=== block 1 ===
==> block_1/pdn.png <==
The bar under the picture is 20 um long. Pins as bars on the die edge. Tap cells in gray.
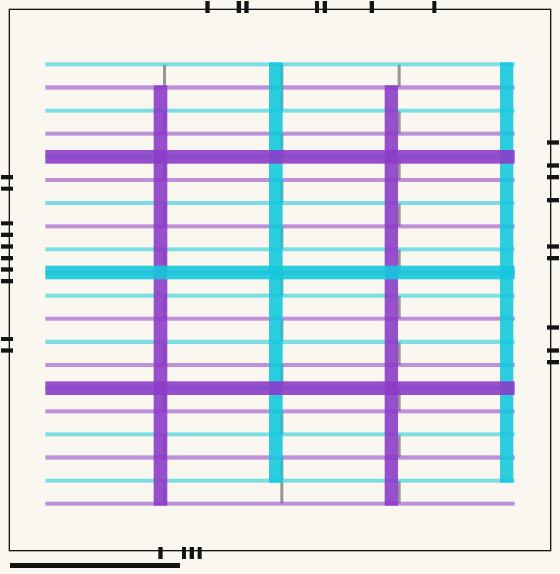
===== src/rtl/pipelined_alu_stream_if.sv =====
// Stream bundle for the pipelined ALU: operand/function input beat and result/flag output beat.
// master drives the input beat and out_ready; slave is the ALU side.
interface pipelined_alu_stream_if #(
  parameter int W = 4
);
  logic         in_valid;
  logic         in_ready;
  logic [W-1:0] a;
  logic [W-1:0] b;
  logic [7:0]   fncode;
  logic         out_valid;
  logic         out_ready;
  logic [W-1:0] result;
  logic         carry;
  logic         zero;
  logic         parity;
  logic         err;

  modport master (
    output in_valid, a, b, fncode, out_ready,
    input  in_ready, out_valid, result, carry, zero, parity, err
  );

  modport slave (
    input  in_valid, a, b, fncode, out_ready,
    output in_ready, out_valid, result, carry, zero, parity, err
  );
endinterface


===== src/rtl/pipelined_alu_stream.sv =====
// Two-stage valid/ready ALU: stage 1 latches operands and the decoded one-hot op,
// stage 2 latches the result with carry/zero/parity/err flags.
module pipelined_alu_stream #(
  parameter int W          = 4,
  parameter int ODD_PARITY = 0
) (
  input logic                  clk,
  input logic                  rst,
  pipelined_alu_stream_if.slave bus
);

  localparam logic PAR_INV = (ODD_PARITY != 0);

  logic         s1_valid;
  logic         s2_valid;
  logic         s1_en;
  logic         s2_en;
  logic [W-1:0] s1_a;
  logic [W-1:0] s1_b;
  logic [2:0]   s1_op;
  logic         s1_ill;
  logic [2:0]   dec_op;
  logic         dec_ill;
  logic [W-1:0] s2_result;
  logic         s2_carry;
  logic         s2_zero;
  logic         s2_parity;
  logic         s2_err;
  logic [W-1:0] alu_res;
  logic         alu_cy;
  logic [W:0]   sum;
  logic [W:0]   diff;

  // Ready chain is combinational so a full pipeline still takes a beat when the sink drains.
  assign s2_en        = !s2_valid || bus.out_ready;
  assign s1_en        = !s1_valid || s2_en;
  assign bus.in_ready = s1_en;

  always_comb begin
    dec_ill = !$onehot(bus.fncode);
    dec_op  = '0;
    for (int k = 0; k < 8; k++) begin
      if (bus.fncode[k]) dec_op = 3'(k);
    end
    if (dec_ill) dec_op = '0;
  end

  assign sum  = {1'b0, s1_a} + {1'b0, s1_b};
  assign diff = {1'b0, s1_a} - {1'b0, s1_b};

  // The top bit of the extended difference is the borrow, i.e. a < b.
  always_comb begin
    alu_res = '0;
    alu_cy  = 1'b0;
    if (!s1_ill) begin
      case (s1_op)
        3'd0: {alu_cy, alu_res} = sum;
        3'd1: begin
          alu_res = diff[W-1:0];
          alu_cy  = diff[W];
        end
        3'd2: alu_res = s1_a ^ s1_b;
        3'd3: alu_res = s1_a | s1_b;
        3'd4: alu_res = s1_a & s1_b;
        3'd5: alu_res = ~(s1_a | s1_b);
        3'd6: alu_res = ~(s1_a & s1_b);
        3'd7: alu_res = ~(s1_a ^ s1_b);
      endcase
    end
  end

  always_ff @(posedge clk or posedge rst) begin
    if (rst) begin
      s1_valid <= 1'b0;
      s1_a     <= '0;
      s1_b     <= '0;
      s1_op    <= '0;
      s1_ill   <= 1'b0;
    end else if (s1_en) begin
      s1_valid <= bus.in_valid;
      if (bus.in_valid) begin
        s1_a   <= bus.a;
        s1_b   <= bus.b;
        s1_op  <= dec_op;
        s1_ill <= dec_ill;
      end
    end
  end

  always_ff @(posedge clk or posedge rst) begin
    if (rst) begin
      s2_valid  <= 1'b0;
      s2_result <= '0;
      s2_carry  <= 1'b0;
      s2_zero   <= 1'b0;
      s2_parity <= 1'b0;
      s2_err    <= 1'b0;
    end else if (s2_en) begin
      s2_valid <= s1_valid;
      if (s1_valid) begin
        s2_result <= alu_res;
        s2_carry  <= alu_cy;
        s2_zero   <= (alu_res == '0);
        s2_parity <= (^alu_res) ^ PAR_INV;
        s2_err    <= s1_ill;
      end
    end
  end

  assign bus.out_valid = s2_valid;
  assign bus.result    = s2_result;
  assign bus.carry     = s2_carry;
  assign bus.zero      = s2_zero;
  assign bus.parity    = s2_parity;
  assign bus.err       = s2_err;

endmodule


===== src/flat_wrapper.sv =====
// flat-port wrapper written by rule: the top's interface ports become plain ports
module pipelined_alu_stream_flat 
#(
  parameter int W          = 4,
  parameter int ODD_PARITY = 0
)
  (clk, rst, bus_in_valid, bus_a, bus_b, bus_fncode, bus_out_ready, bus_in_ready, bus_out_valid, bus_result, bus_carry, bus_zero, bus_parity, bus_err);
  pipelined_alu_stream_if #(.W(W)) bus_i ();
  input logic clk;
  input logic rst;
  input wire logic [$bits(bus_i.in_valid)-1:0] bus_in_valid;
  input wire logic [$bits(bus_i.a)-1:0] bus_a;
  input wire logic [$bits(bus_i.b)-1:0] bus_b;
  input wire logic [$bits(bus_i.fncode)-1:0] bus_fncode;
  input wire logic [$bits(bus_i.out_ready)-1:0] bus_out_ready;
  output wire logic [$bits(bus_i.in_ready)-1:0] bus_in_ready;
  output wire logic [$bits(bus_i.out_valid)-1:0] bus_out_valid;
  output wire logic [$bits(bus_i.result)-1:0] bus_result;
  output wire logic [$bits(bus_i.carry)-1:0] bus_carry;
  output wire logic [$bits(bus_i.zero)-1:0] bus_zero;
  output wire logic [$bits(bus_i.parity)-1:0] bus_parity;
  output wire logic [$bits(bus_i.err)-1:0] bus_err;
  assign bus_i.in_valid = bus_in_valid;
  assign bus_i.a = bus_a;
  assign bus_i.b = bus_b;
  assign bus_i.fncode = bus_fncode;
  assign bus_i.out_ready = bus_out_ready;
  assign bus_in_ready = bus_i.in_ready;
  assign bus_out_valid = bus_i.out_valid;
  assign bus_result = bus_i.result;
  assign bus_carry = bus_i.carry;
  assign bus_zero = bus_i.zero;
  assign bus_parity = bus_i.parity;
  assign bus_err = bus_i.err;
  pipelined_alu_stream #(.W(W), .ODD_PARITY(ODD_PARITY)) u_core (.clk(clk), .rst(rst), .bus(bus_i));
endmodule

===== config.mk =====
export PLATFORM = sky130hd
export DESIGN_NAME = pipelined_alu_stream_flat
export DESIGN_NICKNAME = d
export VERILOG_FILES = /design/src/rtl/pipelined_alu_stream_if.sv /design/src/rtl/pipelined_alu_stream.sv /design/src/flat_wrapper.sv
export SDC_FILE = /design/constraint.sdc
export NUM_CORES = 1
export LEC_CHECK = 0
export CORE_MARGIN = 4
export CORE_UTILIZATION = 57
export CTS_BUF_LIST = sky130_fd_sc_hd__clkbuf_8 sky130_fd_sc_hd__clkbuf_16
export CTS_CLUSTER_DIAMETER = 30
export DETAILED_ROUTE_END_ITERATION = 6
export GPL_ROUTABILITY_DRIVEN = 0
export PLACE_DENSITY = 0.85
export SYNTH_ARGS = -nofsm -noshare
export SYNTH_HDL_FRONTEND = slang
export SYNTH_SLANG_ARGS = --single-unit

===== constraint.sdc =====
create_clock -name clk -period 5 [get_ports clk]
set_input_delay 1.5 -clock clk [delete_from_list [all_inputs] [get_ports clk]]
set_output_delay 1.5 -clock clk [all_outputs]
set_load 0.01 [all_outputs]

==> run summary <==
The flow completed. The run finished with clean final reports. Power per cell area landed at 359.7 nW/um^2. Fraction of registers with async set/reset landed at 1.000. After layout, the setup clock skew is reported as 0.005198 ns. The share of synthesized area in the top cell type comes to 0.3134. Post-route non-filler standard cell count landed at 239. Area fraction in full adders, half adders and majority gates landed at 0.2251. The first global-routing pass estimated 6127 um of wire. In the finished design the tool counted flip-flops and latches totalling 22. The number of warnings reported in the stage logs is 36. STA classifies the critical path startpoint as an input port.

Share of post-route cells with drive strength above 1 landed at 0.08173. In the final layout, the clock buffer count is 3. Inserted tap cell count landed at 31. Per the detail_route log, met3 wirelength is 122 um.

The launch point of the worst min-delay path is recorded as u_core.bus.err. The global routing report lists met1 layer usage as 0.2092. TritonCTS built the clock tree. Final tally of hold violations landed at 0. Static leakage power landed at just under 0.001 uW.

The later pin in the worst-skew pair is clocked with a latency of 0.26 ns. Counting pins that exceed their max-slew limit in the final report gives 0. For the completed layout, the total cell area is recorded as approximately 2100 um^2.
Notes on block_1/pdn.png above:
color	net
purple	VSS
cyan	VDD
met5 straps	3
tap cells	31
signal pins	30
horizontal die dimension: 63.52 um
vertical die dimension: 63.52 um
worst supply voltage drop on vdd: 170.5 uV


=== block 2 ===
==> block_2/density.png <==
The bar under the picture is 50 um long. 13 x 13 tiles, from white (low) to dark blue (high), 0 to 100% covered.
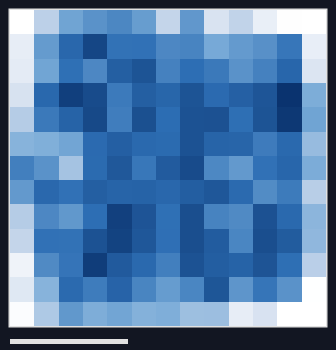
### src/rtl/plab4_net_router_input_queue.sv
// Input queue of the plab4 ring router: a circular buffer that presents its head
// message to the input control. Optional same-cycle bypass: PLAB4_NET_ROUTER_INPUT_QUEUE_BYPASS_EN.
module plab4_net_router_input_queue #(
  parameter int p_num_entries = 4,
  parameter int p_msg_nbits   = 44,
  parameter int p_num_routers = 8,
  localparam int c_dest_nbits = $clog2(p_num_routers),
  localparam int c_cnt_nbits  = $clog2(p_num_entries + 1)
) (
  input  logic                    clk,
  input  logic                    reset,
  input  logic                    domain,
  input  logic                    enq_val,
  output logic                    enq_rdy,
  input  logic [p_msg_nbits-1:0]  enq_msg,
  output logic                    deq_val,
  input  logic                    deq_rdy,
  output logic [p_msg_nbits-1:0]  deq_msg,
  output logic [c_dest_nbits-1:0] deq_dest,
  output logic [c_cnt_nbits-1:0]  num_free_entries
);

  localparam int c_ptr_nbits = $clog2(p_num_entries);

  // Pointer advance with an explicit wrap, so depths that are not a power of two work.
  function automatic logic [c_ptr_nbits-1:0] ptr_next(input logic [c_ptr_nbits-1:0] ptr);
    logic [c_ptr_nbits-1:0] nxt;
    if (ptr == c_ptr_nbits'(p_num_entries - 1)) begin
      nxt = {c_ptr_nbits{1'b0}};
    end else begin
      nxt = ptr + c_ptr_nbits'(1);
    end
    return nxt;
  endfunction

  logic [p_msg_nbits-1:0] storage_r [p_num_entries];
  logic [c_ptr_nbits-1:0] enq_ptr_r;
  logic [c_ptr_nbits-1:0] deq_ptr_r;
  logic [c_cnt_nbits-1:0] count_r;

  logic                   empty_s;
  logic                   full_s;
  logic                   enq_fire_s;
  logic                   deq_pop_s;
  logic                   byp_fire_s;
  logic                   wr_s;
  logic                   deq_val_s;
  logic [p_msg_nbits-1:0] deq_msg_s;

  // The domain label only qualifies the channel; the buffer itself ignores it.
  logic unused_domain_s;
  assign unused_domain_s = domain;

  assign empty_s    = (count_r == {c_cnt_nbits{1'b0}});
  assign full_s     = (count_r == c_cnt_nbits'(p_num_entries));
  assign enq_fire_s = enq_val && !full_s;
  assign deq_pop_s  = !empty_s && deq_rdy;
  assign wr_s       = enq_fire_s && !byp_fire_s;

  // Head presentation; with bypass an empty queue forwards the incoming message.
  always_comb begin
    deq_val_s  = !empty_s;
    deq_msg_s  = storage_r[deq_ptr_r];
    byp_fire_s = 1'b0;
`ifdef PLAB4_NET_ROUTER_INPUT_QUEUE_BYPASS_EN
    if (empty_s) begin
      deq_val_s  = enq_val;
      deq_msg_s  = enq_msg;
      byp_fire_s = enq_val && deq_rdy;
    end else begin
      deq_val_s  = 1'b1;
      deq_msg_s  = storage_r[deq_ptr_r];
      byp_fire_s = 1'b0;
    end
`endif
  end

  // Pointer and occupancy state.
  always_ff @(posedge clk or posedge reset) begin
    if (reset) begin
      enq_ptr_r <= {c_ptr_nbits{1'b0}};
      deq_ptr_r <= {c_ptr_nbits{1'b0}};
      count_r   <= {c_cnt_nbits{1'b0}};
    end else begin
      if (wr_s) begin
        enq_ptr_r <= ptr_next(enq_ptr_r);
      end
      if (deq_pop_s) begin
        deq_ptr_r <= ptr_next(deq_ptr_r);
      end
      case ({wr_s, deq_pop_s})
        2'b10:   count_r <= count_r + c_cnt_nbits'(1);
        2'b01:   count_r <= count_r - c_cnt_nbits'(1);
        default: count_r <= count_r;
      endcase
    end
  end

  // Message storage; a dequeued slot is scrubbed to zero so no stale payload lingers.
  always_ff @(posedge clk or posedge reset) begin
    if (reset) begin
      for (int i = 0; i < p_num_entries; i++) begin
        storage_r[i] <= {p_msg_nbits{1'b0}};
      end
    end else begin
      if (wr_s) begin
        storage_r[enq_ptr_r] <= enq_msg;
      end
      if (deq_pop_s) begin
        storage_r[deq_ptr_r] <= {p_msg_nbits{1'b0}};
      end
    end
  end

  assign enq_rdy          = !full_s;
  assign deq_val          = deq_val_s;
  assign deq_msg          = deq_msg_s;
  assign deq_dest         = deq_msg_s[p_msg_nbits-1 -: c_dest_nbits];
  assign num_free_entries = c_cnt_nbits'(p_num_entries) - count_r;

endmodule

### config.mk
export PLATFORM = sky130hd
export DESIGN_NAME = plab4_net_router_input_queue
export DESIGN_NICKNAME = d
export VERILOG_FILES = /design/src/rtl/plab4_net_router_input_queue.sv
export SDC_FILE = /design/constraint.sdc
export NUM_CORES = 1
export LEC_CHECK = 0
export CAP_MARGIN = 25
export CORE_UTILIZATION = 55
export CTS_CLUSTER_SIZE = 16
export DETAILED_ROUTE_END_ITERATION = 7
export GPL_TIMING_DRIVEN = 0
export PLACE_DENSITY = 0.81
export SYNTH_ARGS = -nofsm -noshare
export SYNTH_HDL_FRONTEND = slang
export SYNTH_SLANG_ARGS = --single-unit
### constraint.sdc
create_clock -name clk -period 13.35 [get_ports clk]
set_input_delay 1.335 -clock clk [delete_from_list [all_inputs] [get_ports clk]]
set_output_delay 1.335 -clock clk [all_outputs]
set_load 0.005 [all_outputs]
==> run summary <==
The flow completed. The flow ran to the end, and the final reports show no timing, DRC or antenna violations. For reference, the final report shows the hold violation count at 0. For this run, the total global-route usage over all layers was measured as 0.2789. Inverter count landed at 13. Total power draw landed at 2815 uW. Mux share of post-synthesis cell area landed at 0.1076. Maximum VDD drop landed at ~150 uV. On the critical path the largest part of the delay comes from buffers and inverters. Combinational share of cell area landed at 0.3678.

The worst register-to-register path begins at count_r[0]. Number of maximum-capacitance violations landed at 0. Cell area after placement landed at 10780 um^2. Looking at the global route congestion table, the highest-usage layer is met2.

In the global route stage, met2 resource usage came out at 0.4543. Row count landed at 47. On the worst setup and hold paths after CTS, the clock-pin slew comes to 0.07 ns.

In the final report, the number of endpoints failing setup comes to 0. Cell internal power dissipation landed at 1799 uW. Power per cell area landed at 247.4 nW/um^2.
## Picture notes: block_2/density.png
nearly empty tiles	4.1%
mean over tiles	62%
fullest tile	99%
tiles over 75% full	39%
densest ninth of the die	center
core region area: 16700 um^2
post-layout util: 0.6811


=== block 3 ===
==> block_3/pdn.png <==
The bar under the picture is 20 um long. Pins as bars on the die edge. Tap cells in gray.
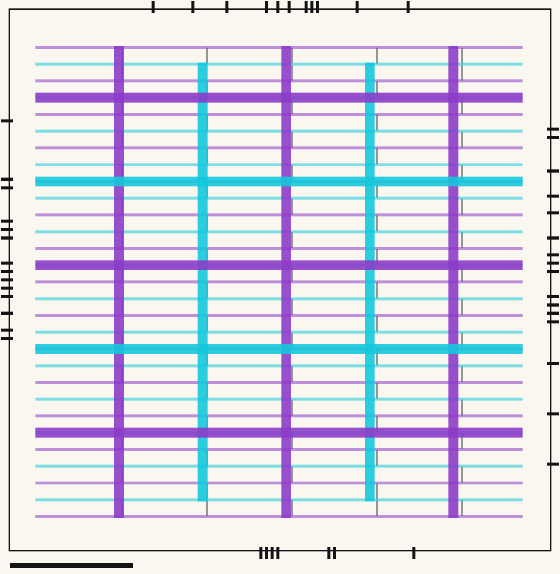
==> block_3/density.png <==
The bar under the picture is 20 um long. 9 x 9 tiles, from white (low) to dark blue (high), 0 to 100% covered.
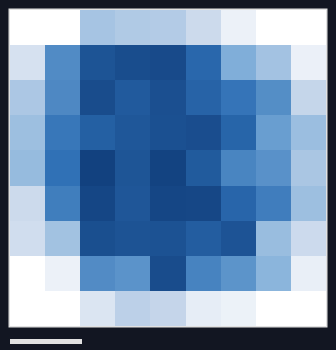
==> block_3/port_nets.png <==
The bar under the picture is 20 um long.
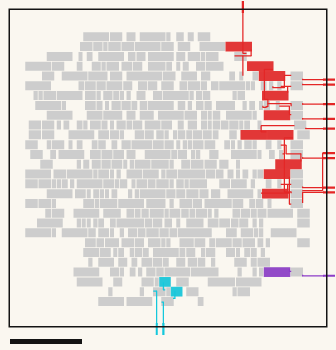
[src/rtl/match_stream_gen_pkg.sv]
// Shared definitions for the match stream generator and its match counter receiver:
// base encodings, stream framing constants, default memory geometry and the FSM states.
package match_stream_gen_pkg;

  localparam int SYM_W = 2;
  localparam int BEATS = 3;

  localparam int TAGT_NUM_DEF    = 64;
  localparam int TAGT_LENGTH_DEF = 6;
  localparam int REF_NUM_DEF     = 1024;
  localparam int REF_LENGTH_DEF  = 10;

  localparam logic [SYM_W-1:0] BASE_A = 2'd0;
  localparam logic [SYM_W-1:0] BASE_C = 2'd1;
  localparam logic [SYM_W-1:0] BASE_G = 2'd2;
  localparam logic [SYM_W-1:0] BASE_T = 2'd3;

  typedef enum logic [2:0] {
    ST_IDLE  = 3'd0,
    ST_LOAD0 = 3'd1,
    ST_LOAD1 = 3'd2,
    ST_EMIT  = 3'd3,
    ST_TAIL  = 3'd4,
    ST_DONE  = 3'd5
  } state_t;

  function automatic logic sym_match(input logic [SYM_W-1:0] a, input logic [SYM_W-1:0] b);
    return (a == b);
  endfunction

endpackage

[src/rtl/match_stream_gen_if.sv]
// Control, memory read and match stream signals of the match stream generator.
// master = generator side, slave = host / memories / receiver side.
interface match_stream_gen_if
  import match_stream_gen_pkg::*;
#(
  parameter int TAGT_LENGTH = TAGT_LENGTH_DEF,
  parameter int REF_LENGTH  = REF_LENGTH_DEF
) ();

  logic                   start;
  logic [REF_LENGTH-1:0]  start_off;
  logic [TAGT_LENGTH-1:0] tgt_addr;
  logic [SYM_W-1:0]       tgt_sym;
  logic [REF_LENGTH-1:0]  ref_addr;
  logic [SYM_W-1:0]       ref_sym;
  logic                   valid;
  logic                   match_bit;
  logic                   busy;
  logic                   done;
  logic                   hit;
  logic [REF_LENGTH-1:0]  match_pos;

  modport master (
    input  start, start_off, tgt_sym, ref_sym,
    output tgt_addr, ref_addr, valid, match_bit, busy, done, hit, match_pos
  );

  modport slave (
    output start, start_off, tgt_sym, ref_sym,
    input  tgt_addr, ref_addr, valid, match_bit, busy, done, hit, match_pos
  );

endinterface

[src/rtl/match_stream_gen_sym_prefetch.sv]
// Address generation and symbol compare for the match stream generator: registered
// read addresses, one-cycle read latency, current (eq) and prefetched (eq_next) results.
module match_stream_gen_sym_prefetch
  import match_stream_gen_pkg::*;
#(
  parameter int TAGT_LENGTH = TAGT_LENGTH_DEF,
  parameter int REF_LENGTH  = REF_LENGTH_DEF
) (
  input  logic                   clk,
  input  logic                   rst,
  input  logic                   addr_ld,
  input  logic [REF_LENGTH-1:0]  base,
  input  logic [TAGT_LENGTH:0]   idx,
  input  logic                   eq_ld,
  input  logic                   eq_next_ld,
  input  logic                   eq_shift,
  input  logic [SYM_W-1:0]       tgt_sym,
  input  logic [SYM_W-1:0]       ref_sym,
  output logic [TAGT_LENGTH-1:0] tgt_addr,
  output logic [REF_LENGTH-1:0]  ref_addr,
  output logic                   sym_eq,
  output logic                   eq,
  output logic                   eq_next
);

  logic [REF_LENGTH-1:0] idx_ext_s;

  assign sym_eq    = sym_match(tgt_sym, ref_sym);
  assign idx_ext_s = REF_LENGTH'(idx);

  // Address registers and compare-result registers; the sum wraps at the address width
  always_ff @(posedge clk) begin
    if (rst) begin
      tgt_addr <= '0;
      ref_addr <= '0;
      eq       <= 1'b0;
      eq_next  <= 1'b0;
    end else begin
      if (addr_ld) begin
        tgt_addr <= idx[TAGT_LENGTH-1:0];
        ref_addr <= base + idx_ext_s;
      end
      if (eq_ld) begin
        eq <= sym_eq;
      end else if (eq_shift) begin
        eq <= eq_next;
      end
      if (eq_next_ld) begin
        eq_next <= sym_eq;
      end
    end
  end

endmodule

[src/rtl/match_stream_gen.sv]
// Match stream generator: slides the reference offset, frames each matching symbol as
// BEATS ones and reports the first full match. `define REF_WRAP_EN for a circular reference.
module match_stream_gen
  import match_stream_gen_pkg::*;
#(
  parameter int TAGT_NUM    = TAGT_NUM_DEF,
  parameter int TAGT_LENGTH = TAGT_LENGTH_DEF,
  parameter int REF_NUM     = REF_NUM_DEF,
  parameter int REF_LENGTH  = REF_LENGTH_DEF
) (
  input  logic               clk,
  input  logic               rst,
  match_stream_gen_if.master bus
);

  // One spare offset bit so a wrapped reference can still step past its last offset
  localparam int OFF_W = REF_LENGTH + 1;
  localparam int IDX_W = TAGT_LENGTH + 1;
`ifdef REF_WRAP_EN
  localparam logic [OFF_W-1:0] LIMIT = OFF_W'(REF_NUM - 1);
`else
  localparam logic [OFF_W-1:0] LIMIT = OFF_W'(REF_NUM - TAGT_NUM);
`endif
  localparam logic [TAGT_LENGTH-1:0] J_LAST = TAGT_LENGTH'(TAGT_NUM - 1);
  localparam logic [1:0]             B_LAST = 2'(BEATS - 1);

  state_t                 state_r, state_n_s;
  logic [OFF_W-1:0]       offset_r, offset_n_s;
  logic [TAGT_LENGTH-1:0] j_r, j_n_s;
  logic [1:0]             b_r, b_n_s;
  logic                   valid_r, valid_n_s;
  logic                   match_bit_r, match_bit_n_s;
  logic                   busy_r, busy_n_s;
  logic                   done_r, done_n_s;
  logic                   hit_r, hit_n_s;
  logic [REF_LENGTH-1:0]  match_pos_r, match_pos_n_s;

  logic                   addr_ld_s, eq_ld_s, eq_next_ld_s, eq_shift_s;
  logic [REF_LENGTH-1:0]  base_s;
  logic [IDX_W-1:0]       idx_s;
  logic                   sym_eq_s, eq_s, eq_next_s;
  logic [TAGT_LENGTH-1:0] tgt_addr_s;
  logic [REF_LENGTH-1:0]  ref_addr_s;

  match_stream_gen_sym_prefetch #(
    .TAGT_LENGTH (TAGT_LENGTH),
    .REF_LENGTH  (REF_LENGTH)
  ) u_prefetch (
    .clk        (clk),
    .rst        (rst),
    .addr_ld    (addr_ld_s),
    .base       (base_s),
    .idx        (idx_s),
    .eq_ld      (eq_ld_s),
    .eq_next_ld (eq_next_ld_s),
    .eq_shift   (eq_shift_s),
    .tgt_sym    (bus.tgt_sym),
    .ref_sym    (bus.ref_sym),
    .tgt_addr   (tgt_addr_s),
    .ref_addr   (ref_addr_s),
    .sym_eq     (sym_eq_s),
    .eq         (eq_s),
    .eq_next    (eq_next_s)
  );

  // Next state, next registered outputs and prefetch controls
  always_comb begin
    state_n_s     = state_r;
    offset_n_s    = offset_r;
    j_n_s         = j_r;
    b_n_s         = b_r;
    valid_n_s     = 1'b0;
    match_bit_n_s = 1'b0;
    busy_n_s      = busy_r;
    done_n_s      = done_r;
    hit_n_s       = hit_r;
    match_pos_n_s = match_pos_r;
    addr_ld_s     = 1'b0;
    idx_s         = '0;
    eq_ld_s       = 1'b0;
    eq_next_ld_s  = 1'b0;
    eq_shift_s    = 1'b0;
    case (state_r)
      ST_IDLE, ST_DONE: begin
        if (bus.start) begin
          state_n_s  = ST_LOAD0;
          offset_n_s = {1'b0, bus.start_off};
          busy_n_s   = 1'b1;
          done_n_s   = 1'b0;
          hit_n_s    = 1'b0;
          addr_ld_s  = 1'b1;
        end else begin
          valid_n_s  = hit_r;
        end
      end
      ST_LOAD0: begin
        if (offset_r > LIMIT) begin
          state_n_s = ST_DONE;
          busy_n_s  = 1'b0;
          done_n_s  = 1'b1;
        end else begin
          state_n_s = ST_LOAD1;
        end
      end
      ST_LOAD1: begin
        state_n_s     = ST_EMIT;
        j_n_s         = '0;
        b_n_s         = 2'd0;
        eq_ld_s       = 1'b1;
        valid_n_s     = 1'b1;
        match_bit_n_s = sym_eq_s;
        addr_ld_s     = 1'b1;
        idx_s         = IDX_W'(1);
      end
      ST_EMIT: begin
        if ((b_r == 2'd0) && !eq_s) begin
          state_n_s  = ST_LOAD0;
          offset_n_s = offset_r + OFF_W'(1);
          addr_ld_s  = 1'b1;
        end else if (b_r != B_LAST) begin
          b_n_s         = b_r + 2'd1;
          valid_n_s     = 1'b1;
          match_bit_n_s = eq_s;
          eq_next_ld_s  = (b_r == 2'd1);
        end else if (j_r != J_LAST) begin
          j_n_s         = j_r + TAGT_LENGTH'(1);
          b_n_s         = 2'd0;
          valid_n_s     = 1'b1;
          match_bit_n_s = eq_next_s;
          eq_shift_s    = 1'b1;
          addr_ld_s     = 1'b1;
          idx_s         = {1'b0, j_r} + IDX_W'(2);
        end else begin
          state_n_s     = ST_TAIL;
          valid_n_s     = 1'b1;
        end
      end
      ST_TAIL: begin
        state_n_s     = ST_DONE;
        valid_n_s     = 1'b1;
        busy_n_s      = 1'b0;
        done_n_s      = 1'b1;
        hit_n_s       = 1'b1;
        match_pos_n_s = offset_r[REF_LENGTH-1:0];
      end
      default: begin
        state_n_s = ST_IDLE;
        busy_n_s  = 1'b0;
        done_n_s  = 1'b0;
        hit_n_s   = 1'b0;
      end
    endcase
    base_s = offset_n_s[REF_LENGTH-1:0];
  end

  // State, counters and registered outputs
  always_ff @(posedge clk) begin
    if (rst) begin
      state_r     <= ST_IDLE;
      offset_r    <= '0;
      j_r         <= '0;
      b_r         <= 2'd0;
      valid_r     <= 1'b0;
      match_bit_r <= 1'b0;
      busy_r      <= 1'b0;
      done_r      <= 1'b0;
      hit_r       <= 1'b0;
      match_pos_r <= '0;
    end else begin
      state_r     <= state_n_s;
      offset_r    <= offset_n_s;
      j_r         <= j_n_s;
      b_r         <= b_n_s;
      valid_r     <= valid_n_s;
      match_bit_r <= match_bit_n_s;
      busy_r      <= busy_n_s;
      done_r      <= done_n_s;
      hit_r       <= hit_n_s;
      match_pos_r <= match_pos_n_s;
    end
  end

  assign bus.tgt_addr  = tgt_addr_s;
  assign bus.ref_addr  = ref_addr_s;
  assign bus.valid     = valid_r;
  assign bus.match_bit = match_bit_r;
  assign bus.busy      = busy_r;
  assign bus.done      = done_r;
  assign bus.hit       = hit_r;
  assign bus.match_pos = match_pos_r;

endmodule
[src/flat_wrapper.sv]
// flat-port wrapper written by rule: the top's interface ports become plain ports
module match_stream_gen_flat import match_stream_gen_pkg::*;
#(
  parameter int TAGT_NUM    = TAGT_NUM_DEF,
  parameter int TAGT_LENGTH = TAGT_LENGTH_DEF,
  parameter int REF_NUM     = REF_NUM_DEF,
  parameter int REF_LENGTH  = REF_LENGTH_DEF
)
  (clk, rst, bus_start, bus_start_off, bus_tgt_sym, bus_ref_sym, bus_tgt_addr, bus_ref_addr, bus_valid, bus_match_bit, bus_busy, bus_done, bus_hit, bus_match_pos);
  match_stream_gen_if #(.TAGT_LENGTH(TAGT_LENGTH), .REF_LENGTH(REF_LENGTH)) bus_i ();
  input  logic clk;
  input  logic rst;
  input wire logic [$bits(bus_i.start)-1:0] bus_start;
  input wire logic [$bits(bus_i.start_off)-1:0] bus_start_off;
  input wire logic [$bits(bus_i.tgt_sym)-1:0] bus_tgt_sym;
  input wire logic [$bits(bus_i.ref_sym)-1:0] bus_ref_sym;
  output wire logic [$bits(bus_i.tgt_addr)-1:0] bus_tgt_addr;
  output wire logic [$bits(bus_i.ref_addr)-1:0] bus_ref_addr;
  output wire logic [$bits(bus_i.valid)-1:0] bus_valid;
  output wire logic [$bits(bus_i.match_bit)-1:0] bus_match_bit;
  output wire logic [$bits(bus_i.busy)-1:0] bus_busy;
  output wire logic [$bits(bus_i.done)-1:0] bus_done;
  output wire logic [$bits(bus_i.hit)-1:0] bus_hit;
  output wire logic [$bits(bus_i.match_pos)-1:0] bus_match_pos;
  assign bus_i.start = bus_start;
  assign bus_i.start_off = bus_start_off;
  assign bus_i.tgt_sym = bus_tgt_sym;
  assign bus_i.ref_sym = bus_ref_sym;
  assign bus_tgt_addr = bus_i.tgt_addr;
  assign bus_ref_addr = bus_i.ref_addr;
  assign bus_valid = bus_i.valid;
  assign bus_match_bit = bus_i.match_bit;
  assign bus_busy = bus_i.busy;
  assign bus_done = bus_i.done;
  assign bus_hit = bus_i.hit;
  assign bus_match_pos = bus_i.match_pos;
  match_stream_gen #(.TAGT_NUM(TAGT_NUM), .TAGT_LENGTH(TAGT_LENGTH), .REF_NUM(REF_NUM), .REF_LENGTH(REF_LENGTH)) u_core (.clk(clk), .rst(rst), .bus(bus_i));
endmodule
[config.mk]
export PLATFORM = sky130hd
export DESIGN_NAME = match_stream_gen_flat
export DESIGN_NICKNAME = d
export VERILOG_FILES = /design/src/rtl/match_stream_gen_pkg.sv /design/src/rtl/match_stream_gen_if.sv /design/src/rtl/match_stream_gen_sym_prefetch.sv /design/src/rtl/match_stream_gen.sv /design/src/flat_wrapper.sv
export SDC_FILE = /design/constraint.sdc
export NUM_CORES = 1
export LEC_CHECK = 0
export CAP_MARGIN = 30
export CORE_MARGIN = 4
export CORE_UTILIZATION = 49
export DETAILED_ROUTE_END_ITERATION = 10
export PLACE_DENSITY = 0.85
export SETUP_SLACK_MARGIN = 0.2
export SLEW_MARGIN = 15
export SYNTH_ARGS = -nofsm -noshare
export SYNTH_HDL_FRONTEND = slang
export SYNTH_SLANG_ARGS = --single-unit
[constraint.sdc]
create_clock -name clk -period 3.9 [get_ports clk]
set_clock_uncertainty 0.2 [all_clocks]
set_input_delay 0.78 -clock clk [delete_from_list [all_inputs] [get_ports clk]]
set_output_delay 0.78 -clock clk [all_outputs]
set_load 0.1 [all_outputs]
==> run summary <==
The flow completed. Total grt overflow landed at 0. TritonCTS built the clock tree. CTS built an H-tree with a depth of 2.

Total count of max-transition violations in the final report landed at 0. Combinational-cell power consumption landed at between 500 and 600 uW. In this design, the critical path's most frequently occurring cell is nand2_1. Total number of yosys warnings landed at 0. Net switching power landed at 607.7 uW.

DRC violation count after routing landed at 0. The number of global-route vias before repair came to 3085. Counting the inverters off the clock network in the layout gives 13.

Relative max-transition margin landed at 0.3384. Fraction of cell area in non-clock buffers landed at 0.1835. Detailed routing inserted a total of 3171 vias. Sum of routed wire length over all layers landed at between 8000 and 9000 um.

The critical path in this run is classified as reg -> reg. Hold-fix buffer count after cts landed at 0. Per the GRT log, the top usage layer is met2. Number of routed nets with antenna violations landed at 0. STA lists the endpoint of the worst register-to-register path as u_core.u_prefetch.ref_addr[9]. The power report attributes to the clock group a share of 0.221.

Looking at the group totals, the largest power group turns out to be registers. The cell-mix breakdown from Yosys lists the XOR/XNOR area share as 0.03660. The critical path runs through a total of 12 cells. Per the log, the first TritonRoute iteration ended with a DRC count of 231. Post-synthesis share of cell area spent on and, or, nand and nor gates landed at 0.2611.

The run finished with clean final reports. The area fraction of the largest cell type after synthesis is 0.3540. The type recorded for the worst min-delay path is reg -> reg. The worst setup path is captured at a flop.
## Picture notes: block_3/pdn.png
color	net
cyan	VDD
purple	VSS
signal pins	48
rows	28
met5 straps	5
tap cells	75
horizontal die dimension: 87.68 um
vertical die dimension: 87.68 um

## Picture notes: block_3/density.png
tiles over 75% full	35%
mean over tiles	52%
nearly empty tiles	11%
core region area: 6026 um^2
initial core utilization: 0.5162
post-layout util: 0.6721

## Picture notes: block_3/port_nets.png
color	port	bits	direction	edge	end cells	wire
purple	bus_valid	1	output	right	1	7.10 um
red	bus_match_pos	10	output	9 right, 1 top	10	194 um
cyan	bus_ref_sym	2	input	bottom	2	22.0 um
number of primary I/O pins: 48
quantity of I/O buffers inserted on ports: 47


=== block 4 ===
==> block_4/final_placement.png <==
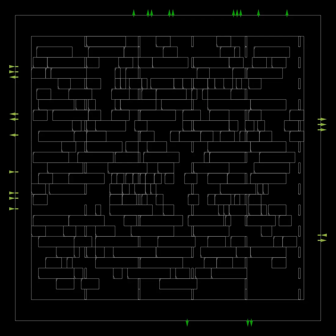
==> block_4/registers.png <==
The bar under the picture is 20 um long.
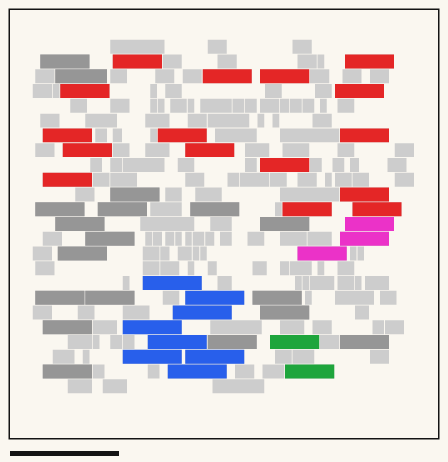
==> block_4/density.png <==
The bar under the picture is 20 um long. 8 x 8 tiles, from white (low) to dark blue (high), 0 to 100% covered.
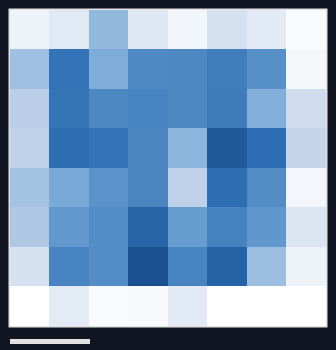
==> src/rtl/ncl_pkg.sv <==
// Shared definitions for NCL-to-clock boundary blocks: rail width, sink FSM
// states and the 1-of-4 token decoder.
package ncl_pkg;

  localparam int RAILS = 4;

  typedef enum logic [1:0] {
    REQ_DATA,
    REQ_NULL,
    HOLD
  } sink_state_t;

  typedef struct packed {
    logic       valid;
    logic [1:0] value;
    logic       illegal;
  } token_t;

  // All-low rails are NULL (neither valid nor illegal); more than one rail high is illegal.
  function automatic token_t onehot4_decode(input logic [RAILS-1:0] rails);
    token_t t;
    t = '0;
    case (rails)
      4'b0000: ;
      4'b0001: begin t.valid = 1'b1; t.value = 2'd0; end
      4'b0010: begin t.valid = 1'b1; t.value = 2'd1; end
      4'b0100: begin t.valid = 1'b1; t.value = 2'd2; end
      4'b1000: begin t.valid = 1'b1; t.value = 2'd3; end
      default: t.illegal = 1'b1;
    endcase
    return t;
  endfunction

endpackage

==> src/rtl/ncl4_sync_sink_if.sv <==
// Bundle of the NCL rail handshake and the clocked valid/ready token stream.
// master = the sink itself, slave = the surrounding pipeline and consumer.
interface ncl4_sync_sink_if #(
  parameter int CNT_W = 16
);

  logic [ncl_pkg::RAILS-1:0] rail_in;
  logic                      comp_out;
  logic [1:0]                out_data;
  logic                      out_valid;
  logic                      out_ready;
  logic [CNT_W-1:0]          token_count;
  logic                      err_illegal;

  modport master (
    input  rail_in,
    input  out_ready,
    output comp_out,
    output out_data,
    output out_valid,
    output token_count,
    output err_illegal
  );

  modport slave (
    output rail_in,
    output out_ready,
    input  comp_out,
    input  out_data,
    input  out_valid,
    input  token_count,
    input  err_illegal
  );

endinterface

==> src/rtl/ncl_sync_fifo.sv <==
// Small synchronous FIFO with a registered head: an entry becomes visible on
// the edge after it is written, never in the same cycle.
module ncl_sync_fifo #(
  parameter int DEPTH = 4,
  parameter int WIDTH = 2,
  localparam int PTR_W = $clog2(DEPTH),
  localparam int CW    = $clog2(DEPTH + 1)
) (
  input  logic             clk,
  input  logic             rst_n,
  input  logic             push,
  input  logic [WIDTH-1:0] push_data,
  input  logic             out_ready,
  output logic [WIDTH-1:0] out_data,
  output logic             out_valid,
  output logic [CW-1:0]    count
);

  logic [WIDTH-1:0] mem [DEPTH];
  logic [PTR_W-1:0] wr_ptr;
  logic [PTR_W-1:0] rd_ptr;
  logic [PTR_W-1:0] rd_next;
  logic [CW-1:0]    remain;
  logic             pop;
  logic             do_push;

  assign pop     = out_valid & out_ready;
  assign do_push = push & (count != CW'(DEPTH));
  assign rd_next = rd_ptr + PTR_W'(pop);
  // Entries already stored before this edge, minus the one leaving; this
  // deliberately excludes a same-cycle push so the head never falls through.
  assign remain  = count - CW'(pop);

  always_ff @(posedge clk) begin
    if (do_push) mem[wr_ptr] <= push_data;
  end

  always_ff @(posedge clk or negedge rst_n) begin
    if (!rst_n) begin
      wr_ptr    <= '0;
      rd_ptr    <= '0;
      count     <= '0;
      out_valid <= 1'b0;
      out_data  <= '0;
    end else begin
      if (do_push) wr_ptr <= wr_ptr + PTR_W'(1);
      rd_ptr    <= rd_next;
      count     <= count + CW'(do_push) - CW'(pop);
      out_valid <= (remain != '0);
      if (remain != '0) out_data <= mem[rd_next];
    end
  end

endmodule

==> src/rtl/ncl4_sync_sink.sv <==
// Clocked tail consumer for a 1-of-4 NCL pipeline: synchronizes the rails,
// acknowledges each DATA/NULL wavefront and queues decoded tokens.
module ncl4_sync_sink
  import ncl_pkg::*;
#(
  parameter int DEPTH       = 4,
  parameter int SYNC_STAGES = 2,
  parameter int CNT_W       = 16
) (
  input  logic              clk,
  input  logic              init_n,
  ncl4_sync_sink_if.master  bus
);

  localparam int FCW = $clog2(DEPTH + 1);

  logic [1:0]       rst_sync;
  logic             rst_n;
  logic [RAILS-1:0] sync_q [SYNC_STAGES];
  token_t           tok;
  sink_state_t      state;
  sink_state_t      state_d;
  logic             push;
  logic             err_set;
  logic             err_q;
  logic [CNT_W-1:0] tok_cnt;
  logic [FCW-1:0]   fifo_count;
  logic             full;

  // Reset asserts asynchronously but releases only after two clock edges.
  always_ff @(posedge clk or negedge init_n) begin
    if (!init_n) rst_sync <= 2'b00;
    else         rst_sync <= {rst_sync[0], 1'b1};
  end
  assign rst_n = rst_sync[1];

  always_ff @(posedge clk or negedge rst_n) begin
    if (!rst_n) begin
      for (int i = 0; i < SYNC_STAGES; i++) sync_q[i] <= '0;
    end else begin
      sync_q[0] <= bus.rail_in;
      for (int i = 1; i < SYNC_STAGES; i++) sync_q[i] <= sync_q[i-1];
    end
  end

  assign tok  = onehot4_decode(sync_q[SYNC_STAGES-1]);
  assign full = (fifo_count == FCW'(DEPTH));

  always_comb begin
    state_d = state;
    push    = 1'b0;
    err_set = tok.illegal;
    case (state)
      REQ_DATA: begin
        if (tok.valid) begin
          push    = 1'b1;
          state_d = REQ_NULL;
        end
      end
      REQ_NULL: begin
        if (!tok.valid && !tok.illegal) state_d = full ? HOLD : REQ_DATA;
      end
      HOLD: begin
        // Upstream must stay NULL while we withhold the DATA request.
        if (tok.valid)                      err_set = 1'b1;
        else if (!tok.illegal && !full)     state_d = REQ_DATA;
      end
      default: state_d = REQ_DATA;
    endcase
  end

  always_ff @(posedge clk or negedge rst_n) begin
    if (!rst_n) begin
      state   <= REQ_DATA;
      err_q   <= 1'b0;
      tok_cnt <= '0;
    end else begin
      state <= state_d;
      if (err_set) err_q   <= 1'b1;
      if (push)    tok_cnt <= tok_cnt + CNT_W'(1);
    end
  end

  assign bus.comp_out    = (state != REQ_DATA);
  assign bus.token_count = tok_cnt;
  assign bus.err_illegal = err_q;

  ncl_sync_fifo #(
    .DEPTH (DEPTH),
    .WIDTH (2)
  ) u_fifo (
    .clk       (clk),
    .rst_n     (rst_n),
    .push      (push),
    .push_data (tok.value),
    .out_ready (bus.out_ready),
    .out_data  (bus.out_data),
    .out_valid (bus.out_valid),
    .count     (fifo_count)
  );

endmodule

==> src/flat_wrapper.sv <==
// flat-port wrapper written by rule: the top's interface ports become plain ports
module ncl4_sync_sink_flat import ncl_pkg::*;
#(
  parameter int DEPTH       = 4,
  parameter int SYNC_STAGES = 2,
  parameter int CNT_W       = 16
)
  (clk, init_n, bus_rail_in, bus_out_ready, bus_comp_out, bus_out_data, bus_out_valid, bus_token_count, bus_err_illegal);
  ncl4_sync_sink_if #(.CNT_W(CNT_W)) bus_i ();
  input  logic clk;
  input  logic init_n;
  input wire logic [$bits(bus_i.rail_in)-1:0] bus_rail_in;
  input wire logic [$bits(bus_i.out_ready)-1:0] bus_out_ready;
  output wire logic [$bits(bus_i.comp_out)-1:0] bus_comp_out;
  output wire logic [$bits(bus_i.out_data)-1:0] bus_out_data;
  output wire logic [$bits(bus_i.out_valid)-1:0] bus_out_valid;
  output wire logic [$bits(bus_i.token_count)-1:0] bus_token_count;
  output wire logic [$bits(bus_i.err_illegal)-1:0] bus_err_illegal;
  assign bus_i.rail_in = bus_rail_in;
  assign bus_i.out_ready = bus_out_ready;
  assign bus_comp_out = bus_i.comp_out;
  assign bus_out_data = bus_i.out_data;
  assign bus_out_valid = bus_i.out_valid;
  assign bus_token_count = bus_i.token_count;
  assign bus_err_illegal = bus_i.err_illegal;
  ncl4_sync_sink #(.DEPTH(DEPTH), .SYNC_STAGES(SYNC_STAGES), .CNT_W(CNT_W)) u_core (.clk(clk), .init_n(init_n), .bus(bus_i));
endmodule
==> config.mk <==
export PLATFORM = sky130hd
export DESIGN_NAME = ncl4_sync_sink_flat
export DESIGN_NICKNAME = d
export VERILOG_FILES = /design/src/rtl/ncl_pkg.sv /design/src/rtl/ncl4_sync_sink_if.sv /design/src/rtl/ncl_sync_fifo.sv /design/src/rtl/ncl4_sync_sink.sv /design/src/flat_wrapper.sv
export SDC_FILE = /design/constraint.sdc
export NUM_CORES = 1
export LEC_CHECK = 0
export CELL_PAD_IN_SITES_DETAIL_PLACEMENT = 0
export CELL_PAD_IN_SITES_GLOBAL_PLACEMENT = 1
export CORE_MARGIN = 4
export CORE_UTILIZATION = 45
export CTS_BUF_LIST = sky130_fd_sc_hd__clkbuf_8
export DETAILED_ROUTE_END_ITERATION = 10
export GPL_TIMING_DRIVEN = 0
export PLACE_DENSITY_LB_ADDON = 0.1
export REMOVE_ABC_BUFFERS = 1
export SLEW_MARGIN = 25
export SYNTH_ARGS = -nofsm -noshare
export SYNTH_HDL_FRONTEND = slang
export SYNTH_HIERARCHICAL = 1
export SYNTH_SLANG_ARGS = --single-unit
==> constraint.sdc <==
create_clock -name clk -period 3.6 [get_ports clk]
set_input_delay 0.36 -clock clk [delete_from_list [all_inputs] [get_ports clk]]
set_output_delay 0.36 -clock clk [all_outputs]
set_load 0.01 [all_outputs]
==> run summary <==
The flow completed. The run finished with clean final reports. Among all flip-flop cells after synthesis, the most frequent one is dfrtp_1. Per the CTS log, the maximum H-tree level is 2. The largest part of the power goes to registers. After routing the design area is 2723 um^2. Depth of the worst register-to-register path landed at 13. In this run the critical register-to-register path is launched from u_core/sync_q[1]. Total grt overflow landed at 0.

Cell internal power dissipation landed at about 1100 uW. Total count of max-transition violations in the final report landed at 0. Maximum VDD drop landed at 293.5 uV. Proportion of netlist area held by the largest area contributor landed at 0.4319. met2 track demand over resource after global routing is 0.2063. The number of antenna violations at the first check in global routing is 0. 28 I/O pins were placed. Final tally of hold violations landed at 0. Per the detail_route log, the uppermost layer with routed signals is met4. Register share of total power landed at 0.463. Met1 wire length landed at 1632 um. The report lists the cells along the critical path as or2_4 -> o2bb2ai_4 -> nand2_2 -> inv_1 -> a21boi_2 -> inv_1 -> ha_1 -> inv_1 -> ha_1 -> inv_1 -> fa_1 -> xnor2_1 -> xnor2_1. The register with the most flip-flops in the layout has 16 of them.

STA on the placed design reports a worst setup slack of about 0.22 ns. CTS added clock buffers totalling 5. In the layout the commonest cells are dfrtp_1, clkdlybuf4s50_1, xnor2_1, inv_1. Total power draw landed at 1565 uW. For this run the detailed placement stage logged an HPWL of 2617 um.
## Picture notes: block_4/final_placement.png
Final Non-Filler Cells: 266
number of filler cells placed in the layout: 413
# Taps: 67

## Picture notes: block_4/registers.png
color	name in the netlist	placed flops
green	u_core/u_fifo/out_data	2
blue	u_core/u_fifo/mem	8
red	u_core/bus.token_count	16
magenta	u_core/u_fifo/count	3
not colored	18
footprint of the flip-flops and latches: 1217 um^2
post-layout util: 0.5689
fraction of standard cell area that is sequential: 0.4472

## Picture notes: block_4/density.png
densest ninth of the die	center
fullest tile	87%
nearly empty tiles	6.2%
tiles over 75% full	9.4%
mean over tiles	42%
core region area: 4786 um^2
initial core utilization: 0.4722


=== block 5 ===
==> block_5/final_placement.png <==
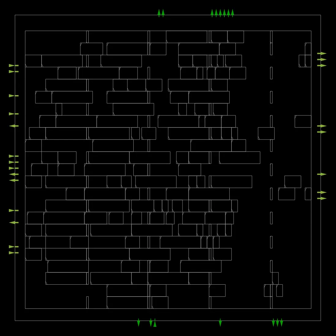
==> config.mk <==
export PLATFORM = sky130hd
export DESIGN_NAME = button_ram_writer
export DESIGN_NICKNAME = d
export VERILOG_FILES = /design/src/rtl/button_ram_writer.sv
export SDC_FILE = /design/constraint.sdc
export NUM_CORES = 1
export LEC_CHECK = 0
export CAP_MARGIN = 20
export CORE_MARGIN = 2
export CORE_UTILIZATION = 41
export DETAILED_ROUTE_END_ITERATION = 12
export PLACE_DENSITY = 0.76
export SYNTH_ARGS = -nofsm -noshare
export SYNTH_HDL_FRONTEND = slang
export SYNTH_SLANG_ARGS = --single-unit
==> constraint.sdc <==
create_clock -name clk -period 2.91 [get_ports clk]
set_input_delay 0.582 -clock clk [delete_from_list [all_inputs] [get_ports clk]]
set_output_delay 0.582 -clock clk [all_outputs]
set_load 0.01 [all_outputs]
==> src/rtl/button_ram_writer.sv <==
// Button synchronizer/debouncer that records the button byte into RAM via a
// byte-serial address/write sequence. Define BTN_DEBOUNCE_EN to enable the debouncer.
module button_ram_writer #(
    parameter logic [15:0] BTN_ADDRESS     = 16'h0010,
    parameter logic [15:0] DEBOUNCE_CYCLES = 16'd50000
) (
    input  logic       clk,
    input  logic       reset,
    input  logic [7:0] btn_in,
    input  logic       refresh,
    output logic       wr_en,
    output logic [7:0] wr_addr,
    output logic [7:0] wr_data,
    output logic       busy,
    output logic [7:0] write_count
);

    typedef enum logic [1:0] {IDLE, ADDR_HI, ADDR_LO, WRITE} state_t;

    state_t     state;
    logic [7:0] sync_p0;
    logic [7:0] sync_p1;
    logic [7:0] stable;
    logic       stable_load;
    logic       pending;

    // Stage p0/p1: two-flop synchronizer per button bit
    always_ff @(posedge clk or posedge reset) begin
        if (reset) begin
            sync_p0 <= 8'h00;
            sync_p1 <= 8'h00;
        end else begin
            sync_p0 <= btn_in;
            sync_p1 <= sync_p0;
        end
    end

`ifdef BTN_DEBOUNCE_EN
    // The current cycle plus the counted history make up the required run of equal samples.
    localparam logic [15:0] STABLE_THRESH = DEBOUNCE_CYCLES - 16'd2;

    logic [7:0]  sync_prev;
    logic [15:0] stable_cnt;

    always_ff @(posedge clk or posedge reset) begin
        if (reset) begin
            sync_prev  <= 8'h00;
            stable_cnt <= 16'd0;
        end else begin
            sync_prev <= sync_p1;
            if (sync_p1 != sync_prev) begin
                stable_cnt <= 16'd0;
            end else if (stable_cnt != 16'hFFFF) begin
                stable_cnt <= stable_cnt + 16'd1;
            end
        end
    end

    assign stable_load = (sync_p1 == sync_prev) && (stable_cnt >= STABLE_THRESH) &&
                         (sync_p1 != stable);
`else
    logic unused_debounce_cfg;
    assign unused_debounce_cfg = ^DEBOUNCE_CYCLES;
    assign stable_load         = (sync_p1 != stable);
`endif

    // Stage p2: accepted button state
    always_ff @(posedge clk or posedge reset) begin
        if (reset) begin
            stable <= 8'h00;
        end else if (stable_load) begin
            stable <= sync_p1;
        end
    end

    // A new request wins over the clear at IDLE exit so it is never lost.
    always_ff @(posedge clk or posedge reset) begin
        if (reset) begin
            state       <= IDLE;
            pending     <= 1'b0;
            wr_en       <= 1'b0;
            wr_addr     <= 8'h00;
            wr_data     <= 8'h00;
            busy        <= 1'b0;
            write_count <= 8'h00;
        end else begin
            if (stable_load || refresh) begin
                pending <= 1'b1;
            end else if (state == IDLE && pending) begin
                pending <= 1'b0;
            end
            case (state)
                IDLE: begin
                    if (pending) begin
                        state   <= ADDR_HI;
                        wr_data <= stable;
                        wr_addr <= BTN_ADDRESS[15:8];
                        busy    <= 1'b1;
                    end
                end
                ADDR_HI: begin
                    state   <= ADDR_LO;
                    wr_addr <= BTN_ADDRESS[7:0];
                end
                ADDR_LO: begin
                    state   <= WRITE;
                    wr_addr <= 8'h00;
                    wr_en   <= 1'b1;
                end
                WRITE: begin
                    state       <= IDLE;
                    wr_en       <= 1'b0;
                    busy        <= 1'b0;
                    write_count <= write_count + 8'd1;
                end
                default: state <= IDLE;
            endcase
        end
    end

endmodule

==> run summary <==
The flow completed. Number of cells on the critical path landed at 1. The number of antenna violations at the first check in global routing was 0. The run finished with clean final reports.

The routed design shows a wire length per standard cell of between 10 and 15 um. The script parses the final routing iteration and logs DRC violations as 0. Of all the cell area in the finished design, the clock network holds 0.03761. In this run, distinct cell masters in the synthesized netlist total 22.

The data required time reported for the critical path is 2.33 ns. Slack of the worst reg-to-reg path landed at 1.46 ns. Hold path depth landed at 0. The highest layer touched by signal routing is met4. The min-delay analysis places its worst path in the category reg -> reg. Maximum VDD drop landed at 430.6 uV.

Number of maximum-capacitance violations landed at 0. The first global-routing pass estimated ~4300 um of wire. The synthesized netlist handed to floorplanning was reported with a cell count of around 120. Per the final report, the share of cell area in non-clock buffers is 0.1421.
About block_5/final_placement.png:
fraction of standard cell area that is sequential: 0.5493
core region area: 4029 um^2
sequential cell count: 46


=== block 6 ===
==> block_6/port_nets.png <==
The bar under the picture is 50 um long.
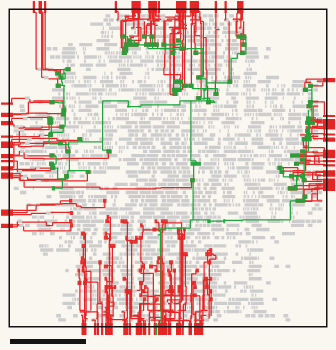
==> block_6/pdn.png <==
The bar under the picture is 50 um long. Pins as bars on the die edge. Tap cells in gray.
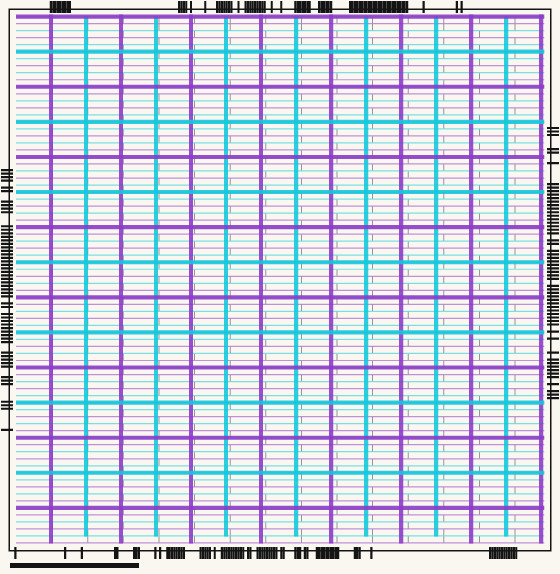
**config.mk**
```make
export PLATFORM = sky130hd
export DESIGN_NAME = mixcol_engine
export DESIGN_NICKNAME = d
export VERILOG_FILES = /design/src/rtl/mixcol_engine.sv
export SDC_FILE = /design/constraint.sdc
export NUM_CORES = 1
export LEC_CHECK = 0
export CELL_PAD_IN_SITES_DETAIL_PLACEMENT = 0
export CELL_PAD_IN_SITES_GLOBAL_PLACEMENT = 1
export CORE_MARGIN = 2
export CORE_UTILIZATION = 37
export CTS_BUF_LIST = sky130_fd_sc_hd__clkbuf_16
export DETAILED_ROUTE_END_ITERATION = 12
export PLACE_DENSITY = 0.8
export SYNTH_ARGS = -nofsm -noshare
export SYNTH_HDL_FRONTEND = slang
export SYNTH_SLANG_ARGS = --single-unit
```
**constraint.sdc**
```tcl
create_clock -name clk -period 2.85 [get_ports clk]
set_clock_uncertainty 0.1 [all_clocks]
set_input_delay 0.57 -clock clk [delete_from_list [all_inputs] [get_ports clk]]
set_output_delay 0.57 -clock clk [all_outputs]
set_load 0.02 [all_outputs]
```
**src/rtl/mixcol_engine.sv**
```systemverilog
// rtl/mixcol_engine.sv - AES MixColumns/InvMixColumns engine, COLS_PER_CYCLE columns per clock
// Optional inverse datapath and mode register built when MIXCOL_INV_EN is defined.
module mixcol_engine #(
  parameter int COLS_PER_CYCLE = 1
) (
  input  logic         clk,
  input  logic         rst_n,
  input  logic         in_valid,
  output logic         in_ready,
  input  logic [127:0] in_state,
  input  logic         in_inv,
  output logic         out_valid,
  input  logic         out_ready,
  output logic [127:0] out_state,
  output logic         busy
);

  localparam int NCYC = 4 / COLS_PER_CYCLE;

  generate
    if (!(COLS_PER_CYCLE == 1 || COLS_PER_CYCLE == 2 || COLS_PER_CYCLE == 4)) begin : g_bad_cols
      $error("mixcol_engine: COLS_PER_CYCLE must be 1, 2 or 4");
    end
  endgenerate

  localparam logic [1:0] S_IDLE = 2'd0;
  localparam logic [1:0] S_RUN  = 2'd1;
  localparam logic [1:0] S_DONE = 2'd2;

  logic [1:0]   state;
  logic [1:0]   cnt;
  logic [127:0] work;
  logic [127:0] work_nxt;
  logic [127:0] out_q;
  logic         mode;
  logic         last_grp;

  function automatic logic [7:0] xt(input logic [7:0] b);
    return {b[6:0], 1'b0} ^ (b[7] ? 8'h1b : 8'h00);
  endfunction

  function automatic logic [31:0] mix_fwd(input logic [31:0] c);
    logic [7:0]  a [4];
    logic [31:0] r;
    for (int i = 0; i < 4; i++) a[i] = c[31-8*i -: 8];
    r = '0;
    for (int i = 0; i < 4; i++)
      r[31-8*i -: 8] = xt(a[i]) ^ xt(a[(i+1)%4]) ^ a[(i+1)%4] ^ a[(i+2)%4] ^ a[(i+3)%4];
    return r;
  endfunction

`ifdef MIXCOL_INV_EN
  // 9/B/D/E multiples share one xtime chain per byte
  function automatic logic [31:0] mix_inv(input logic [31:0] c);
    logic [7:0]  m9 [4];
    logic [7:0]  mb [4];
    logic [7:0]  md [4];
    logic [7:0]  me [4];
    logic [7:0]  x2, x4, x8;
    logic [31:0] r;
    for (int i = 0; i < 4; i++) begin
      x2 = xt(c[31-8*i -: 8]);
      x4 = xt(x2);
      x8 = xt(x4);
      m9[i] = x8 ^ c[31-8*i -: 8];
      mb[i] = x8 ^ x2 ^ c[31-8*i -: 8];
      md[i] = x8 ^ x4 ^ c[31-8*i -: 8];
      me[i] = x8 ^ x4 ^ x2;
    end
    r = '0;
    for (int i = 0; i < 4; i++)
      r[31-8*i -: 8] = me[i] ^ mb[(i+1)%4] ^ md[(i+2)%4] ^ m9[(i+3)%4];
    return r;
  endfunction

  function automatic logic [31:0] mix_col(input logic [31:0] c, input logic inv);
    return inv ? mix_inv(c) : mix_fwd(c);
  endfunction
`else
  function automatic logic [31:0] mix_col(input logic [31:0] c, input logic inv);
    return inv ? mix_fwd(c) : mix_fwd(c);
  endfunction

  logic unused_inv;
  assign unused_inv = in_inv;
`endif

  // Group base is always aligned, so cnt + j never wraps past column 3
  always_comb begin
    work_nxt = work;
    for (int j = 0; j < COLS_PER_CYCLE; j++)
      work_nxt[96 - 32*(int'(cnt) + j) +: 32] = mix_col(work[96 - 32*(int'(cnt) + j) +: 32], mode);
  end

  assign last_grp = (cnt == 2'(4 - COLS_PER_CYCLE));

  always_ff @(posedge clk or negedge rst_n) begin
    if (!rst_n) begin
      state <= S_IDLE;
      cnt   <= 2'd0;
      work  <= '0;
      out_q <= '0;
    end else begin
      case (state)
        S_IDLE: if (in_valid) begin
          work  <= in_state;
          cnt   <= 2'd0;
          state <= S_RUN;
        end
        S_RUN: begin
          work <= work_nxt;
          cnt  <= cnt + 2'(COLS_PER_CYCLE);
          if (last_grp) begin
            out_q <= work_nxt;
            state <= S_DONE;
          end
        end
        S_DONE: if (out_ready) state <= S_IDLE;
        default: state <= S_IDLE;
      endcase
    end
  end

`ifdef MIXCOL_INV_EN
  always_ff @(posedge clk or negedge rst_n) begin
    if (!rst_n)                        mode <= 1'b0;
    else if (state == S_IDLE && in_valid) mode <= in_inv;
  end
`else
  assign mode = 1'b0;
`endif

  assign in_ready  = (state == S_IDLE);
  assign out_valid = (state == S_DONE);
  assign busy      = (state != S_IDLE);
  assign out_state = out_q;

endmodule

```
==> run summary <==
The flow completed. The worst setup path is captured at a flop. The path with the worst hold slack has its endpoint at out_state[57]. The critical path in the final layout is reported with a setup slack of -0.002336 ns.

The report gives the cell count of the worst hold path as 2. The run finished, with violations left. Combinational share of cell area landed at 0.4077. The first global-routing pass estimated 86280 um of wire.

The checks that failed: negative setup slack. Per the timing report, the most critical flop-to-flop path originates at cnt[0]. Post-synthesis instance area landed at 15590 um^2. Count of plain and timing-repair buffers in the layout landed at 376. Data on the critical path is required at its endpoint by between 3 and 4 ns. Endpoints with negative setup slack in the final report add up to 1. The number of global-route vias before repair came to about 14000.
About block_6/port_nets.png:
color	port	bits	direction	edge	end cells	wire
green	in_valid	1	input	bottom	84	1060 um
red	in_state	128	input	43 bottom, 37 top, 26 right, 22 left	164	5530 um
number of primary I/O pins: 264
quantity of I/O buffers inserted on ports: 262

About block_6/pdn.png:
color	net
cyan	VDD
purple	VSS
met5 straps	15
tap cells	539
horizontal die dimension: 209.3 um
vertical die dimension: 209.3 um
core region area: 41760 um^2


=== block 7 ===
==> block_7/final_placement.png <==
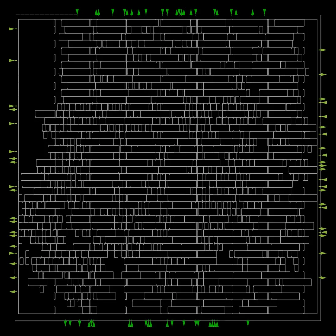
--- src/rtl/miner_pkg.sv ---
// Shared widths and the queue entry record for the miner datapath.
package miner_pkg;

    localparam int unsigned NONCE_W   = 32;
    localparam int unsigned WORK_ID_W = 4;
    localparam int unsigned DROP_W    = 8;

    // One queued golden ticket: pipeline-corrected nonce plus the work tag it belongs to.
    typedef struct packed {
        logic [NONCE_W-1:0]   nonce;
        logic [WORK_ID_W-1:0] work_id;
    } entry_t;

endpackage

--- src/rtl/golden_nonce_queue_if.sv ---
// Consumer-side handshake of the golden nonce queue (head entry + ready).
interface golden_nonce_queue_if;
    import miner_pkg::*;

    logic                 out_valid;
    logic                 out_ready;
    logic [NONCE_W-1:0]   out_nonce;
    logic [WORK_ID_W-1:0] out_work_id;

    modport master (
        output out_valid,
        output out_nonce,
        output out_work_id,
        input  out_ready
    );

    modport slave (
        input  out_valid,
        input  out_nonce,
        input  out_work_id,
        output out_ready
    );

endinterface

--- src/rtl/sync_fifo.sv ---
// Storage, wrapping pointers and level counter for the golden nonce queue.
// The caller only asserts push_i when there is room (or a pop frees a slot this cycle).
module sync_fifo
    import miner_pkg::*;
#(
    parameter int unsigned DEPTH = 4,
    localparam int unsigned AW   = $clog2(DEPTH),
    localparam int unsigned LW   = AW + 1
) (
    input  logic                 clk_i,
    input  logic                 rst_i,
    input  logic                 push_i,
    input  entry_t               push_entry_i,
    output logic [LW-1:0]        level_o,
    golden_nonce_queue_if.master rd
);

    entry_t          mem [DEPTH];
    logic [AW-1:0]   wr_ptr_q, wr_ptr_d;
    logic [AW-1:0]   rd_ptr_q, rd_ptr_d;
    logic [LW-1:0]   level_q,  level_d;
    logic            pop;

    // Head presentation; reset masks the outputs combinationally while it is held.
    assign rd.out_valid   = (level_q != '0) && !rst_i;
    assign rd.out_nonce   = mem[rd_ptr_q].nonce;
    assign rd.out_work_id = mem[rd_ptr_q].work_id;
    assign level_o        = rst_i ? '0 : level_q;
    assign pop            = rd.out_valid && rd.out_ready;

    // Pointer and level next-state.
    always_comb begin
        wr_ptr_d = wr_ptr_q;
        rd_ptr_d = rd_ptr_q;
        level_d  = level_q;
        if (push_i) wr_ptr_d = wr_ptr_q + AW'(1);
        if (pop)    rd_ptr_d = rd_ptr_q + AW'(1);
        if (push_i && !pop)      level_d = level_q + LW'(1);
        else if (pop && !push_i) level_d = level_q - LW'(1);
    end

    // Pointer and level registers.
    always_ff @(posedge clk_i) begin
        if (rst_i) begin
            wr_ptr_q <= '0;
            rd_ptr_q <= '0;
            level_q  <= '0;
        end else begin
            wr_ptr_q <= wr_ptr_d;
            rd_ptr_q <= rd_ptr_d;
            level_q  <= level_d;
        end
    end

    // Entry storage; contents need no reset since level gates visibility.
    always_ff @(posedge clk_i) begin
        if (push_i && !rst_i) mem[wr_ptr_q] <= push_entry_i;
    end

endmodule

--- src/rtl/golden_nonce_queue.sv ---
// Captures golden tickets, corrects the hasher latency, tags them with the
// current work id, suppresses repeats and queues them for the JTAG side.
module golden_nonce_queue
    import miner_pkg::*;
#(
    parameter int unsigned DEPTH        = 4,
    parameter logic [31:0] NONCE_OFFSET = 32'd0
) (
    input  logic                       hash_clk,
    input  logic                       reset,
    input  logic                       new_work,
    input  logic                       golden_valid,
    input  logic [NONCE_W-1:0]         golden_nonce,
    output logic                       out_valid,
    input  logic                       out_ready,
    output logic [NONCE_W-1:0]         out_nonce,
    output logic [WORK_ID_W-1:0]       out_work_id,
    output logic [DROP_W-1:0]          drop_count,
    output logic [$clog2(DEPTH):0]     level
);

    localparam int unsigned LW = $clog2(DEPTH) + 1;

    golden_nonce_queue_if q_bus ();

    logic [WORK_ID_W-1:0] work_id_q,  work_id_d;
    logic [DROP_W-1:0]    drop_cnt_q, drop_cnt_d;
    entry_t               last_q,     last_d;
    logic                 last_vld_q, last_vld_d;

    entry_t               cand;
    logic                 is_dup;
    logic                 full;
    logic                 pop;
    logic                 accept;
    logic                 drop;
    logic [LW-1:0]        fifo_level;

    assign q_bus.out_ready = out_ready;
    assign out_valid       = q_bus.out_valid;
    assign out_nonce       = q_bus.out_nonce;
    assign out_work_id     = q_bus.out_work_id;
    assign level           = fifo_level;
    assign drop_count      = reset ? '0 : drop_cnt_q;

    // Entry formation, duplicate check and accept/drop decision.
    // A pop in the same cycle frees the slot, so a full queue still accepts.
    always_comb begin
        cand.nonce   = golden_nonce - NONCE_OFFSET;
        cand.work_id = work_id_q;
        is_dup       = last_vld_q && (last_q == cand);
        full         = (fifo_level == LW'(DEPTH));
        pop          = q_bus.out_valid && q_bus.out_ready;
        accept       = golden_valid && !is_dup && !reset && (!full || pop);
        drop         = golden_valid && !is_dup && !reset && full && !pop;
    end

    // Next-state for work tag, drop counter and last-accepted record.
    always_comb begin
        work_id_d  = work_id_q;
        drop_cnt_d = drop_cnt_q;
        last_d     = last_q;
        last_vld_d = last_vld_q;
        if (new_work) work_id_d = work_id_q + WORK_ID_W'(1);
        if (drop && (drop_cnt_q != '1)) drop_cnt_d = drop_cnt_q + DROP_W'(1);
        if (accept) begin
            last_d     = cand;
            last_vld_d = 1'b1;
        end
    end

    // Control registers.
    always_ff @(posedge hash_clk) begin
        if (reset) begin
            work_id_q  <= '0;
            drop_cnt_q <= '0;
            last_q     <= '0;
            last_vld_q <= 1'b0;
        end else begin
            work_id_q  <= work_id_d;
            drop_cnt_q <= drop_cnt_d;
            last_q     <= last_d;
            last_vld_q <= last_vld_d;
        end
    end

    sync_fifo #(
        .DEPTH (DEPTH)
    ) u_fifo (
        .clk_i        (hash_clk),
        .rst_i        (reset),
        .push_i       (accept),
        .push_entry_i (cand),
        .level_o      (fifo_level),
        .rd           (q_bus)
    );

endmodule
--- config.mk ---
export PLATFORM = sky130hd
export DESIGN_NAME = golden_nonce_queue
export DESIGN_NICKNAME = d
export VERILOG_FILES = /design/src/rtl/miner_pkg.sv /design/src/rtl/golden_nonce_queue_if.sv /design/src/rtl/sync_fifo.sv /design/src/rtl/golden_nonce_queue.sv
export SDC_FILE = /design/constraint.sdc
export NUM_CORES = 1
export LEC_CHECK = 0
export ABC_AREA = 1
export CORE_UTILIZATION = 63
export DETAILED_ROUTE_END_ITERATION = 16
export DONT_BUFFER_PORTS = 1
export GPL_TIMING_DRIVEN = 0
export PLACE_DENSITY = 0.88
export SLEW_MARGIN = 20
export SYNTH_ARGS = -nofsm -noshare
export SYNTH_HDL_FRONTEND = slang
export SYNTH_SLANG_ARGS = --single-unit
--- constraint.sdc ---
create_clock -name hash_clk -period 4.05 [get_ports hash_clk]
set_input_delay 0.81 -clock hash_clk [delete_from_list [all_inputs] [get_ports hash_clk]]
set_output_delay 0.81 -clock hash_clk [all_outputs]
set_load 0.01 [all_outputs]
==> run summary <==
The flow completed. Met3 wirelength from detailed routing landed at 1601 um. Clock buffer instance count of the final layout landed at 29. For this run the aggregate overflow at the end of global routing stands at 0. The cell type that accounts for the most area after synthesis is edfxtp_1.

Looking at the hold checks, the worst path lands on u_fifo.mem[1][31]. Share of post-route cells with drive strength above 1 landed at 0.06934. TritonCTS built the clock tree. Clock network power share landed at 0.390. The run finished with clean final reports.

After synthesis the netlist holds a flip-flop and latch count of 202. Sum of routed wire length over all layers landed at 19260 um. Reported sequential group power landed at 2330 uW. Sum of net half-perimeters after detailed placement landed at 12280 um. In the detailed route, the total length drawn on met2 is 9618 um. In the layout the commonest cells are nor2_1, nand2_1, edfxtp_1, inv_1, o21ai_0. In the synthesized netlist, the cells that appear most often are nor2_1, nand2_1, edfxtp_1.

The final timing summary puts the cycle share of the worst path at 0.8163. The cell-mix breakdown from Yosys lists the XOR/XNOR area share as 0.01022. In the final layout, flip-flops and latches occupy 5485 um^2.
Notes on block_7/final_placement.png above:
core region area: 13240 um^2
Final Non-Filler Cells: 1099
number of filler cells placed in the layout: 859
fraction of standard cell area that is sequential: 0.5745


=== block 8 ===
==> block_8/pdn.png <==
The bar under the picture is 20 um long. Pins as bars on the die edge. Tap cells in gray.
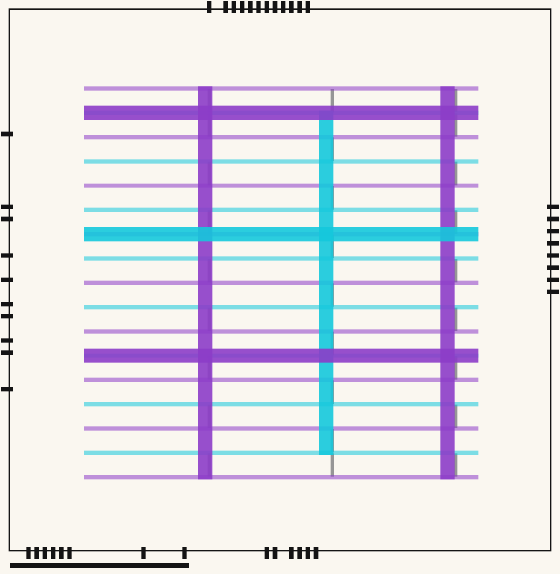
<file path="src/rtl/proc_pkg.sv">
// Shared definitions for the multi-cycle control unit: opcodes, ULA select
// codes and the T0..T3 time-step encoding.
package proc_pkg;

    localparam int DATA_WIDTH = 16;
    localparam int NREGS      = 8;

    localparam logic [3:0] OP_MV  = 4'b0000;
    localparam logic [3:0] OP_MVI = 4'b0001;
    localparam logic [3:0] OP_ADD = 4'b0010;
    localparam logic [3:0] OP_SUB = 4'b0011;
    localparam logic [3:0] OP_SLT = 4'b0100;
    localparam logic [3:0] OP_CMP = 4'b0101;

    localparam logic [1:0] ULA_ADD = 2'b00;
    localparam logic [1:0] ULA_SUB = 2'b01;
    localparam logic [1:0] ULA_SLT = 2'b10;
    localparam logic [1:0] ULA_CMP = 2'b11;

    typedef enum logic [1:0] {
        T0 = 2'b00,
        T1 = 2'b01,
        T2 = 2'b10,
        T3 = 2'b11
    } state_t;

    function automatic logic is_alu_op(input logic [3:0] opcode);
        return (opcode == OP_ADD) || (opcode == OP_SUB) ||
               (opcode == OP_SLT) || (opcode == OP_CMP);
    endfunction

    function automatic logic [1:0] ula_op(input logic [3:0] opcode);
        logic [1:0] op;
        case (opcode)
            OP_SUB:  op = ULA_SUB;
            OP_SLT:  op = ULA_SLT;
            OP_CMP:  op = ULA_CMP;
            default: op = ULA_ADD;
        endcase
        return op;
    endfunction

endpackage

</file>
<file path="src/rtl/proc_control_if.sv">
// Control-unit to datapath interface: instruction/start inputs and the
// bus, latch and ULA control strobes.
interface proc_control_if #(
    parameter int DATA_WIDTH = 16,
    parameter int NREGS      = 8
);
    logic                  Run;
    logic [DATA_WIDTH-1:0] DIN;
    logic                  IRin;
    logic [NREGS-1:0]      Rout;
    logic [NREGS-1:0]      Rin;
    logic                  DINout;
    logic                  Ain;
    logic                  Gin;
    logic                  Gout;
    logic [1:0]            Operacao;
    logic                  Done;
    logic                  Busy;

    modport master (
        input  Run, DIN,
        output IRin, Rout, Rin, DINout, Ain, Gin, Gout, Operacao, Done, Busy
    );

    modport slave (
        output Run, DIN,
        input  IRin, Rout, Rin, DINout, Ain, Gin, Gout, Operacao, Done, Busy
    );
endinterface

</file>
<file path="src/rtl/dec3to8.sv">
// 3-to-8 one-hot decoder with enable; all-zero output when disabled.
module dec3to8 (
    input  logic       en,
    input  logic [2:0] sel,
    output logic [7:0] onehot
);

    always_comb begin
        onehot = '0;
        if (en) begin
            onehot[sel] = 1'b1;
        end
    end

endmodule

</file>
<file path="src/rtl/proc_control.sv">
// Multi-cycle control unit: fetches an instruction into IR and sequences the
// register file, A/G latches and ULA select over time steps T0..T3.
//
// state | meaning
// T0    | idle; accept instruction from DIN when Run is high
// T1    | mv/mvi/illegal complete here; ALU ops load A with Rx
// T2    | ALU ops: Ry onto bus, ULA result into G
// T3    | ALU ops: G written back to Rx, Done
module proc_control
    import proc_pkg::*;
#(
    parameter int DATA_WIDTH = 16,
    parameter int NREGS      = 8
) (
    input  logic Clock,
    input  logic Resetn,
    proc_control_if.master bus
);

    state_t                state;
    logic [DATA_WIDTH-1:0] ir;

    logic [3:0] opcode;
    logic [2:0] rx;
    logic [2:0] ry;
    logic       unused_ir_low;

    assign opcode        = ir[15:12];
    assign rx            = ir[11:9];
    assign ry            = ir[8:6];
    assign unused_ir_low = ^ir[5:0];

    always_ff @(posedge Clock or negedge Resetn) begin
        if (!Resetn) begin
            state <= T0;
            ir    <= '0;
        end else begin
            case (state)
                T0: begin
                    if (bus.Run) begin
                        ir    <= bus.DIN;
                        state <= T1;
                    end
                end
                T1:      state <= is_alu_op(opcode) ? T2 : T0;
                T2:      state <= T3;
                default: state <= T0;
            endcase
        end
    end

    logic       irin_c;
    logic       dinout_c;
    logic       ain_c;
    logic       gin_c;
    logic       gout_c;
    logic       done_c;
    logic [1:0] op_c;
    logic       rout_x;
    logic       rout_y;
    logic       rin_en;

    always_comb begin
        irin_c   = 1'b0;
        dinout_c = 1'b0;
        ain_c    = 1'b0;
        gin_c    = 1'b0;
        gout_c   = 1'b0;
        done_c   = 1'b0;
        op_c     = ULA_ADD;
        rout_x   = 1'b0;
        rout_y   = 1'b0;
        rin_en   = 1'b0;
        case (state)
            // Gated by Resetn so nothing strobes while reset is held.
            T0: irin_c = bus.Run & Resetn;
            T1: begin
                if (opcode == OP_MV) begin
                    rout_y = 1'b1;
                    rin_en = 1'b1;
                    done_c = 1'b1;
                end else if (opcode == OP_MVI) begin
                    dinout_c = 1'b1;
                    rin_en   = 1'b1;
                    done_c   = 1'b1;
                end else if (is_alu_op(opcode)) begin
                    rout_x = 1'b1;
                    ain_c  = 1'b1;
                end else begin
                    done_c = 1'b1;
                end
            end
            T2: begin
                rout_y = 1'b1;
                gin_c  = 1'b1;
                op_c   = ula_op(opcode);
            end
            default: begin
                gout_c = 1'b1;
                rin_en = 1'b1;
                done_c = 1'b1;
            end
        endcase
    end

    // Rx is needed both as a source (T1 of ALU ops) and as the destination;
    // those uses never overlap, so one decoder serves both.
    logic [7:0] x_hot;
    logic [7:0] y_hot;

    dec3to8 u_dec_x (
        .en     (rout_x | rin_en),
        .sel    (rx),
        .onehot (x_hot)
    );

    dec3to8 u_dec_y (
        .en     (rout_y),
        .sel    (ry),
        .onehot (y_hot)
    );

    assign bus.IRin     = irin_c;
    assign bus.Rout     = (rout_x ? x_hot : 8'h00) | y_hot;
    assign bus.Rin      = rin_en ? x_hot : 8'h00;
    assign bus.DINout   = dinout_c;
    assign bus.Ain      = ain_c;
    assign bus.Gin      = gin_c;
    assign bus.Gout     = gout_c;
    assign bus.Operacao = op_c;
    assign bus.Done     = done_c;
    assign bus.Busy     = (state != T0);

endmodule

</file>
<file path="src/flat_wrapper.sv">
// flat-port wrapper written by rule: the top's interface ports become plain ports
module proc_control_flat import proc_pkg::*;
#(
    parameter int DATA_WIDTH = 16,
    parameter int NREGS      = 8
)
  (Clock, Resetn, bus_Run, bus_DIN, bus_IRin, bus_Rout, bus_Rin, bus_DINout, bus_Ain, bus_Gin, bus_Gout, bus_Operacao, bus_Done, bus_Busy);
  proc_control_if #(.DATA_WIDTH(DATA_WIDTH), .NREGS(NREGS)) bus_i ();
  input  logic Clock;
  input  logic Resetn;
  input wire logic [$bits(bus_i.Run)-1:0] bus_Run;
  input wire logic [$bits(bus_i.DIN)-1:0] bus_DIN;
  output wire logic [$bits(bus_i.IRin)-1:0] bus_IRin;
  output wire logic [$bits(bus_i.Rout)-1:0] bus_Rout;
  output wire logic [$bits(bus_i.Rin)-1:0] bus_Rin;
  output wire logic [$bits(bus_i.DINout)-1:0] bus_DINout;
  output wire logic [$bits(bus_i.Ain)-1:0] bus_Ain;
  output wire logic [$bits(bus_i.Gin)-1:0] bus_Gin;
  output wire logic [$bits(bus_i.Gout)-1:0] bus_Gout;
  output wire logic [$bits(bus_i.Operacao)-1:0] bus_Operacao;
  output wire logic [$bits(bus_i.Done)-1:0] bus_Done;
  output wire logic [$bits(bus_i.Busy)-1:0] bus_Busy;
  assign bus_i.Run = bus_Run;
  assign bus_i.DIN = bus_DIN;
  assign bus_IRin = bus_i.IRin;
  assign bus_Rout = bus_i.Rout;
  assign bus_Rin = bus_i.Rin;
  assign bus_DINout = bus_i.DINout;
  assign bus_Ain = bus_i.Ain;
  assign bus_Gin = bus_i.Gin;
  assign bus_Gout = bus_i.Gout;
  assign bus_Operacao = bus_i.Operacao;
  assign bus_Done = bus_i.Done;
  assign bus_Busy = bus_i.Busy;
  proc_control #(.DATA_WIDTH(DATA_WIDTH), .NREGS(NREGS)) u_core (.Clock(Clock), .Resetn(Resetn), .bus(bus_i));
endmodule
</file>
<file path="config.mk">
export PLATFORM = sky130hd
export DESIGN_NAME = proc_control_flat
export DESIGN_NICKNAME = d
export VERILOG_FILES = /design/src/rtl/proc_pkg.sv /design/src/rtl/proc_control_if.sv /design/src/rtl/dec3to8.sv /design/src/rtl/proc_control.sv /design/src/flat_wrapper.sv
export SDC_FILE = /design/constraint.sdc
export NUM_CORES = 1
export LEC_CHECK = 0
export CORE_MARGIN = 8
export CORE_UTILIZATION = 41
export DETAILED_ROUTE_END_ITERATION = 10
export PLACE_DENSITY = 0.84
export SYNTH_ARGS = -nofsm -noshare
export SYNTH_HDL_FRONTEND = slang
export SYNTH_SLANG_ARGS = --single-unit
</file>
<file path="constraint.sdc">
create_clock -name Clock -period 3.04 [get_ports Clock]
set_clock_uncertainty 0.1 [all_clocks]
set_input_delay 0.608 -clock Clock [delete_from_list [all_inputs] [get_ports Clock]]
set_output_delay 0.608 -clock Clock [all_outputs]
set_load 0.01 [all_outputs]
</file>
==> run summary <==
The flow completed. Per the synthesis report, the simple-gate share of the synthesized area is 0.2438. Leaving out fill and tap cells, the most frequent cells in the layout are clkdlybuf4s50_1, dfrtp_1, mux2_2, nor2_1, o22ai_1. STA classifies the critical path startpoint as a flop. Global routing usage summed across all routing layers landed at 0.1292. Met1 wire length landed at 997 um. The largest total area in the synthesized netlist belongs to dfrtp_1. Broken down by cell family, the worst path's largest delay share belongs to buffers and inverters.

According to the cell report, flip-flops and latches in the layout number 12. The biggest slice of the area belongs to combinational gates. The worst-case max-slew headroom was logged as 0.7102. Violation count after the first detailed-route iteration landed at 19. The synthesized design contains 0 enable-type register cells.

The root buffer cell chosen for the clock tree is clkbuf_4. Worst-skew pair later-pin latency landed at 0.27 ns. Per the CTS log, the buffer count on the longest clock path is 2. According to the cell report, the number of logic gates is 64.

The script logs the mean routed wire length per placed instance as 16.41 um. Distinct cell type count after synthesis landed at 28. Excluding fillers, the count of instances in the completed layout stands at 150. The critical path in this run is classified as reg -> out. Tracing the worst setup path back leads to its startpoint at u_core.state[1]. The script computed the net switching share of total power as 0.4240. The number of antenna violations at the first check in global routing is 0. According to the floorplan report, the total die area is approximately 3700 um^2. Per report_power, the Combinational row totals 642 uW. Area fraction in full adders, half adders and majority gates landed at 0.06173.

The share of synthesized area in the top cell type comes to 0.3704. The biggest slice of the total power is consumed by combinational logic. The run finished with clean final reports.
Notes on block_8/pdn.png above:
color	net
purple	VSS
cyan	VDD
signal pins	44
met1 rails	17
met4 straps	3
horizontal die dimension: 60.47 um
worst supply voltage drop on vdd: 551.9 uV


=== block 9 ===
==> block_9/density.png <==
The bar under the picture is 20 um long. 12 x 12 tiles, from white (low) to dark blue (high), 0 to 100% covered.
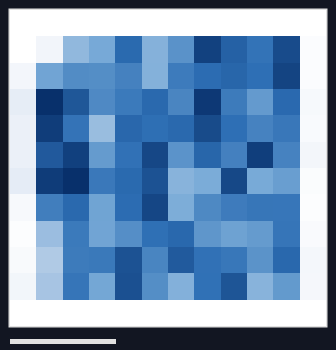
[src/rtl/fdiv_monitor_if.sv]
// rtl/fdiv_monitor_if.sv - strobe/measurement bundle between a divider checker and its user
interface fdiv_monitor_if #(
    parameter int CNT_W = 8
);
    logic             en;
    logic             strb;
    logic [CNT_W-1:0] exp_div;
    logic [CNT_W-1:0] period;
    logic             period_vld;
    logic             lock;
    logic             err;
    logic             ovf;

    modport master (
        output en, strb, exp_div,
        input  period, period_vld, lock, err, ovf
    );

    modport slave (
        input  en, strb, exp_div,
        output period, period_vld, lock, err, ovf
    );
endinterface

[src/rtl/fdiv_monitor.sv]
// rtl/fdiv_monitor.sv - measures divided-strobe periods and reports lock/err/ovf
module fdiv_monitor #(
    parameter int CNT_W  = 8,
    parameter int LOCK_N = 3
) (
    input  logic          clk,
    input  logic          rst,
    fdiv_monitor_if.slave bus
);
    typedef enum logic [1:0] {
        IDLE = 2'd0,
        ARM  = 2'd1,
        MEAS = 2'd2
    } state_t;

    localparam logic [CNT_W-1:0] CNT_MAX  = '1;
    localparam logic [3:0]       LOCK_TGT = 4'(LOCK_N);

    state_t           state, state_d;
    logic [CNT_W-1:0] cnt, cnt_d;
    logic [CNT_W-1:0] period_d;
    logic [3:0]       match_cnt, match_d, match_inc;
    logic             strb_q, strb_edge;
    logic             vld_d, lock_d, err_d, ovf_d;

    assign strb_edge = bus.strb & ~strb_q;
    assign match_inc = (match_cnt >= LOCK_TGT) ? LOCK_TGT : match_cnt + 4'd1;

    // Next-state and next-output decode; pulses default low, levels hold
    always_comb begin
        state_d  = state;
        cnt_d    = cnt;
        match_d  = match_cnt;
        period_d = bus.period;
        lock_d   = bus.lock;
        vld_d    = 1'b0;
        err_d    = 1'b0;
        ovf_d    = 1'b0;
        if (!bus.en) begin
            state_d = IDLE;
            cnt_d   = '0;
            match_d = '0;
            lock_d  = 1'b0;
        end else begin
            case (state)
                IDLE: begin
                    cnt_d   = '0;
                    match_d = '0;
                    lock_d  = 1'b0;
                    state_d = ARM;
                end
                ARM: begin
                    if (strb_edge) begin
                        cnt_d   = {{(CNT_W-1){1'b0}}, 1'b1};
                        state_d = MEAS;
                    end
                end
                MEAS: begin
                    if (strb_edge) begin
                        period_d = cnt;
                        vld_d    = 1'b1;
                        cnt_d    = {{(CNT_W-1){1'b0}}, 1'b1};
                        if (cnt == bus.exp_div) begin
                            match_d = match_inc;
                            if (match_inc == LOCK_TGT) begin
                                lock_d = 1'b1;
                            end
                        end else begin
                            err_d   = 1'b1;
                            match_d = '0;
                            lock_d  = 1'b0;
                        end
                    end else if (cnt == CNT_MAX) begin
                        // Gap too long to measure: drop back and wait for a fresh edge
                        ovf_d   = 1'b1;
                        match_d = '0;
                        lock_d  = 1'b0;
                        state_d = ARM;
                    end else begin
                        cnt_d = cnt + 1'b1;
                    end
                end
                default: state_d = IDLE;
            endcase
        end
    end

    // State and output registers; the strobe history updates every cycle
    always_ff @(posedge clk) begin
        if (rst) begin
            state          <= IDLE;
            cnt            <= '0;
            match_cnt      <= '0;
            strb_q         <= 1'b0;
            bus.period     <= '0;
            bus.period_vld <= 1'b0;
            bus.lock       <= 1'b0;
            bus.err        <= 1'b0;
            bus.ovf        <= 1'b0;
        end else begin
            state          <= state_d;
            cnt            <= cnt_d;
            match_cnt      <= match_d;
            strb_q         <= bus.strb;
            bus.period     <= period_d;
            bus.period_vld <= vld_d;
            bus.lock       <= lock_d;
            bus.err        <= err_d;
            bus.ovf        <= ovf_d;
        end
    end
endmodule

[src/flat_wrapper.sv]
// flat-port wrapper written by rule: the top's interface ports become plain ports
module fdiv_monitor_flat 
#(
    parameter int CNT_W  = 8,
    parameter int LOCK_N = 3
)
  (clk, rst, bus_en, bus_strb, bus_exp_div, bus_period, bus_period_vld, bus_lock, bus_err, bus_ovf);
  fdiv_monitor_if #(.CNT_W(CNT_W)) bus_i ();
  input  logic clk;
  input  logic rst;
  input wire logic [$bits(bus_i.en)-1:0] bus_en;
  input wire logic [$bits(bus_i.strb)-1:0] bus_strb;
  input wire logic [$bits(bus_i.exp_div)-1:0] bus_exp_div;
  output wire logic [$bits(bus_i.period)-1:0] bus_period;
  output wire logic [$bits(bus_i.period_vld)-1:0] bus_period_vld;
  output wire logic [$bits(bus_i.lock)-1:0] bus_lock;
  output wire logic [$bits(bus_i.err)-1:0] bus_err;
  output wire logic [$bits(bus_i.ovf)-1:0] bus_ovf;
  assign bus_i.en = bus_en;
  assign bus_i.strb = bus_strb;
  assign bus_i.exp_div = bus_exp_div;
  assign bus_period = bus_i.period;
  assign bus_period_vld = bus_i.period_vld;
  assign bus_lock = bus_i.lock;
  assign bus_err = bus_i.err;
  assign bus_ovf = bus_i.ovf;
  fdiv_monitor #(.CNT_W(CNT_W), .LOCK_N(LOCK_N)) u_core (.clk(clk), .rst(rst), .bus(bus_i));
endmodule
[config.mk]
export PLATFORM = sky130hd
export DESIGN_NAME = fdiv_monitor_flat
export DESIGN_NICKNAME = d
export VERILOG_FILES = /design/src/rtl/fdiv_monitor_if.sv /design/src/rtl/fdiv_monitor.sv /design/src/flat_wrapper.sv
export SDC_FILE = /design/constraint.sdc
export NUM_CORES = 1
export LEC_CHECK = 0
export ABC_AREA = 1
export CORE_MARGIN = 4
export CORE_UTILIZATION = 55
export DETAILED_ROUTE_END_ITERATION = 8
export GPL_TIMING_DRIVEN = 0
export PLACE_DENSITY = 0.82
export SLEW_MARGIN = 40
export SYNTH_ARGS = -nofsm -noshare
export SYNTH_HDL_FRONTEND = slang
export SYNTH_SLANG_ARGS = --single-unit
[constraint.sdc]
create_clock -name clk -period 3.25 [get_ports clk]
set_input_delay 0.4875 -clock clk [delete_from_list [all_inputs] [get_ports clk]]
set_output_delay 0.4875 -clock clk [all_outputs]
set_load 0.05 [all_outputs]
==> run summary <==
The flow completed. The run finished with clean final reports. The startpoint identified for the worst register-to-register timing path is u_core.state[0]. The commonest register cell is dfxtp_1. Area taken by flip-flops and latches landed at 540.5 um^2. Global routing put the most usage on met2. Violation count after the first detailed-route iteration landed at 49. The layout has 3 clock buffers. The STA report counts the stages on the worst setup path as 1. The first TritonRoute pass finished after 4 iterations. Met1 wire length landed at 1501 um. Looking at the max-slew report, the worst-margin pin has a slew of 0.4962 ns. Number of synthesized register bits landed at 27.

Before CTS, the worst setup slack after placement is 1.215 ns. Across all hold checks on the routed design, the worst slack comes to 0.4625 ns. Relative max-transition margin landed at 0.6681. Once detail routing completed, the nets flagged for antenna violations numbered 0. For met2 alone, demand over resource in global routing was 0.2855.
## Picture notes: block_9/density.png
tiles over 75% full	24%
fullest tile	100%
mean over tiles	49%
densest ninth of the die	center
nearly empty tiles	20%
initial core utilization: 0.5836
core region area: 2500 um^2
post-layout util: 0.7017


=== block 10 ===
==> src/rtl/ps2_pkg.sv <==
`default_nettype none
// ============================================================================
// Module      : ps2_pkg
// Description : Shared PS/2 definitions: controller state encoding, line
//               synchronizer depth, frame length and the parity helper.
//               Used by the host transmitter and the keyboard receiver.
// Revision    : 1.0 - initial release
// ============================================================================
package ps2_pkg;

  typedef enum logic [2:0] {
    IDLE      = 3'd0,
    INHIBIT   = 3'd1,
    REQUEST   = 3'd2,
    SEND      = 3'd3,
    WAIT_IDLE = 3'd4
  } ps2_state_t;

  // Flops between the raw pad and the first use of the line value.
  localparam int PS2_SYNC_STAGES = 2;

  // start + 8 data + parity + stop (host-to-device: stop slot is the ack clock)
  localparam int PS2_FRAME_LEN = 11;

  // Parity bit that gives data+parity an odd number of ones.
  function automatic logic ps2_odd_parity(input logic [7:0] data);
    return ~^data;
  endfunction

endpackage
`default_nettype wire

==> src/rtl/ps2_line_sync.sv <==
`default_nettype none
// ============================================================================
// Module      : ps2_line_sync
// Description : Multi-flop synchronizer for one raw PS/2 line plus a falling
//               edge detector on the synchronized value.
// Revision    : 1.0 - initial release
// ============================================================================
module ps2_line_sync
  import ps2_pkg::*;
#(
  parameter int STAGES = PS2_SYNC_STAGES
) (
  input  logic clk,
  input  logic rst_n,
  input  logic i_line,
  output logic o_line_sync,
  output logic o_fall
);

  logic [STAGES-1:0] r_sync;
  logic              r_prev;

  // Shift the raw line through the synchronizer; idle PS/2 lines are high,
  // so reset to 1 to avoid a false edge when reset releases.
  always_ff @(posedge clk or negedge rst_n) begin
    if (!rst_n) begin
      r_sync <= '1;
      r_prev <= 1'b1;
    end else begin
      r_sync <= {r_sync[STAGES-2:0], i_line};
      r_prev <= r_sync[STAGES-1];
    end
  end

  assign o_line_sync = r_sync[STAGES-1];
  assign o_fall      = r_prev & ~r_sync[STAGES-1];

endmodule
`default_nettype wire

==> src/rtl/ps2_host_tx.sv <==
`default_nettype none
// ============================================================================
// Module      : ps2_host_tx
// Description : Host-to-device PS/2 command transmitter. Inhibits the clock,
//               issues the request-to-send, shifts out data/parity/stop on
//               device clock falls, checks the device ack and reports
//               done / error. Open-drain outputs: oe=1 pulls the line low.
// Revision    : 1.0 - initial release
// ============================================================================
module ps2_host_tx
  import ps2_pkg::*;
#(
  parameter int INHIBIT_CYCLES = 5000,
  parameter int TIMEOUT_CYCLES = 750000
) (
  input  logic       system_clk,
  input  logic       reset,
  input  logic [7:0] tx_data,
  input  logic       tx_valid,
  output logic       tx_ready,
  input  logic       PS2_clk,
  input  logic       PS2_data,
  output logic       ps2_clk_oe,
  output logic       ps2_data_oe,
  output logic       busy,
  output logic       tx_done,
  output logic       tx_error
);

  localparam int         c_INH_W   = $clog2(INHIBIT_CYCLES + 1);
  localparam int         c_TMO_W   = $clog2(TIMEOUT_CYCLES + 1);
  localparam logic [3:0] c_ACK_BIT = 4'(PS2_FRAME_LEN - 1);
  localparam logic [3:0] c_STOP_BIT = 4'(PS2_FRAME_LEN - 2);

  ps2_state_t         r_state;
  ps2_state_t         w_state_nxt;
  logic [9:0]         r_frame;       // {stop, parity, data[7:0]}
  logic [3:0]         r_bit_n;
  logic [c_INH_W-1:0] r_inh_cnt;
  logic [c_TMO_W-1:0] r_tmo_cnt;
  logic               r_data_oe;
  logic               r_err_flag;

  logic w_clk_sync;
  logic w_clk_fall;
  logic w_data_sync;
  logic w_data_fall_unused;
  logic w_clk_oe;
  logic w_done;
  logic w_err;
  logic w_tmo_hit;

  ps2_line_sync #(.STAGES(PS2_SYNC_STAGES)) u_clk_sync (
    .clk         (system_clk),
    .rst_n       (reset),
    .i_line      (PS2_clk),
    .o_line_sync (w_clk_sync),
    .o_fall      (w_clk_fall)
  );

  ps2_line_sync #(.STAGES(PS2_SYNC_STAGES)) u_data_sync (
    .clk         (system_clk),
    .rst_n       (reset),
    .i_line      (PS2_data),
    .o_line_sync (w_data_sync),
    .o_fall      (w_data_fall_unused)
  );

  assign w_tmo_hit = (r_tmo_cnt == c_TMO_W'(TIMEOUT_CYCLES));

  // State register; reset drops straight to IDLE so both lines release at once.
  always_ff @(posedge system_clk or negedge reset) begin
    if (!reset) r_state <= IDLE;
    else        r_state <= w_state_nxt;
  end

  // Next-state decode plus the state-derived clock drive and result pulses.
  always_comb begin
    w_state_nxt = r_state;
    w_clk_oe    = 1'b0;
    w_done      = 1'b0;
    w_err       = 1'b0;
    case (r_state)
      IDLE: begin
        if (tx_valid) w_state_nxt = INHIBIT;
      end
      INHIBIT: begin
        w_clk_oe = 1'b1;
        if (r_inh_cnt == '0) w_state_nxt = REQUEST;
      end
      REQUEST: begin
        w_clk_oe    = 1'b1;
        w_state_nxt = SEND;
      end
      SEND: begin
        if (w_tmo_hit) begin
          w_err       = 1'b1;
          w_state_nxt = IDLE;
        end else if (w_clk_fall && (r_bit_n == c_ACK_BIT)) begin
          w_state_nxt = WAIT_IDLE;
        end
      end
      WAIT_IDLE: begin
        if (w_clk_sync && w_data_sync) begin
          w_done      = ~r_err_flag;
          w_err       = r_err_flag;
          w_state_nxt = IDLE;
        end
      end
      default: w_state_nxt = IDLE;
    endcase
  end

  // Frame capture, counters, data-line drive and ack bookkeeping.
  always_ff @(posedge system_clk or negedge reset) begin
    if (!reset) begin
      r_frame    <= '0;
      r_bit_n    <= '0;
      r_inh_cnt  <= '0;
      r_tmo_cnt  <= '0;
      r_data_oe  <= 1'b0;
      r_err_flag <= 1'b0;
    end else begin
      case (r_state)
        IDLE: begin
          r_data_oe <= 1'b0;
          if (tx_valid) begin
            r_frame   <= {1'b1, ps2_odd_parity(tx_data), tx_data};
            r_inh_cnt <= c_INH_W'(INHIBIT_CYCLES - 1);
          end
        end
        INHIBIT: begin
          if (r_inh_cnt != '0) r_inh_cnt <= r_inh_cnt - 1'b1;
          else                 r_data_oe <= 1'b1;   // start bit for REQUEST
        end
        REQUEST: begin
          r_bit_n   <= '0;
          r_tmo_cnt <= '0;
        end
        SEND: begin
          if (w_tmo_hit) begin
            r_data_oe <= 1'b0;
          end else begin
            r_tmo_cnt <= r_tmo_cnt + 1'b1;
            if (w_clk_fall) begin
              if (r_bit_n <= c_STOP_BIT) begin
                // Stop bit is 1 in the frame, so this releases the line.
                r_data_oe <= ~r_frame[r_bit_n];
                r_bit_n   <= r_bit_n + 4'd1;
              end else begin
                // Ack slot: device should be holding data low.
                r_err_flag <= w_data_sync;
                r_data_oe  <= 1'b0;
              end
            end
          end
        end
        WAIT_IDLE: begin
          r_data_oe <= 1'b0;
          if (w_clk_sync && w_data_sync) r_err_flag <= 1'b0;
        end
        default: r_data_oe <= 1'b0;
      endcase
    end
  end

  assign tx_ready    = (r_state == IDLE);
  assign busy        = (r_state != IDLE);
  assign ps2_clk_oe  = w_clk_oe;
  assign ps2_data_oe = r_data_oe;
  assign tx_done     = w_done;
  assign tx_error    = w_err;

endmodule
`default_nettype wire

==> config.mk <==
export PLATFORM = sky130hd
export DESIGN_NAME = ps2_host_tx
export DESIGN_NICKNAME = d
export VERILOG_FILES = /design/src/rtl/ps2_pkg.sv /design/src/rtl/ps2_line_sync.sv /design/src/rtl/ps2_host_tx.sv
export SDC_FILE = /design/constraint.sdc
export NUM_CORES = 1
export LEC_CHECK = 0
export CAP_MARGIN = 20
export CELL_PAD_IN_SITES_DETAIL_PLACEMENT = 0
export CELL_PAD_IN_SITES_GLOBAL_PLACEMENT = 1
export CORE_UTILIZATION = 45
export DETAILED_ROUTE_END_ITERATION = 7
export HOLD_SLACK_MARGIN = 0.06
export MAX_ROUTING_LAYER = met4
export PLACE_DENSITY = 0.83
export SLEW_MARGIN = 30
export SYNTH_ARGS = -nofsm -noshare
export SYNTH_HDL_FRONTEND = slang
export SYNTH_SLANG_ARGS = --single-unit
==> constraint.sdc <==
create_clock -name system_clk -period 7.84 [get_ports system_clk]
set_clock_uncertainty 0.2 [all_clocks]
set_input_delay 1.96 -clock system_clk [delete_from_list [all_inputs] [get_ports system_clk]]
set_output_delay 1.96 -clock system_clk [all_outputs]
set_load 0.01 [all_outputs]
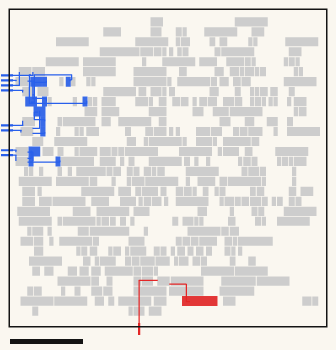
(block_10/port_nets.png)
The bar under the picture is 20 um long.
color	port	bits	direction	edge	end cells	wire
blue	tx_data	8	input	left	12	121 um
red	PS2_data	1	input	bottom	1	27.4 um
quantity of I/O buffers inserted on ports: 18
number of primary I/O pins: 19

==> run summary <==
The flow completed. Of the total standard cell area in the layout, the sequential portion is 0.3895. The run finished with clean final reports. In the detailed route, the total length drawn on met3 is 321 um.

Post-synthesis share of cell area spent on and, or, nand and nor gates landed at 0.2817. Of the post-synthesis cell area, the dominant cell type holds 0.4080. After synthesis, the share of cell area in mux cells is 0.04237. Entering global routing, the biggest net connects 58 pins. Depth of the worst register-to-register path landed at 5.

Reported sequential group power landed at 297 uW. Based on the critical path, the design can be clocked at up to 197.8 MHz. DRC violation count after routing landed at 0. Multi-input combinational gate total landed at 271.

The script computed the net switching share of total power as 0.2189. Final count of negative-setup-slack endpoints landed at 0. According to the finish report, the design has a final net count of approximately 400.
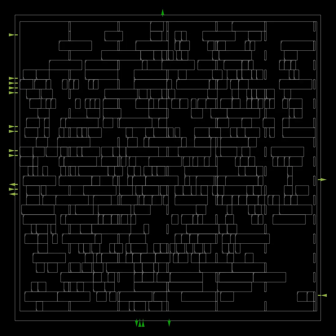
(block_10/final_placement.png)
number of filler cells placed in the layout: 654
# Taps: 96


=== block 11 ===
==> block_11/density.png <==
The bar under the picture is 100 um long. 26 x 27 tiles, from white (low) to dark blue (high), 0 to 100% covered.
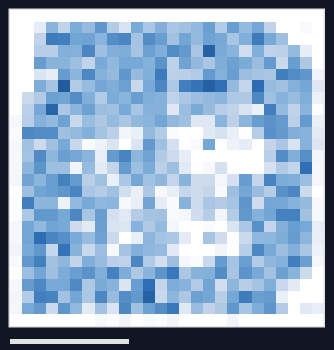
==> block_11/registers.png <==
The bar under the picture is 100 um long.
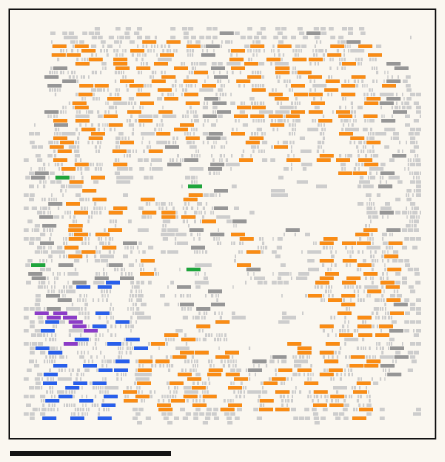
==> block_11/port_nets.png <==
The bar under the picture is 100 um long.
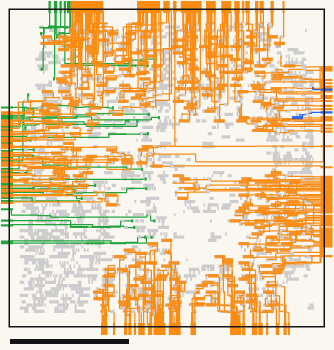
===== src/rtl/axi_lite_pkg.sv =====
// -----------------------------------------------------------------------------
// axi_lite_pkg
// Shared definitions for the AXI4-Lite register bank: response codes, the
// write/read FSM state encodings, the decode result type, an address-decode
// helper and a byte-strobe merge helper.
// -----------------------------------------------------------------------------
package axi_lite_pkg;

    localparam logic [1:0] RESP_OKAY   = 2'b00;
    localparam logic [1:0] RESP_SLVERR = 2'b10;

    // Index is wide enough for the largest supported bank (256 words).
    localparam int unsigned IDX_W = 8;

    typedef enum logic {
        W_IDLE = 1'b0,
        W_RESP = 1'b1
    } wstate_e;

    typedef enum logic {
        R_IDLE = 1'b0,
        R_DATA = 1'b1
    } rstate_e;

    typedef struct packed {
        logic             hit;
        logic [IDX_W-1:0] index;
    } decode_t;

    // Range, alignment and bound check. All values are zero-extended to 64
    // bits by the caller; the offset is then truncated to addr_w bits. The
    // range check rejects anything below base before the index is trusted,
    // so a wrapped offset can never alias onto a real register.
    function automatic decode_t decode_addr(
        input logic [63:0] addr,
        input logic [63:0] base,
        input logic [63:0] high,
        input int unsigned num_regs,
        input int unsigned addr_w
    );
        logic [63:0] mask;
        logic [63:0] offset;
        logic [63:0] word;
        decode_t     d;
        mask    = (addr_w >= 32'd64) ? {64{1'b1}} : ((64'd1 << addr_w) - 64'd1);
        offset  = (addr - base) & mask;
        word    = offset >> 2;
        d.hit   = (addr >= base) && (addr <= high) && (addr[1:0] == 2'b00) &&
                  (word < 64'(num_regs));
        d.index = offset[IDX_W+1:2];
        return d;
    endfunction

    // Byte-lane merge: lane b takes the new byte where strb[b] is set.
    function automatic logic [31:0] apply_wstrb(
        input logic [31:0] old_word,
        input logic [31:0] new_word,
        input logic [3:0]  strb
    );
        logic [31:0] res;
        for (int b = 0; b < 4; b++) begin
            res[8*b +: 8] = strb[b] ? new_word[8*b +: 8] : old_word[8*b +: 8];
        end
        return res;
    endfunction

endpackage


===== src/rtl/axi_lite_regbank_decode.sv =====
// -----------------------------------------------------------------------------
// axi_lite_regbank_decode
// Combinational address check for one AXI channel.
// Ports:
//   addr  - byte address presented on the channel
//   hit   - address is in range, word aligned and below C_NUM_REGS
//   index - word index relative to C_BASE (meaningful only when hit=1)
// -----------------------------------------------------------------------------
module axi_lite_regbank_decode
    import axi_lite_pkg::*;
#(
    parameter int unsigned               C_ADDR_WIDTH = 32,
    parameter logic [C_ADDR_WIDTH-1:0]   C_BASE       = 32'h0000_0000,
    parameter logic [C_ADDR_WIDTH-1:0]   C_HIGH       = 32'h0000_FFFF,
    parameter int unsigned               C_NUM_REGS   = 8
) (
    input  logic [C_ADDR_WIDTH-1:0] addr,
    output logic                    hit,
    output logic [IDX_W-1:0]        index
);

    decode_t dec_s;

    // Evaluate the shared decode rule on this channel's address.
    always_comb begin
        dec_s = decode_addr(64'(addr), 64'(C_BASE), 64'(C_HIGH), C_NUM_REGS, C_ADDR_WIDTH);
        hit   = dec_s.hit;
        index = dec_s.index;
    end

endmodule


===== src/rtl/axi_lite_regbank.sv =====
// -----------------------------------------------------------------------------
// axi_lite_regbank
// AXI4-Lite slave register bank with C_NUM_REGS 32-bit words. Words whose
// C_RO_MASK bit is set are read-only and return the matching STATUS_IN word.
// Independent write and read FSMs; byte-strobe writes; SLVERR on out-of-range,
// misaligned or read-only-target accesses; one-cycle WR_PULSE per commit.
// Ports:
//   ACLK, ARESETN        - clock, async active-low reset
//   S_AXI_AW*/W*/B*      - write address / data / response channels
//   S_AXI_AR*/R*         - read address / data channels
//   REG_OUT              - flattened stored register values, word i at [32i+:32]
//   STATUS_IN            - flattened status words, used for read-only indices
//   WR_PULSE             - bit i high for one cycle after register i is written
// -----------------------------------------------------------------------------
module axi_lite_regbank
    import axi_lite_pkg::*;
#(
    parameter int unsigned                     C_S_AXI_ADDR_WIDTH = 32,
    parameter int unsigned                     C_S_AXI_DATA_WIDTH = 32,
    parameter logic [C_S_AXI_ADDR_WIDTH-1:0]   C_S_AXI_BASE_ADDR  = 32'h0000_0000,
    parameter logic [C_S_AXI_ADDR_WIDTH-1:0]   C_S_AXI_HIGH_ADDR  = 32'h0000_FFFF,
    parameter int unsigned                     C_NUM_REGS         = 8,
    parameter logic [C_NUM_REGS-1:0]           C_RO_MASK          = {C_NUM_REGS{1'b0}},
    parameter logic [31:0]                     C_RST_VAL          = 32'h0000_0000
) (
    input  logic                              ACLK,
    input  logic                              ARESETN,
    input  logic [C_S_AXI_ADDR_WIDTH-1:0]     S_AXI_AWADDR,
    input  logic [2:0]                        S_AXI_AWPROT,
    input  logic                              S_AXI_AWVALID,
    output logic                              S_AXI_AWREADY,
    input  logic [C_S_AXI_DATA_WIDTH-1:0]     S_AXI_WDATA,
    input  logic [C_S_AXI_DATA_WIDTH/8-1:0]   S_AXI_WSTRB,
    input  logic                              S_AXI_WVALID,
    output logic                              S_AXI_WREADY,
    output logic [1:0]                        S_AXI_BRESP,
    output logic                              S_AXI_BVALID,
    input  logic                              S_AXI_BREADY,
    input  logic [C_S_AXI_ADDR_WIDTH-1:0]     S_AXI_ARADDR,
    input  logic [2:0]                        S_AXI_ARPROT,
    input  logic                              S_AXI_ARVALID,
    output logic                              S_AXI_ARREADY,
    output logic [C_S_AXI_DATA_WIDTH-1:0]     S_AXI_RDATA,
    output logic [1:0]                        S_AXI_RRESP,
    output logic                              S_AXI_RVALID,
    input  logic                              S_AXI_RREADY,
    output logic [32*C_NUM_REGS-1:0]          REG_OUT,
    input  logic [32*C_NUM_REGS-1:0]          STATUS_IN,
    output logic [C_NUM_REGS-1:0]             WR_PULSE
);

    generate
        if (C_S_AXI_DATA_WIDTH != 32) begin : g_bad_data_width
            $error("axi_lite_regbank supports only a 32-bit data bus");
        end
        if ((C_NUM_REGS < 1) || (C_NUM_REGS > 256)) begin : g_bad_num_regs
            $error("axi_lite_regbank C_NUM_REGS must be in 1..256");
        end
    endgenerate

    // Protection attributes carry no meaning for this bank.
    logic unused_s;
    assign unused_s = ^{S_AXI_AWPROT, S_AXI_ARPROT};

    // ---------------- state ----------------
    wstate_e                 wstate_r, wstate_n;
    logic                    awready_r, awready_n;
    logic                    wready_r, wready_n;
    logic                    aw_cap_r, aw_cap_n;
    logic                    w_cap_r, w_cap_n;
    logic [C_S_AXI_ADDR_WIDTH-1:0] aw_addr_r, aw_addr_n;
    logic [31:0]             wdata_r, wdata_n;
    logic [3:0]              wstrb_r, wstrb_n;
    logic                    bvalid_r, bvalid_n;
    logic [1:0]              bresp_r, bresp_n;

    rstate_e                 rstate_r, rstate_n;
    logic                    arready_r, arready_n;
    logic                    rvalid_r, rvalid_n;
    logic [31:0]             rdata_r, rdata_n;
    logic [1:0]              rresp_r, rresp_n;

    logic [31:0]             regs_r [C_NUM_REGS];
    logic [C_NUM_REGS-1:0]   wr_pulse_r;

    // ---------------- combinational helpers ----------------
    logic                          aw_hs_s, w_hs_s, ar_hs_s, commit_s;
    logic [C_S_AXI_ADDR_WIDTH-1:0] wr_addr_s;
    logic [31:0]                   wr_data_s;
    logic [3:0]                    wr_strb_s;
    logic                          wr_hit_s, rd_hit_s, wr_ro_s, wr_ok_s;
    logic [IDX_W-1:0]              wr_idx_s, rd_idx_s;
    logic [C_NUM_REGS-1:0]         wr_sel_s;
    logic [31:0]                   rd_word_s;

    assign aw_hs_s = S_AXI_AWVALID && awready_r;
    assign w_hs_s  = S_AXI_WVALID  && wready_r;
    assign ar_hs_s = S_AXI_ARVALID && arready_r;

    // A channel captured on an earlier edge supplies its held value; one
    // handshaking on this edge is bypassed so the commit needs no extra cycle.
    assign wr_addr_s = aw_cap_r ? aw_addr_r : S_AXI_AWADDR;
    assign wr_data_s = w_cap_r  ? wdata_r   : S_AXI_WDATA;
    assign wr_strb_s = w_cap_r  ? wstrb_r   : S_AXI_WSTRB;

    axi_lite_regbank_decode #(
        .C_ADDR_WIDTH (C_S_AXI_ADDR_WIDTH),
        .C_BASE       (C_S_AXI_BASE_ADDR),
        .C_HIGH       (C_S_AXI_HIGH_ADDR),
        .C_NUM_REGS   (C_NUM_REGS)
    ) u_wr_decode (
        .addr  (wr_addr_s),
        .hit   (wr_hit_s),
        .index (wr_idx_s)
    );

    axi_lite_regbank_decode #(
        .C_ADDR_WIDTH (C_S_AXI_ADDR_WIDTH),
        .C_BASE       (C_S_AXI_BASE_ADDR),
        .C_HIGH       (C_S_AXI_HIGH_ADDR),
        .C_NUM_REGS   (C_NUM_REGS)
    ) u_rd_decode (
        .addr  (S_AXI_ARADDR),
        .hit   (rd_hit_s),
        .index (rd_idx_s)
    );

    // One-hot write target, read-only qualification and read data mux.
    always_comb begin
        wr_sel_s  = {C_NUM_REGS{1'b0}};
        rd_word_s = 32'h0000_0000;
        for (int i = 0; i < C_NUM_REGS; i++) begin
            wr_sel_s[i] = wr_hit_s && (wr_idx_s == IDX_W'(i));
            rd_word_s   = rd_word_s |
                          ((rd_hit_s && (rd_idx_s == IDX_W'(i))) ?
                           (C_RO_MASK[i] ? STATUS_IN[32*i +: 32] : regs_r[i]) : 32'h0000_0000);
        end
        wr_ro_s = |(wr_sel_s & C_RO_MASK);
        wr_ok_s = wr_hit_s && !wr_ro_s;
    end

    // Write FSM next-state and output logic.
    always_comb begin
        wstate_n  = wstate_r;
        awready_n = awready_r;
        wready_n  = wready_r;
        aw_cap_n  = aw_cap_r;
        w_cap_n   = w_cap_r;
        aw_addr_n = aw_addr_r;
        wdata_n   = wdata_r;
        wstrb_n   = wstrb_r;
        bvalid_n  = bvalid_r;
        bresp_n   = bresp_r;
        commit_s  = 1'b0;
        case (wstate_r)
            W_IDLE: begin
                if (aw_hs_s) begin
                    aw_cap_n  = 1'b1;
                    aw_addr_n = S_AXI_AWADDR;
                    awready_n = 1'b0;
                end else begin
                    awready_n = !aw_cap_r;
                end
                if (w_hs_s) begin
                    w_cap_n  = 1'b1;
                    wdata_n  = S_AXI_WDATA;
                    wstrb_n  = S_AXI_WSTRB;
                    wready_n = 1'b0;
                end else begin
                    wready_n = !w_cap_r;
                end
                if ((aw_cap_r || aw_hs_s) && (w_cap_r || w_hs_s)) begin
                    commit_s  = 1'b1;
                    wstate_n  = W_RESP;
                    bvalid_n  = 1'b1;
                    bresp_n   = wr_ok_s ? RESP_OKAY : RESP_SLVERR;
                    awready_n = 1'b0;
                    wready_n  = 1'b0;
                    aw_cap_n  = 1'b0;
                    w_cap_n   = 1'b0;
                end else begin
                    commit_s  = 1'b0;
                end
            end
            W_RESP: begin
                if (S_AXI_BREADY) begin
                    wstate_n  = W_IDLE;
                    bvalid_n  = 1'b0;
                    awready_n = 1'b1;
                    wready_n  = 1'b1;
                end else begin
                    bvalid_n  = 1'b1;
                    awready_n = 1'b0;
                    wready_n  = 1'b0;
                end
            end
            default: begin
                wstate_n  = W_IDLE;
                bvalid_n  = 1'b0;
                awready_n = 1'b0;
                wready_n  = 1'b0;
                aw_cap_n  = 1'b0;
                w_cap_n   = 1'b0;
            end
        endcase
    end

    // Read FSM next-state and output logic.
    always_comb begin
        rstate_n  = rstate_r;
        arready_n = arready_r;
        rvalid_n  = rvalid_r;
        rdata_n   = rdata_r;
        rresp_n   = rresp_r;
        case (rstate_r)
            R_IDLE: begin
                if (ar_hs_s) begin
                    rstate_n  = R_DATA;
                    arready_n = 1'b0;
                    rvalid_n  = 1'b1;
                    rdata_n   = rd_word_s;
                    rresp_n   = rd_hit_s ? RESP_OKAY : RESP_SLVERR;
                end else begin
                    arready_n = 1'b1;
                end
            end
            R_DATA: begin
                if (S_AXI_RREADY) begin
                    rstate_n  = R_IDLE;
                    rvalid_n  = 1'b0;
                    arready_n = 1'b1;
                end else begin
                    rvalid_n  = 1'b1;
                    arready_n = 1'b0;
                end
            end
            default: begin
                rstate_n  = R_IDLE;
                rvalid_n  = 1'b0;
                arready_n = 1'b0;
            end
        endcase
    end

    // Write FSM state and channel registers.
    always_ff @(posedge ACLK or negedge ARESETN) begin
        if (!ARESETN) begin
            wstate_r  <= W_IDLE;
            awready_r <= 1'b0;
            wready_r  <= 1'b0;
            aw_cap_r  <= 1'b0;
            w_cap_r   <= 1'b0;
            aw_addr_r <= {C_S_AXI_ADDR_WIDTH{1'b0}};
            wdata_r   <= 32'h0000_0000;
            wstrb_r   <= 4'h0;
            bvalid_r  <= 1'b0;
            bresp_r   <= RESP_OKAY;
        end else begin
            wstate_r  <= wstate_n;
            awready_r <= awready_n;
            wready_r  <= wready_n;
            aw_cap_r  <= aw_cap_n;
            w_cap_r   <= w_cap_n;
            aw_addr_r <= aw_addr_n;
            wdata_r   <= wdata_n;
            wstrb_r   <= wstrb_n;
            bvalid_r  <= bvalid_n;
            bresp_r   <= bresp_n;
        end
    end

    // Read FSM state and channel registers.
    always_ff @(posedge ACLK or negedge ARESETN) begin
        if (!ARESETN) begin
            rstate_r  <= R_IDLE;
            arready_r <= 1'b0;
            rvalid_r  <= 1'b0;
            rdata_r   <= 32'h0000_0000;
            rresp_r   <= RESP_OKAY;
        end else begin
            rstate_r  <= rstate_n;
            arready_r <= arready_n;
            rvalid_r  <= rvalid_n;
            rdata_r   <= rdata_n;
            rresp_r   <= rresp_n;
        end
    end

    // Register storage and the per-register write pulse.
    always_ff @(posedge ACLK or negedge ARESETN) begin
        if (!ARESETN) begin
            for (int i = 0; i < C_NUM_REGS; i++) begin
                regs_r[i] <= C_RST_VAL;
            end
            wr_pulse_r <= {C_NUM_REGS{1'b0}};
        end else begin
            for (int i = 0; i < C_NUM_REGS; i++) begin
                if (commit_s && wr_ok_s && wr_sel_s[i]) begin
                    regs_r[i] <= apply_wstrb(regs_r[i], wr_data_s, wr_strb_s);
                end else begin
                    regs_r[i] <= regs_r[i];
                end
            end
            wr_pulse_r <= (commit_s && wr_ok_s) ? wr_sel_s : {C_NUM_REGS{1'b0}};
        end
    end

    genvar gi;
    generate
        for (gi = 0; gi < C_NUM_REGS; gi++) begin : g_reg_out
            assign REG_OUT[32*gi +: 32] = regs_r[gi];
        end
    endgenerate

    assign S_AXI_AWREADY = awready_r;
    assign S_AXI_WREADY  = wready_r;
    assign S_AXI_BVALID  = bvalid_r;
    assign S_AXI_BRESP   = bresp_r;
    assign S_AXI_ARREADY = arready_r;
    assign S_AXI_RVALID  = rvalid_r;
    assign S_AXI_RDATA   = rdata_r;
    assign S_AXI_RRESP   = rresp_r;
    assign WR_PULSE      = wr_pulse_r;

endmodule


===== config.mk =====
export PLATFORM = sky130hd
export DESIGN_NAME = axi_lite_regbank
export DESIGN_NICKNAME = d
export VERILOG_FILES = /design/src/rtl/axi_lite_pkg.sv /design/src/rtl/axi_lite_regbank_decode.sv /design/src/rtl/axi_lite_regbank.sv
export SDC_FILE = /design/constraint.sdc
export NUM_CORES = 1
export LEC_CHECK = 0
export ABC_AREA = 1
export CAP_MARGIN = 20
export CORE_AREA = 8 8 256 258
export CTS_CLUSTER_SIZE = 28
export DETAILED_ROUTE_END_ITERATION = 12
export DIE_AREA = 0 0 264 266
export GPL_ROUTABILITY_DRIVEN = 0
export PLACE_DENSITY_LB_ADDON = 0.12
export SLEW_MARGIN = 20
export SYNTH_ARGS = -nofsm -noshare
export SYNTH_HDL_FRONTEND = slang
export SYNTH_HIERARCHICAL = 1
export SYNTH_SLANG_ARGS = --single-unit

===== constraint.sdc =====
create_clock -name ACLK -period 3.4 [get_ports ACLK]
set_clock_uncertainty 0.2 [all_clocks]
set_input_delay 0.68 -clock ACLK [delete_from_list [all_inputs] [get_ports ACLK]]
set_output_delay 0.68 -clock ACLK [all_outputs]
set_load 0.02 [all_outputs]

==> run summary <==
The flow completed. Relative max-transition margin landed at 0.5721. Broken down by cell family, the worst path's largest delay share belongs to simple AND/OR/NAND/NOR gates. Clock network power share landed at 0.402. Net switching power landed at 3816 uW. The final layout report lists a non-clock buffer count of 469. Met2 layer wire length in the routed design landed at 30300 um. Setup repair after global routing left no endpoint under its margin. Adding up every negative setup slack in the final design gives 0 ns.

Clock network power consumption landed at 4990 uW. Combinational share of cell area landed at 0.2823. On met3, the global router reports a usage of 0.06173. The final antenna diode tally reported by the flow is 0.

The report puts the cell count of the worst reg-to-reg path at 13. The flow ran to the end, and the final reports show no timing, DRC or antenna violations. The register with the most flip-flops in the layout has around 260 of them. Biggest cell delay along the critical path landed at 0.37 ns.
## Picture notes: block_11/density.png
emptiest ninth of the die	center
densest ninth of the die	top center
fullest tile	82%
post-layout util: 0.3929
initial core utilization: 0.2828
core region area: 61260 um^2

## Picture notes: block_11/registers.png
color	name in the netlist	placed flops
blue	aw_addr_r	32
green	wstrb_r	4
orange	REG_OUT	256
purple	WR_PULSE	8
not colored	75
power in sequential cells: 5140 uW
fraction of standard cell area that is sequential: 0.3900
footprint of the flip-flops and latches: 9385 um^2

## Picture notes: block_11/port_nets.png
color	port	bits	direction	edge	end cells	wire
blue	S_AXI_RRESP	2	output	right	2	28.9 um
green	S_AXI_WDATA	32	input	25 left, 7 top	32	2510 um
orange	REG_OUT	256	output	98 top, 64 right, 59 bottom, 35 left	256	16800 um
quantity of I/O buffers inserted on ports: 409
number of primary I/O pins: 674



==> layout pictures side by side <==
Register map, names as in the netlist.
picture 1
The bar under the picture is 20 um long.
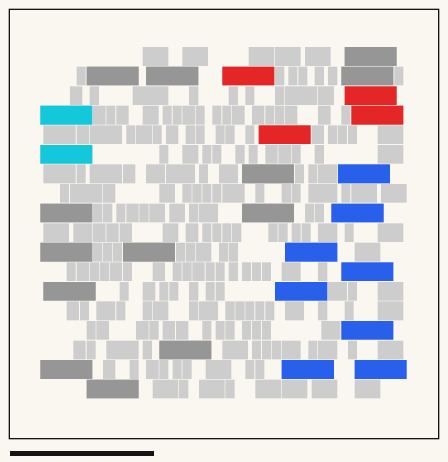
picture 2
The bar under the picture is 20 um long.
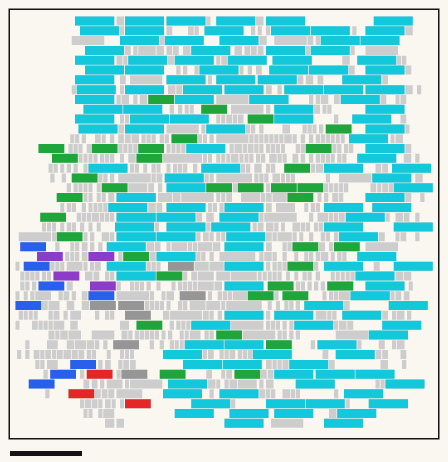
picture 3
The bar under the picture is 50 um long.
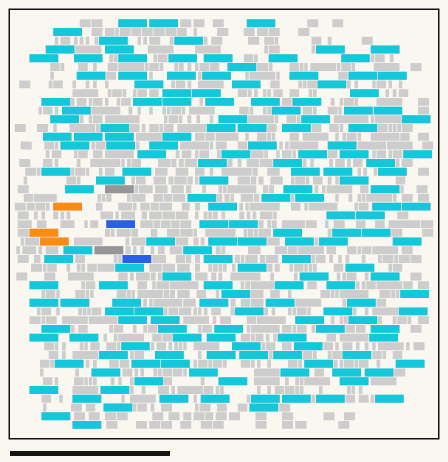
picture 4
The bar under the picture is 20 um long.
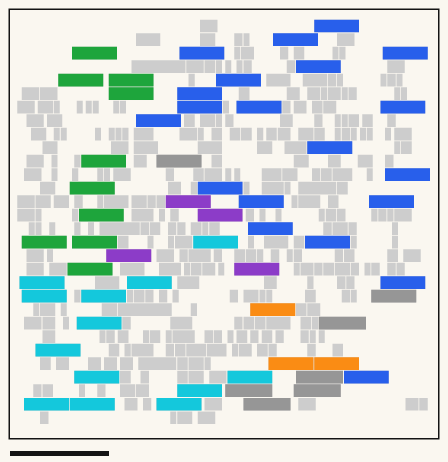
picture 5
The bar under the picture is 20 um long.
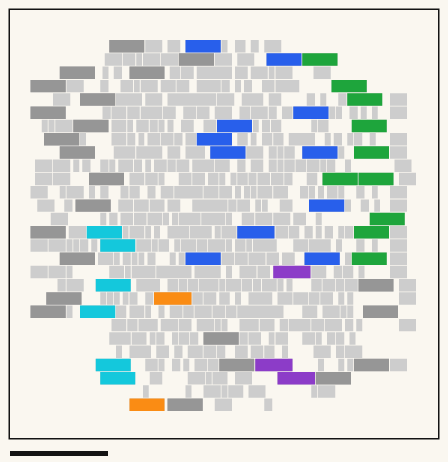
picture 6
The bar under the picture is 50 um long.
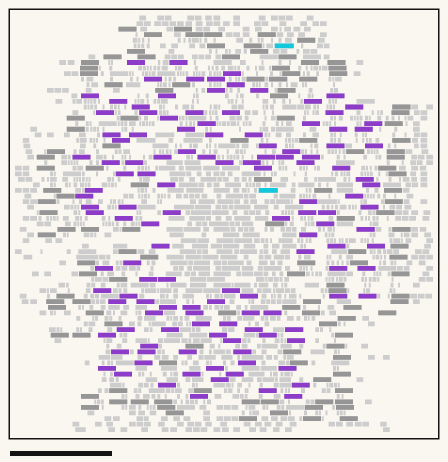
block 3 -> picture 5
block 10 -> picture 4
block 2 -> picture 3
block 6 -> picture 6
block 9 -> picture 1
block 7 -> picture 2
- most cells: picture 6
- largest die: picture 6

Key to picture 5:
color	name in the netlist	placed flops
cyan	u_core.j_r	6
blue	u_core.offset_r	11
orange	u_core.b_r	2
purple	u_core.state_r	3
green	u_core.bus.match_pos	10
not colored	23


==> notes/layouts.md <==
Pictures saved along the way, in no particular order.

Floorplan with the power grid.
image #1
The bar under the picture is 20 um long. Pins as bars on the die edge. Tap cells in gray.
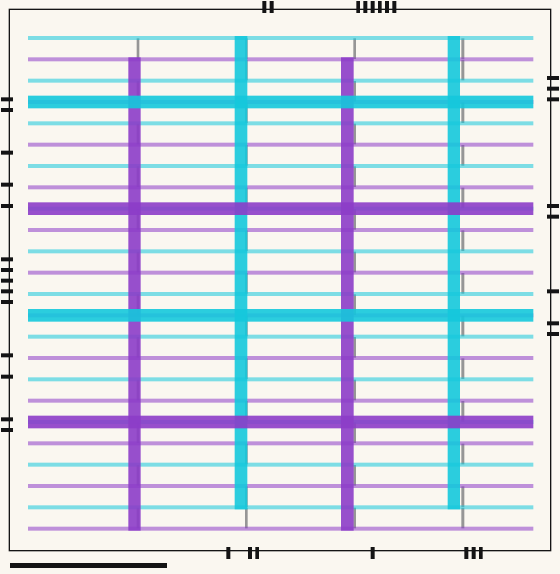
image #2
The bar under the picture is 50 um long. Pins as bars on the die edge. Tap cells in gray.
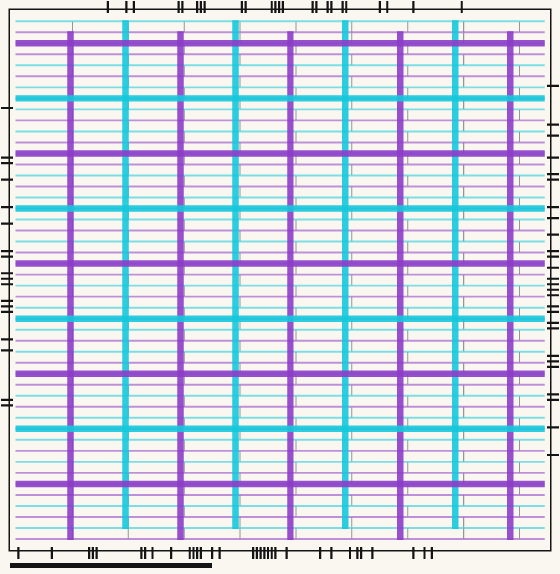
image #3
The bar under the picture is 20 um long. Pins as bars on the die edge. Tap cells in gray.
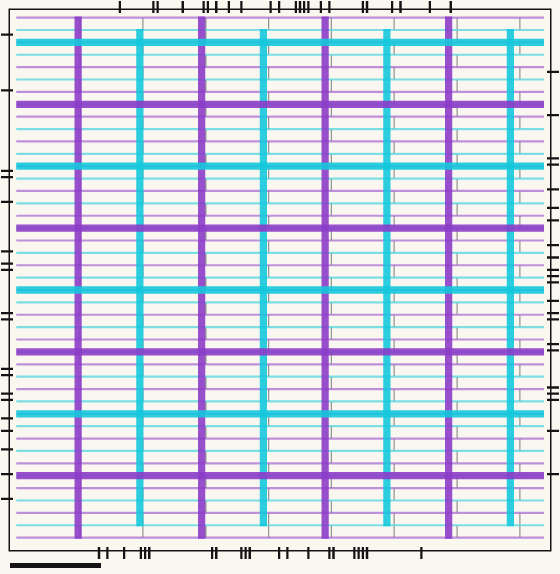
image #4
The bar under the picture is 20 um long. Pins as bars on the die edge. Tap cells in gray.
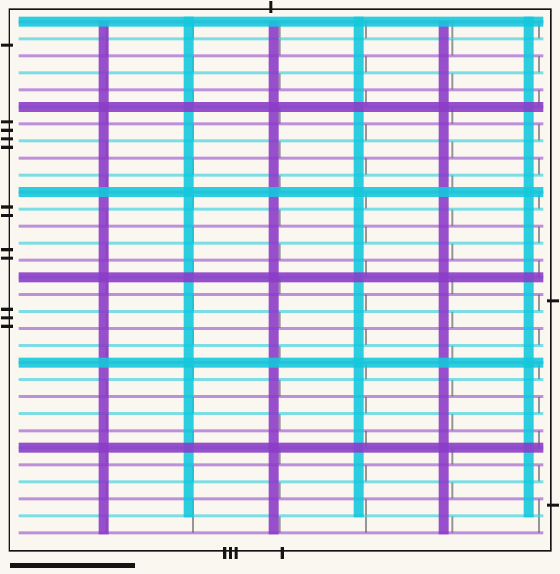
image #5
The bar under the picture is 100 um long. Pins as bars on the die edge. Tap cells in gray.
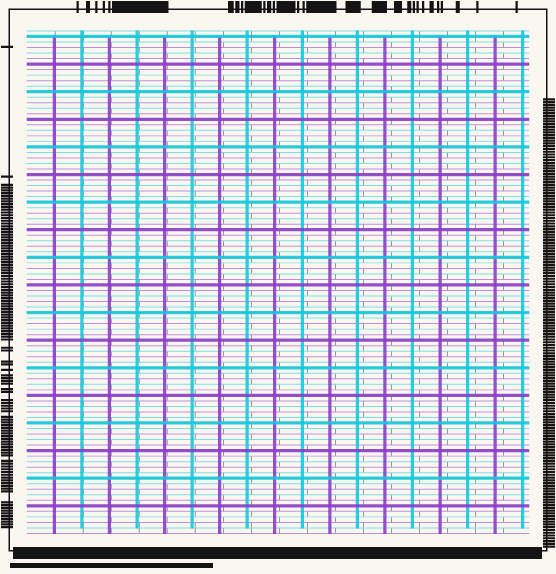
image #6
The bar under the picture is 20 um long. Pins as bars on the die edge. Tap cells in gray.
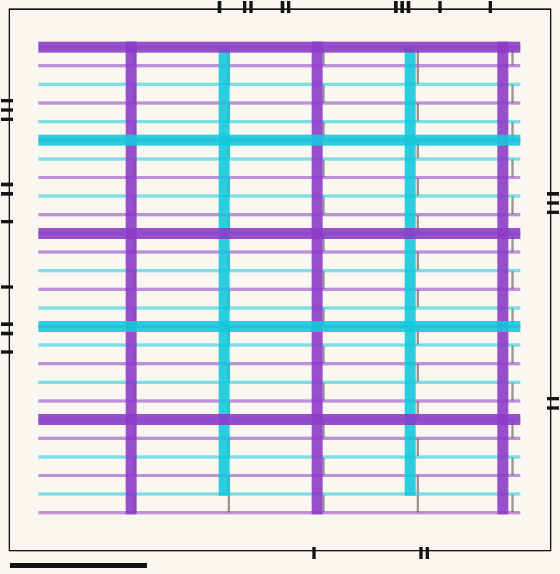
image #6: block 4
image #2: block 2
image #1: block 5
image #5: block 11
image #3: block 7
image #4: block 10
The one with the fewest pins is image #4.

Key to image #5:
color	net
purple	VSS
cyan	VDD
tap cells	790
met5 straps	18
met4 straps	18

Power is estimated from default activity; no workload was simulated.
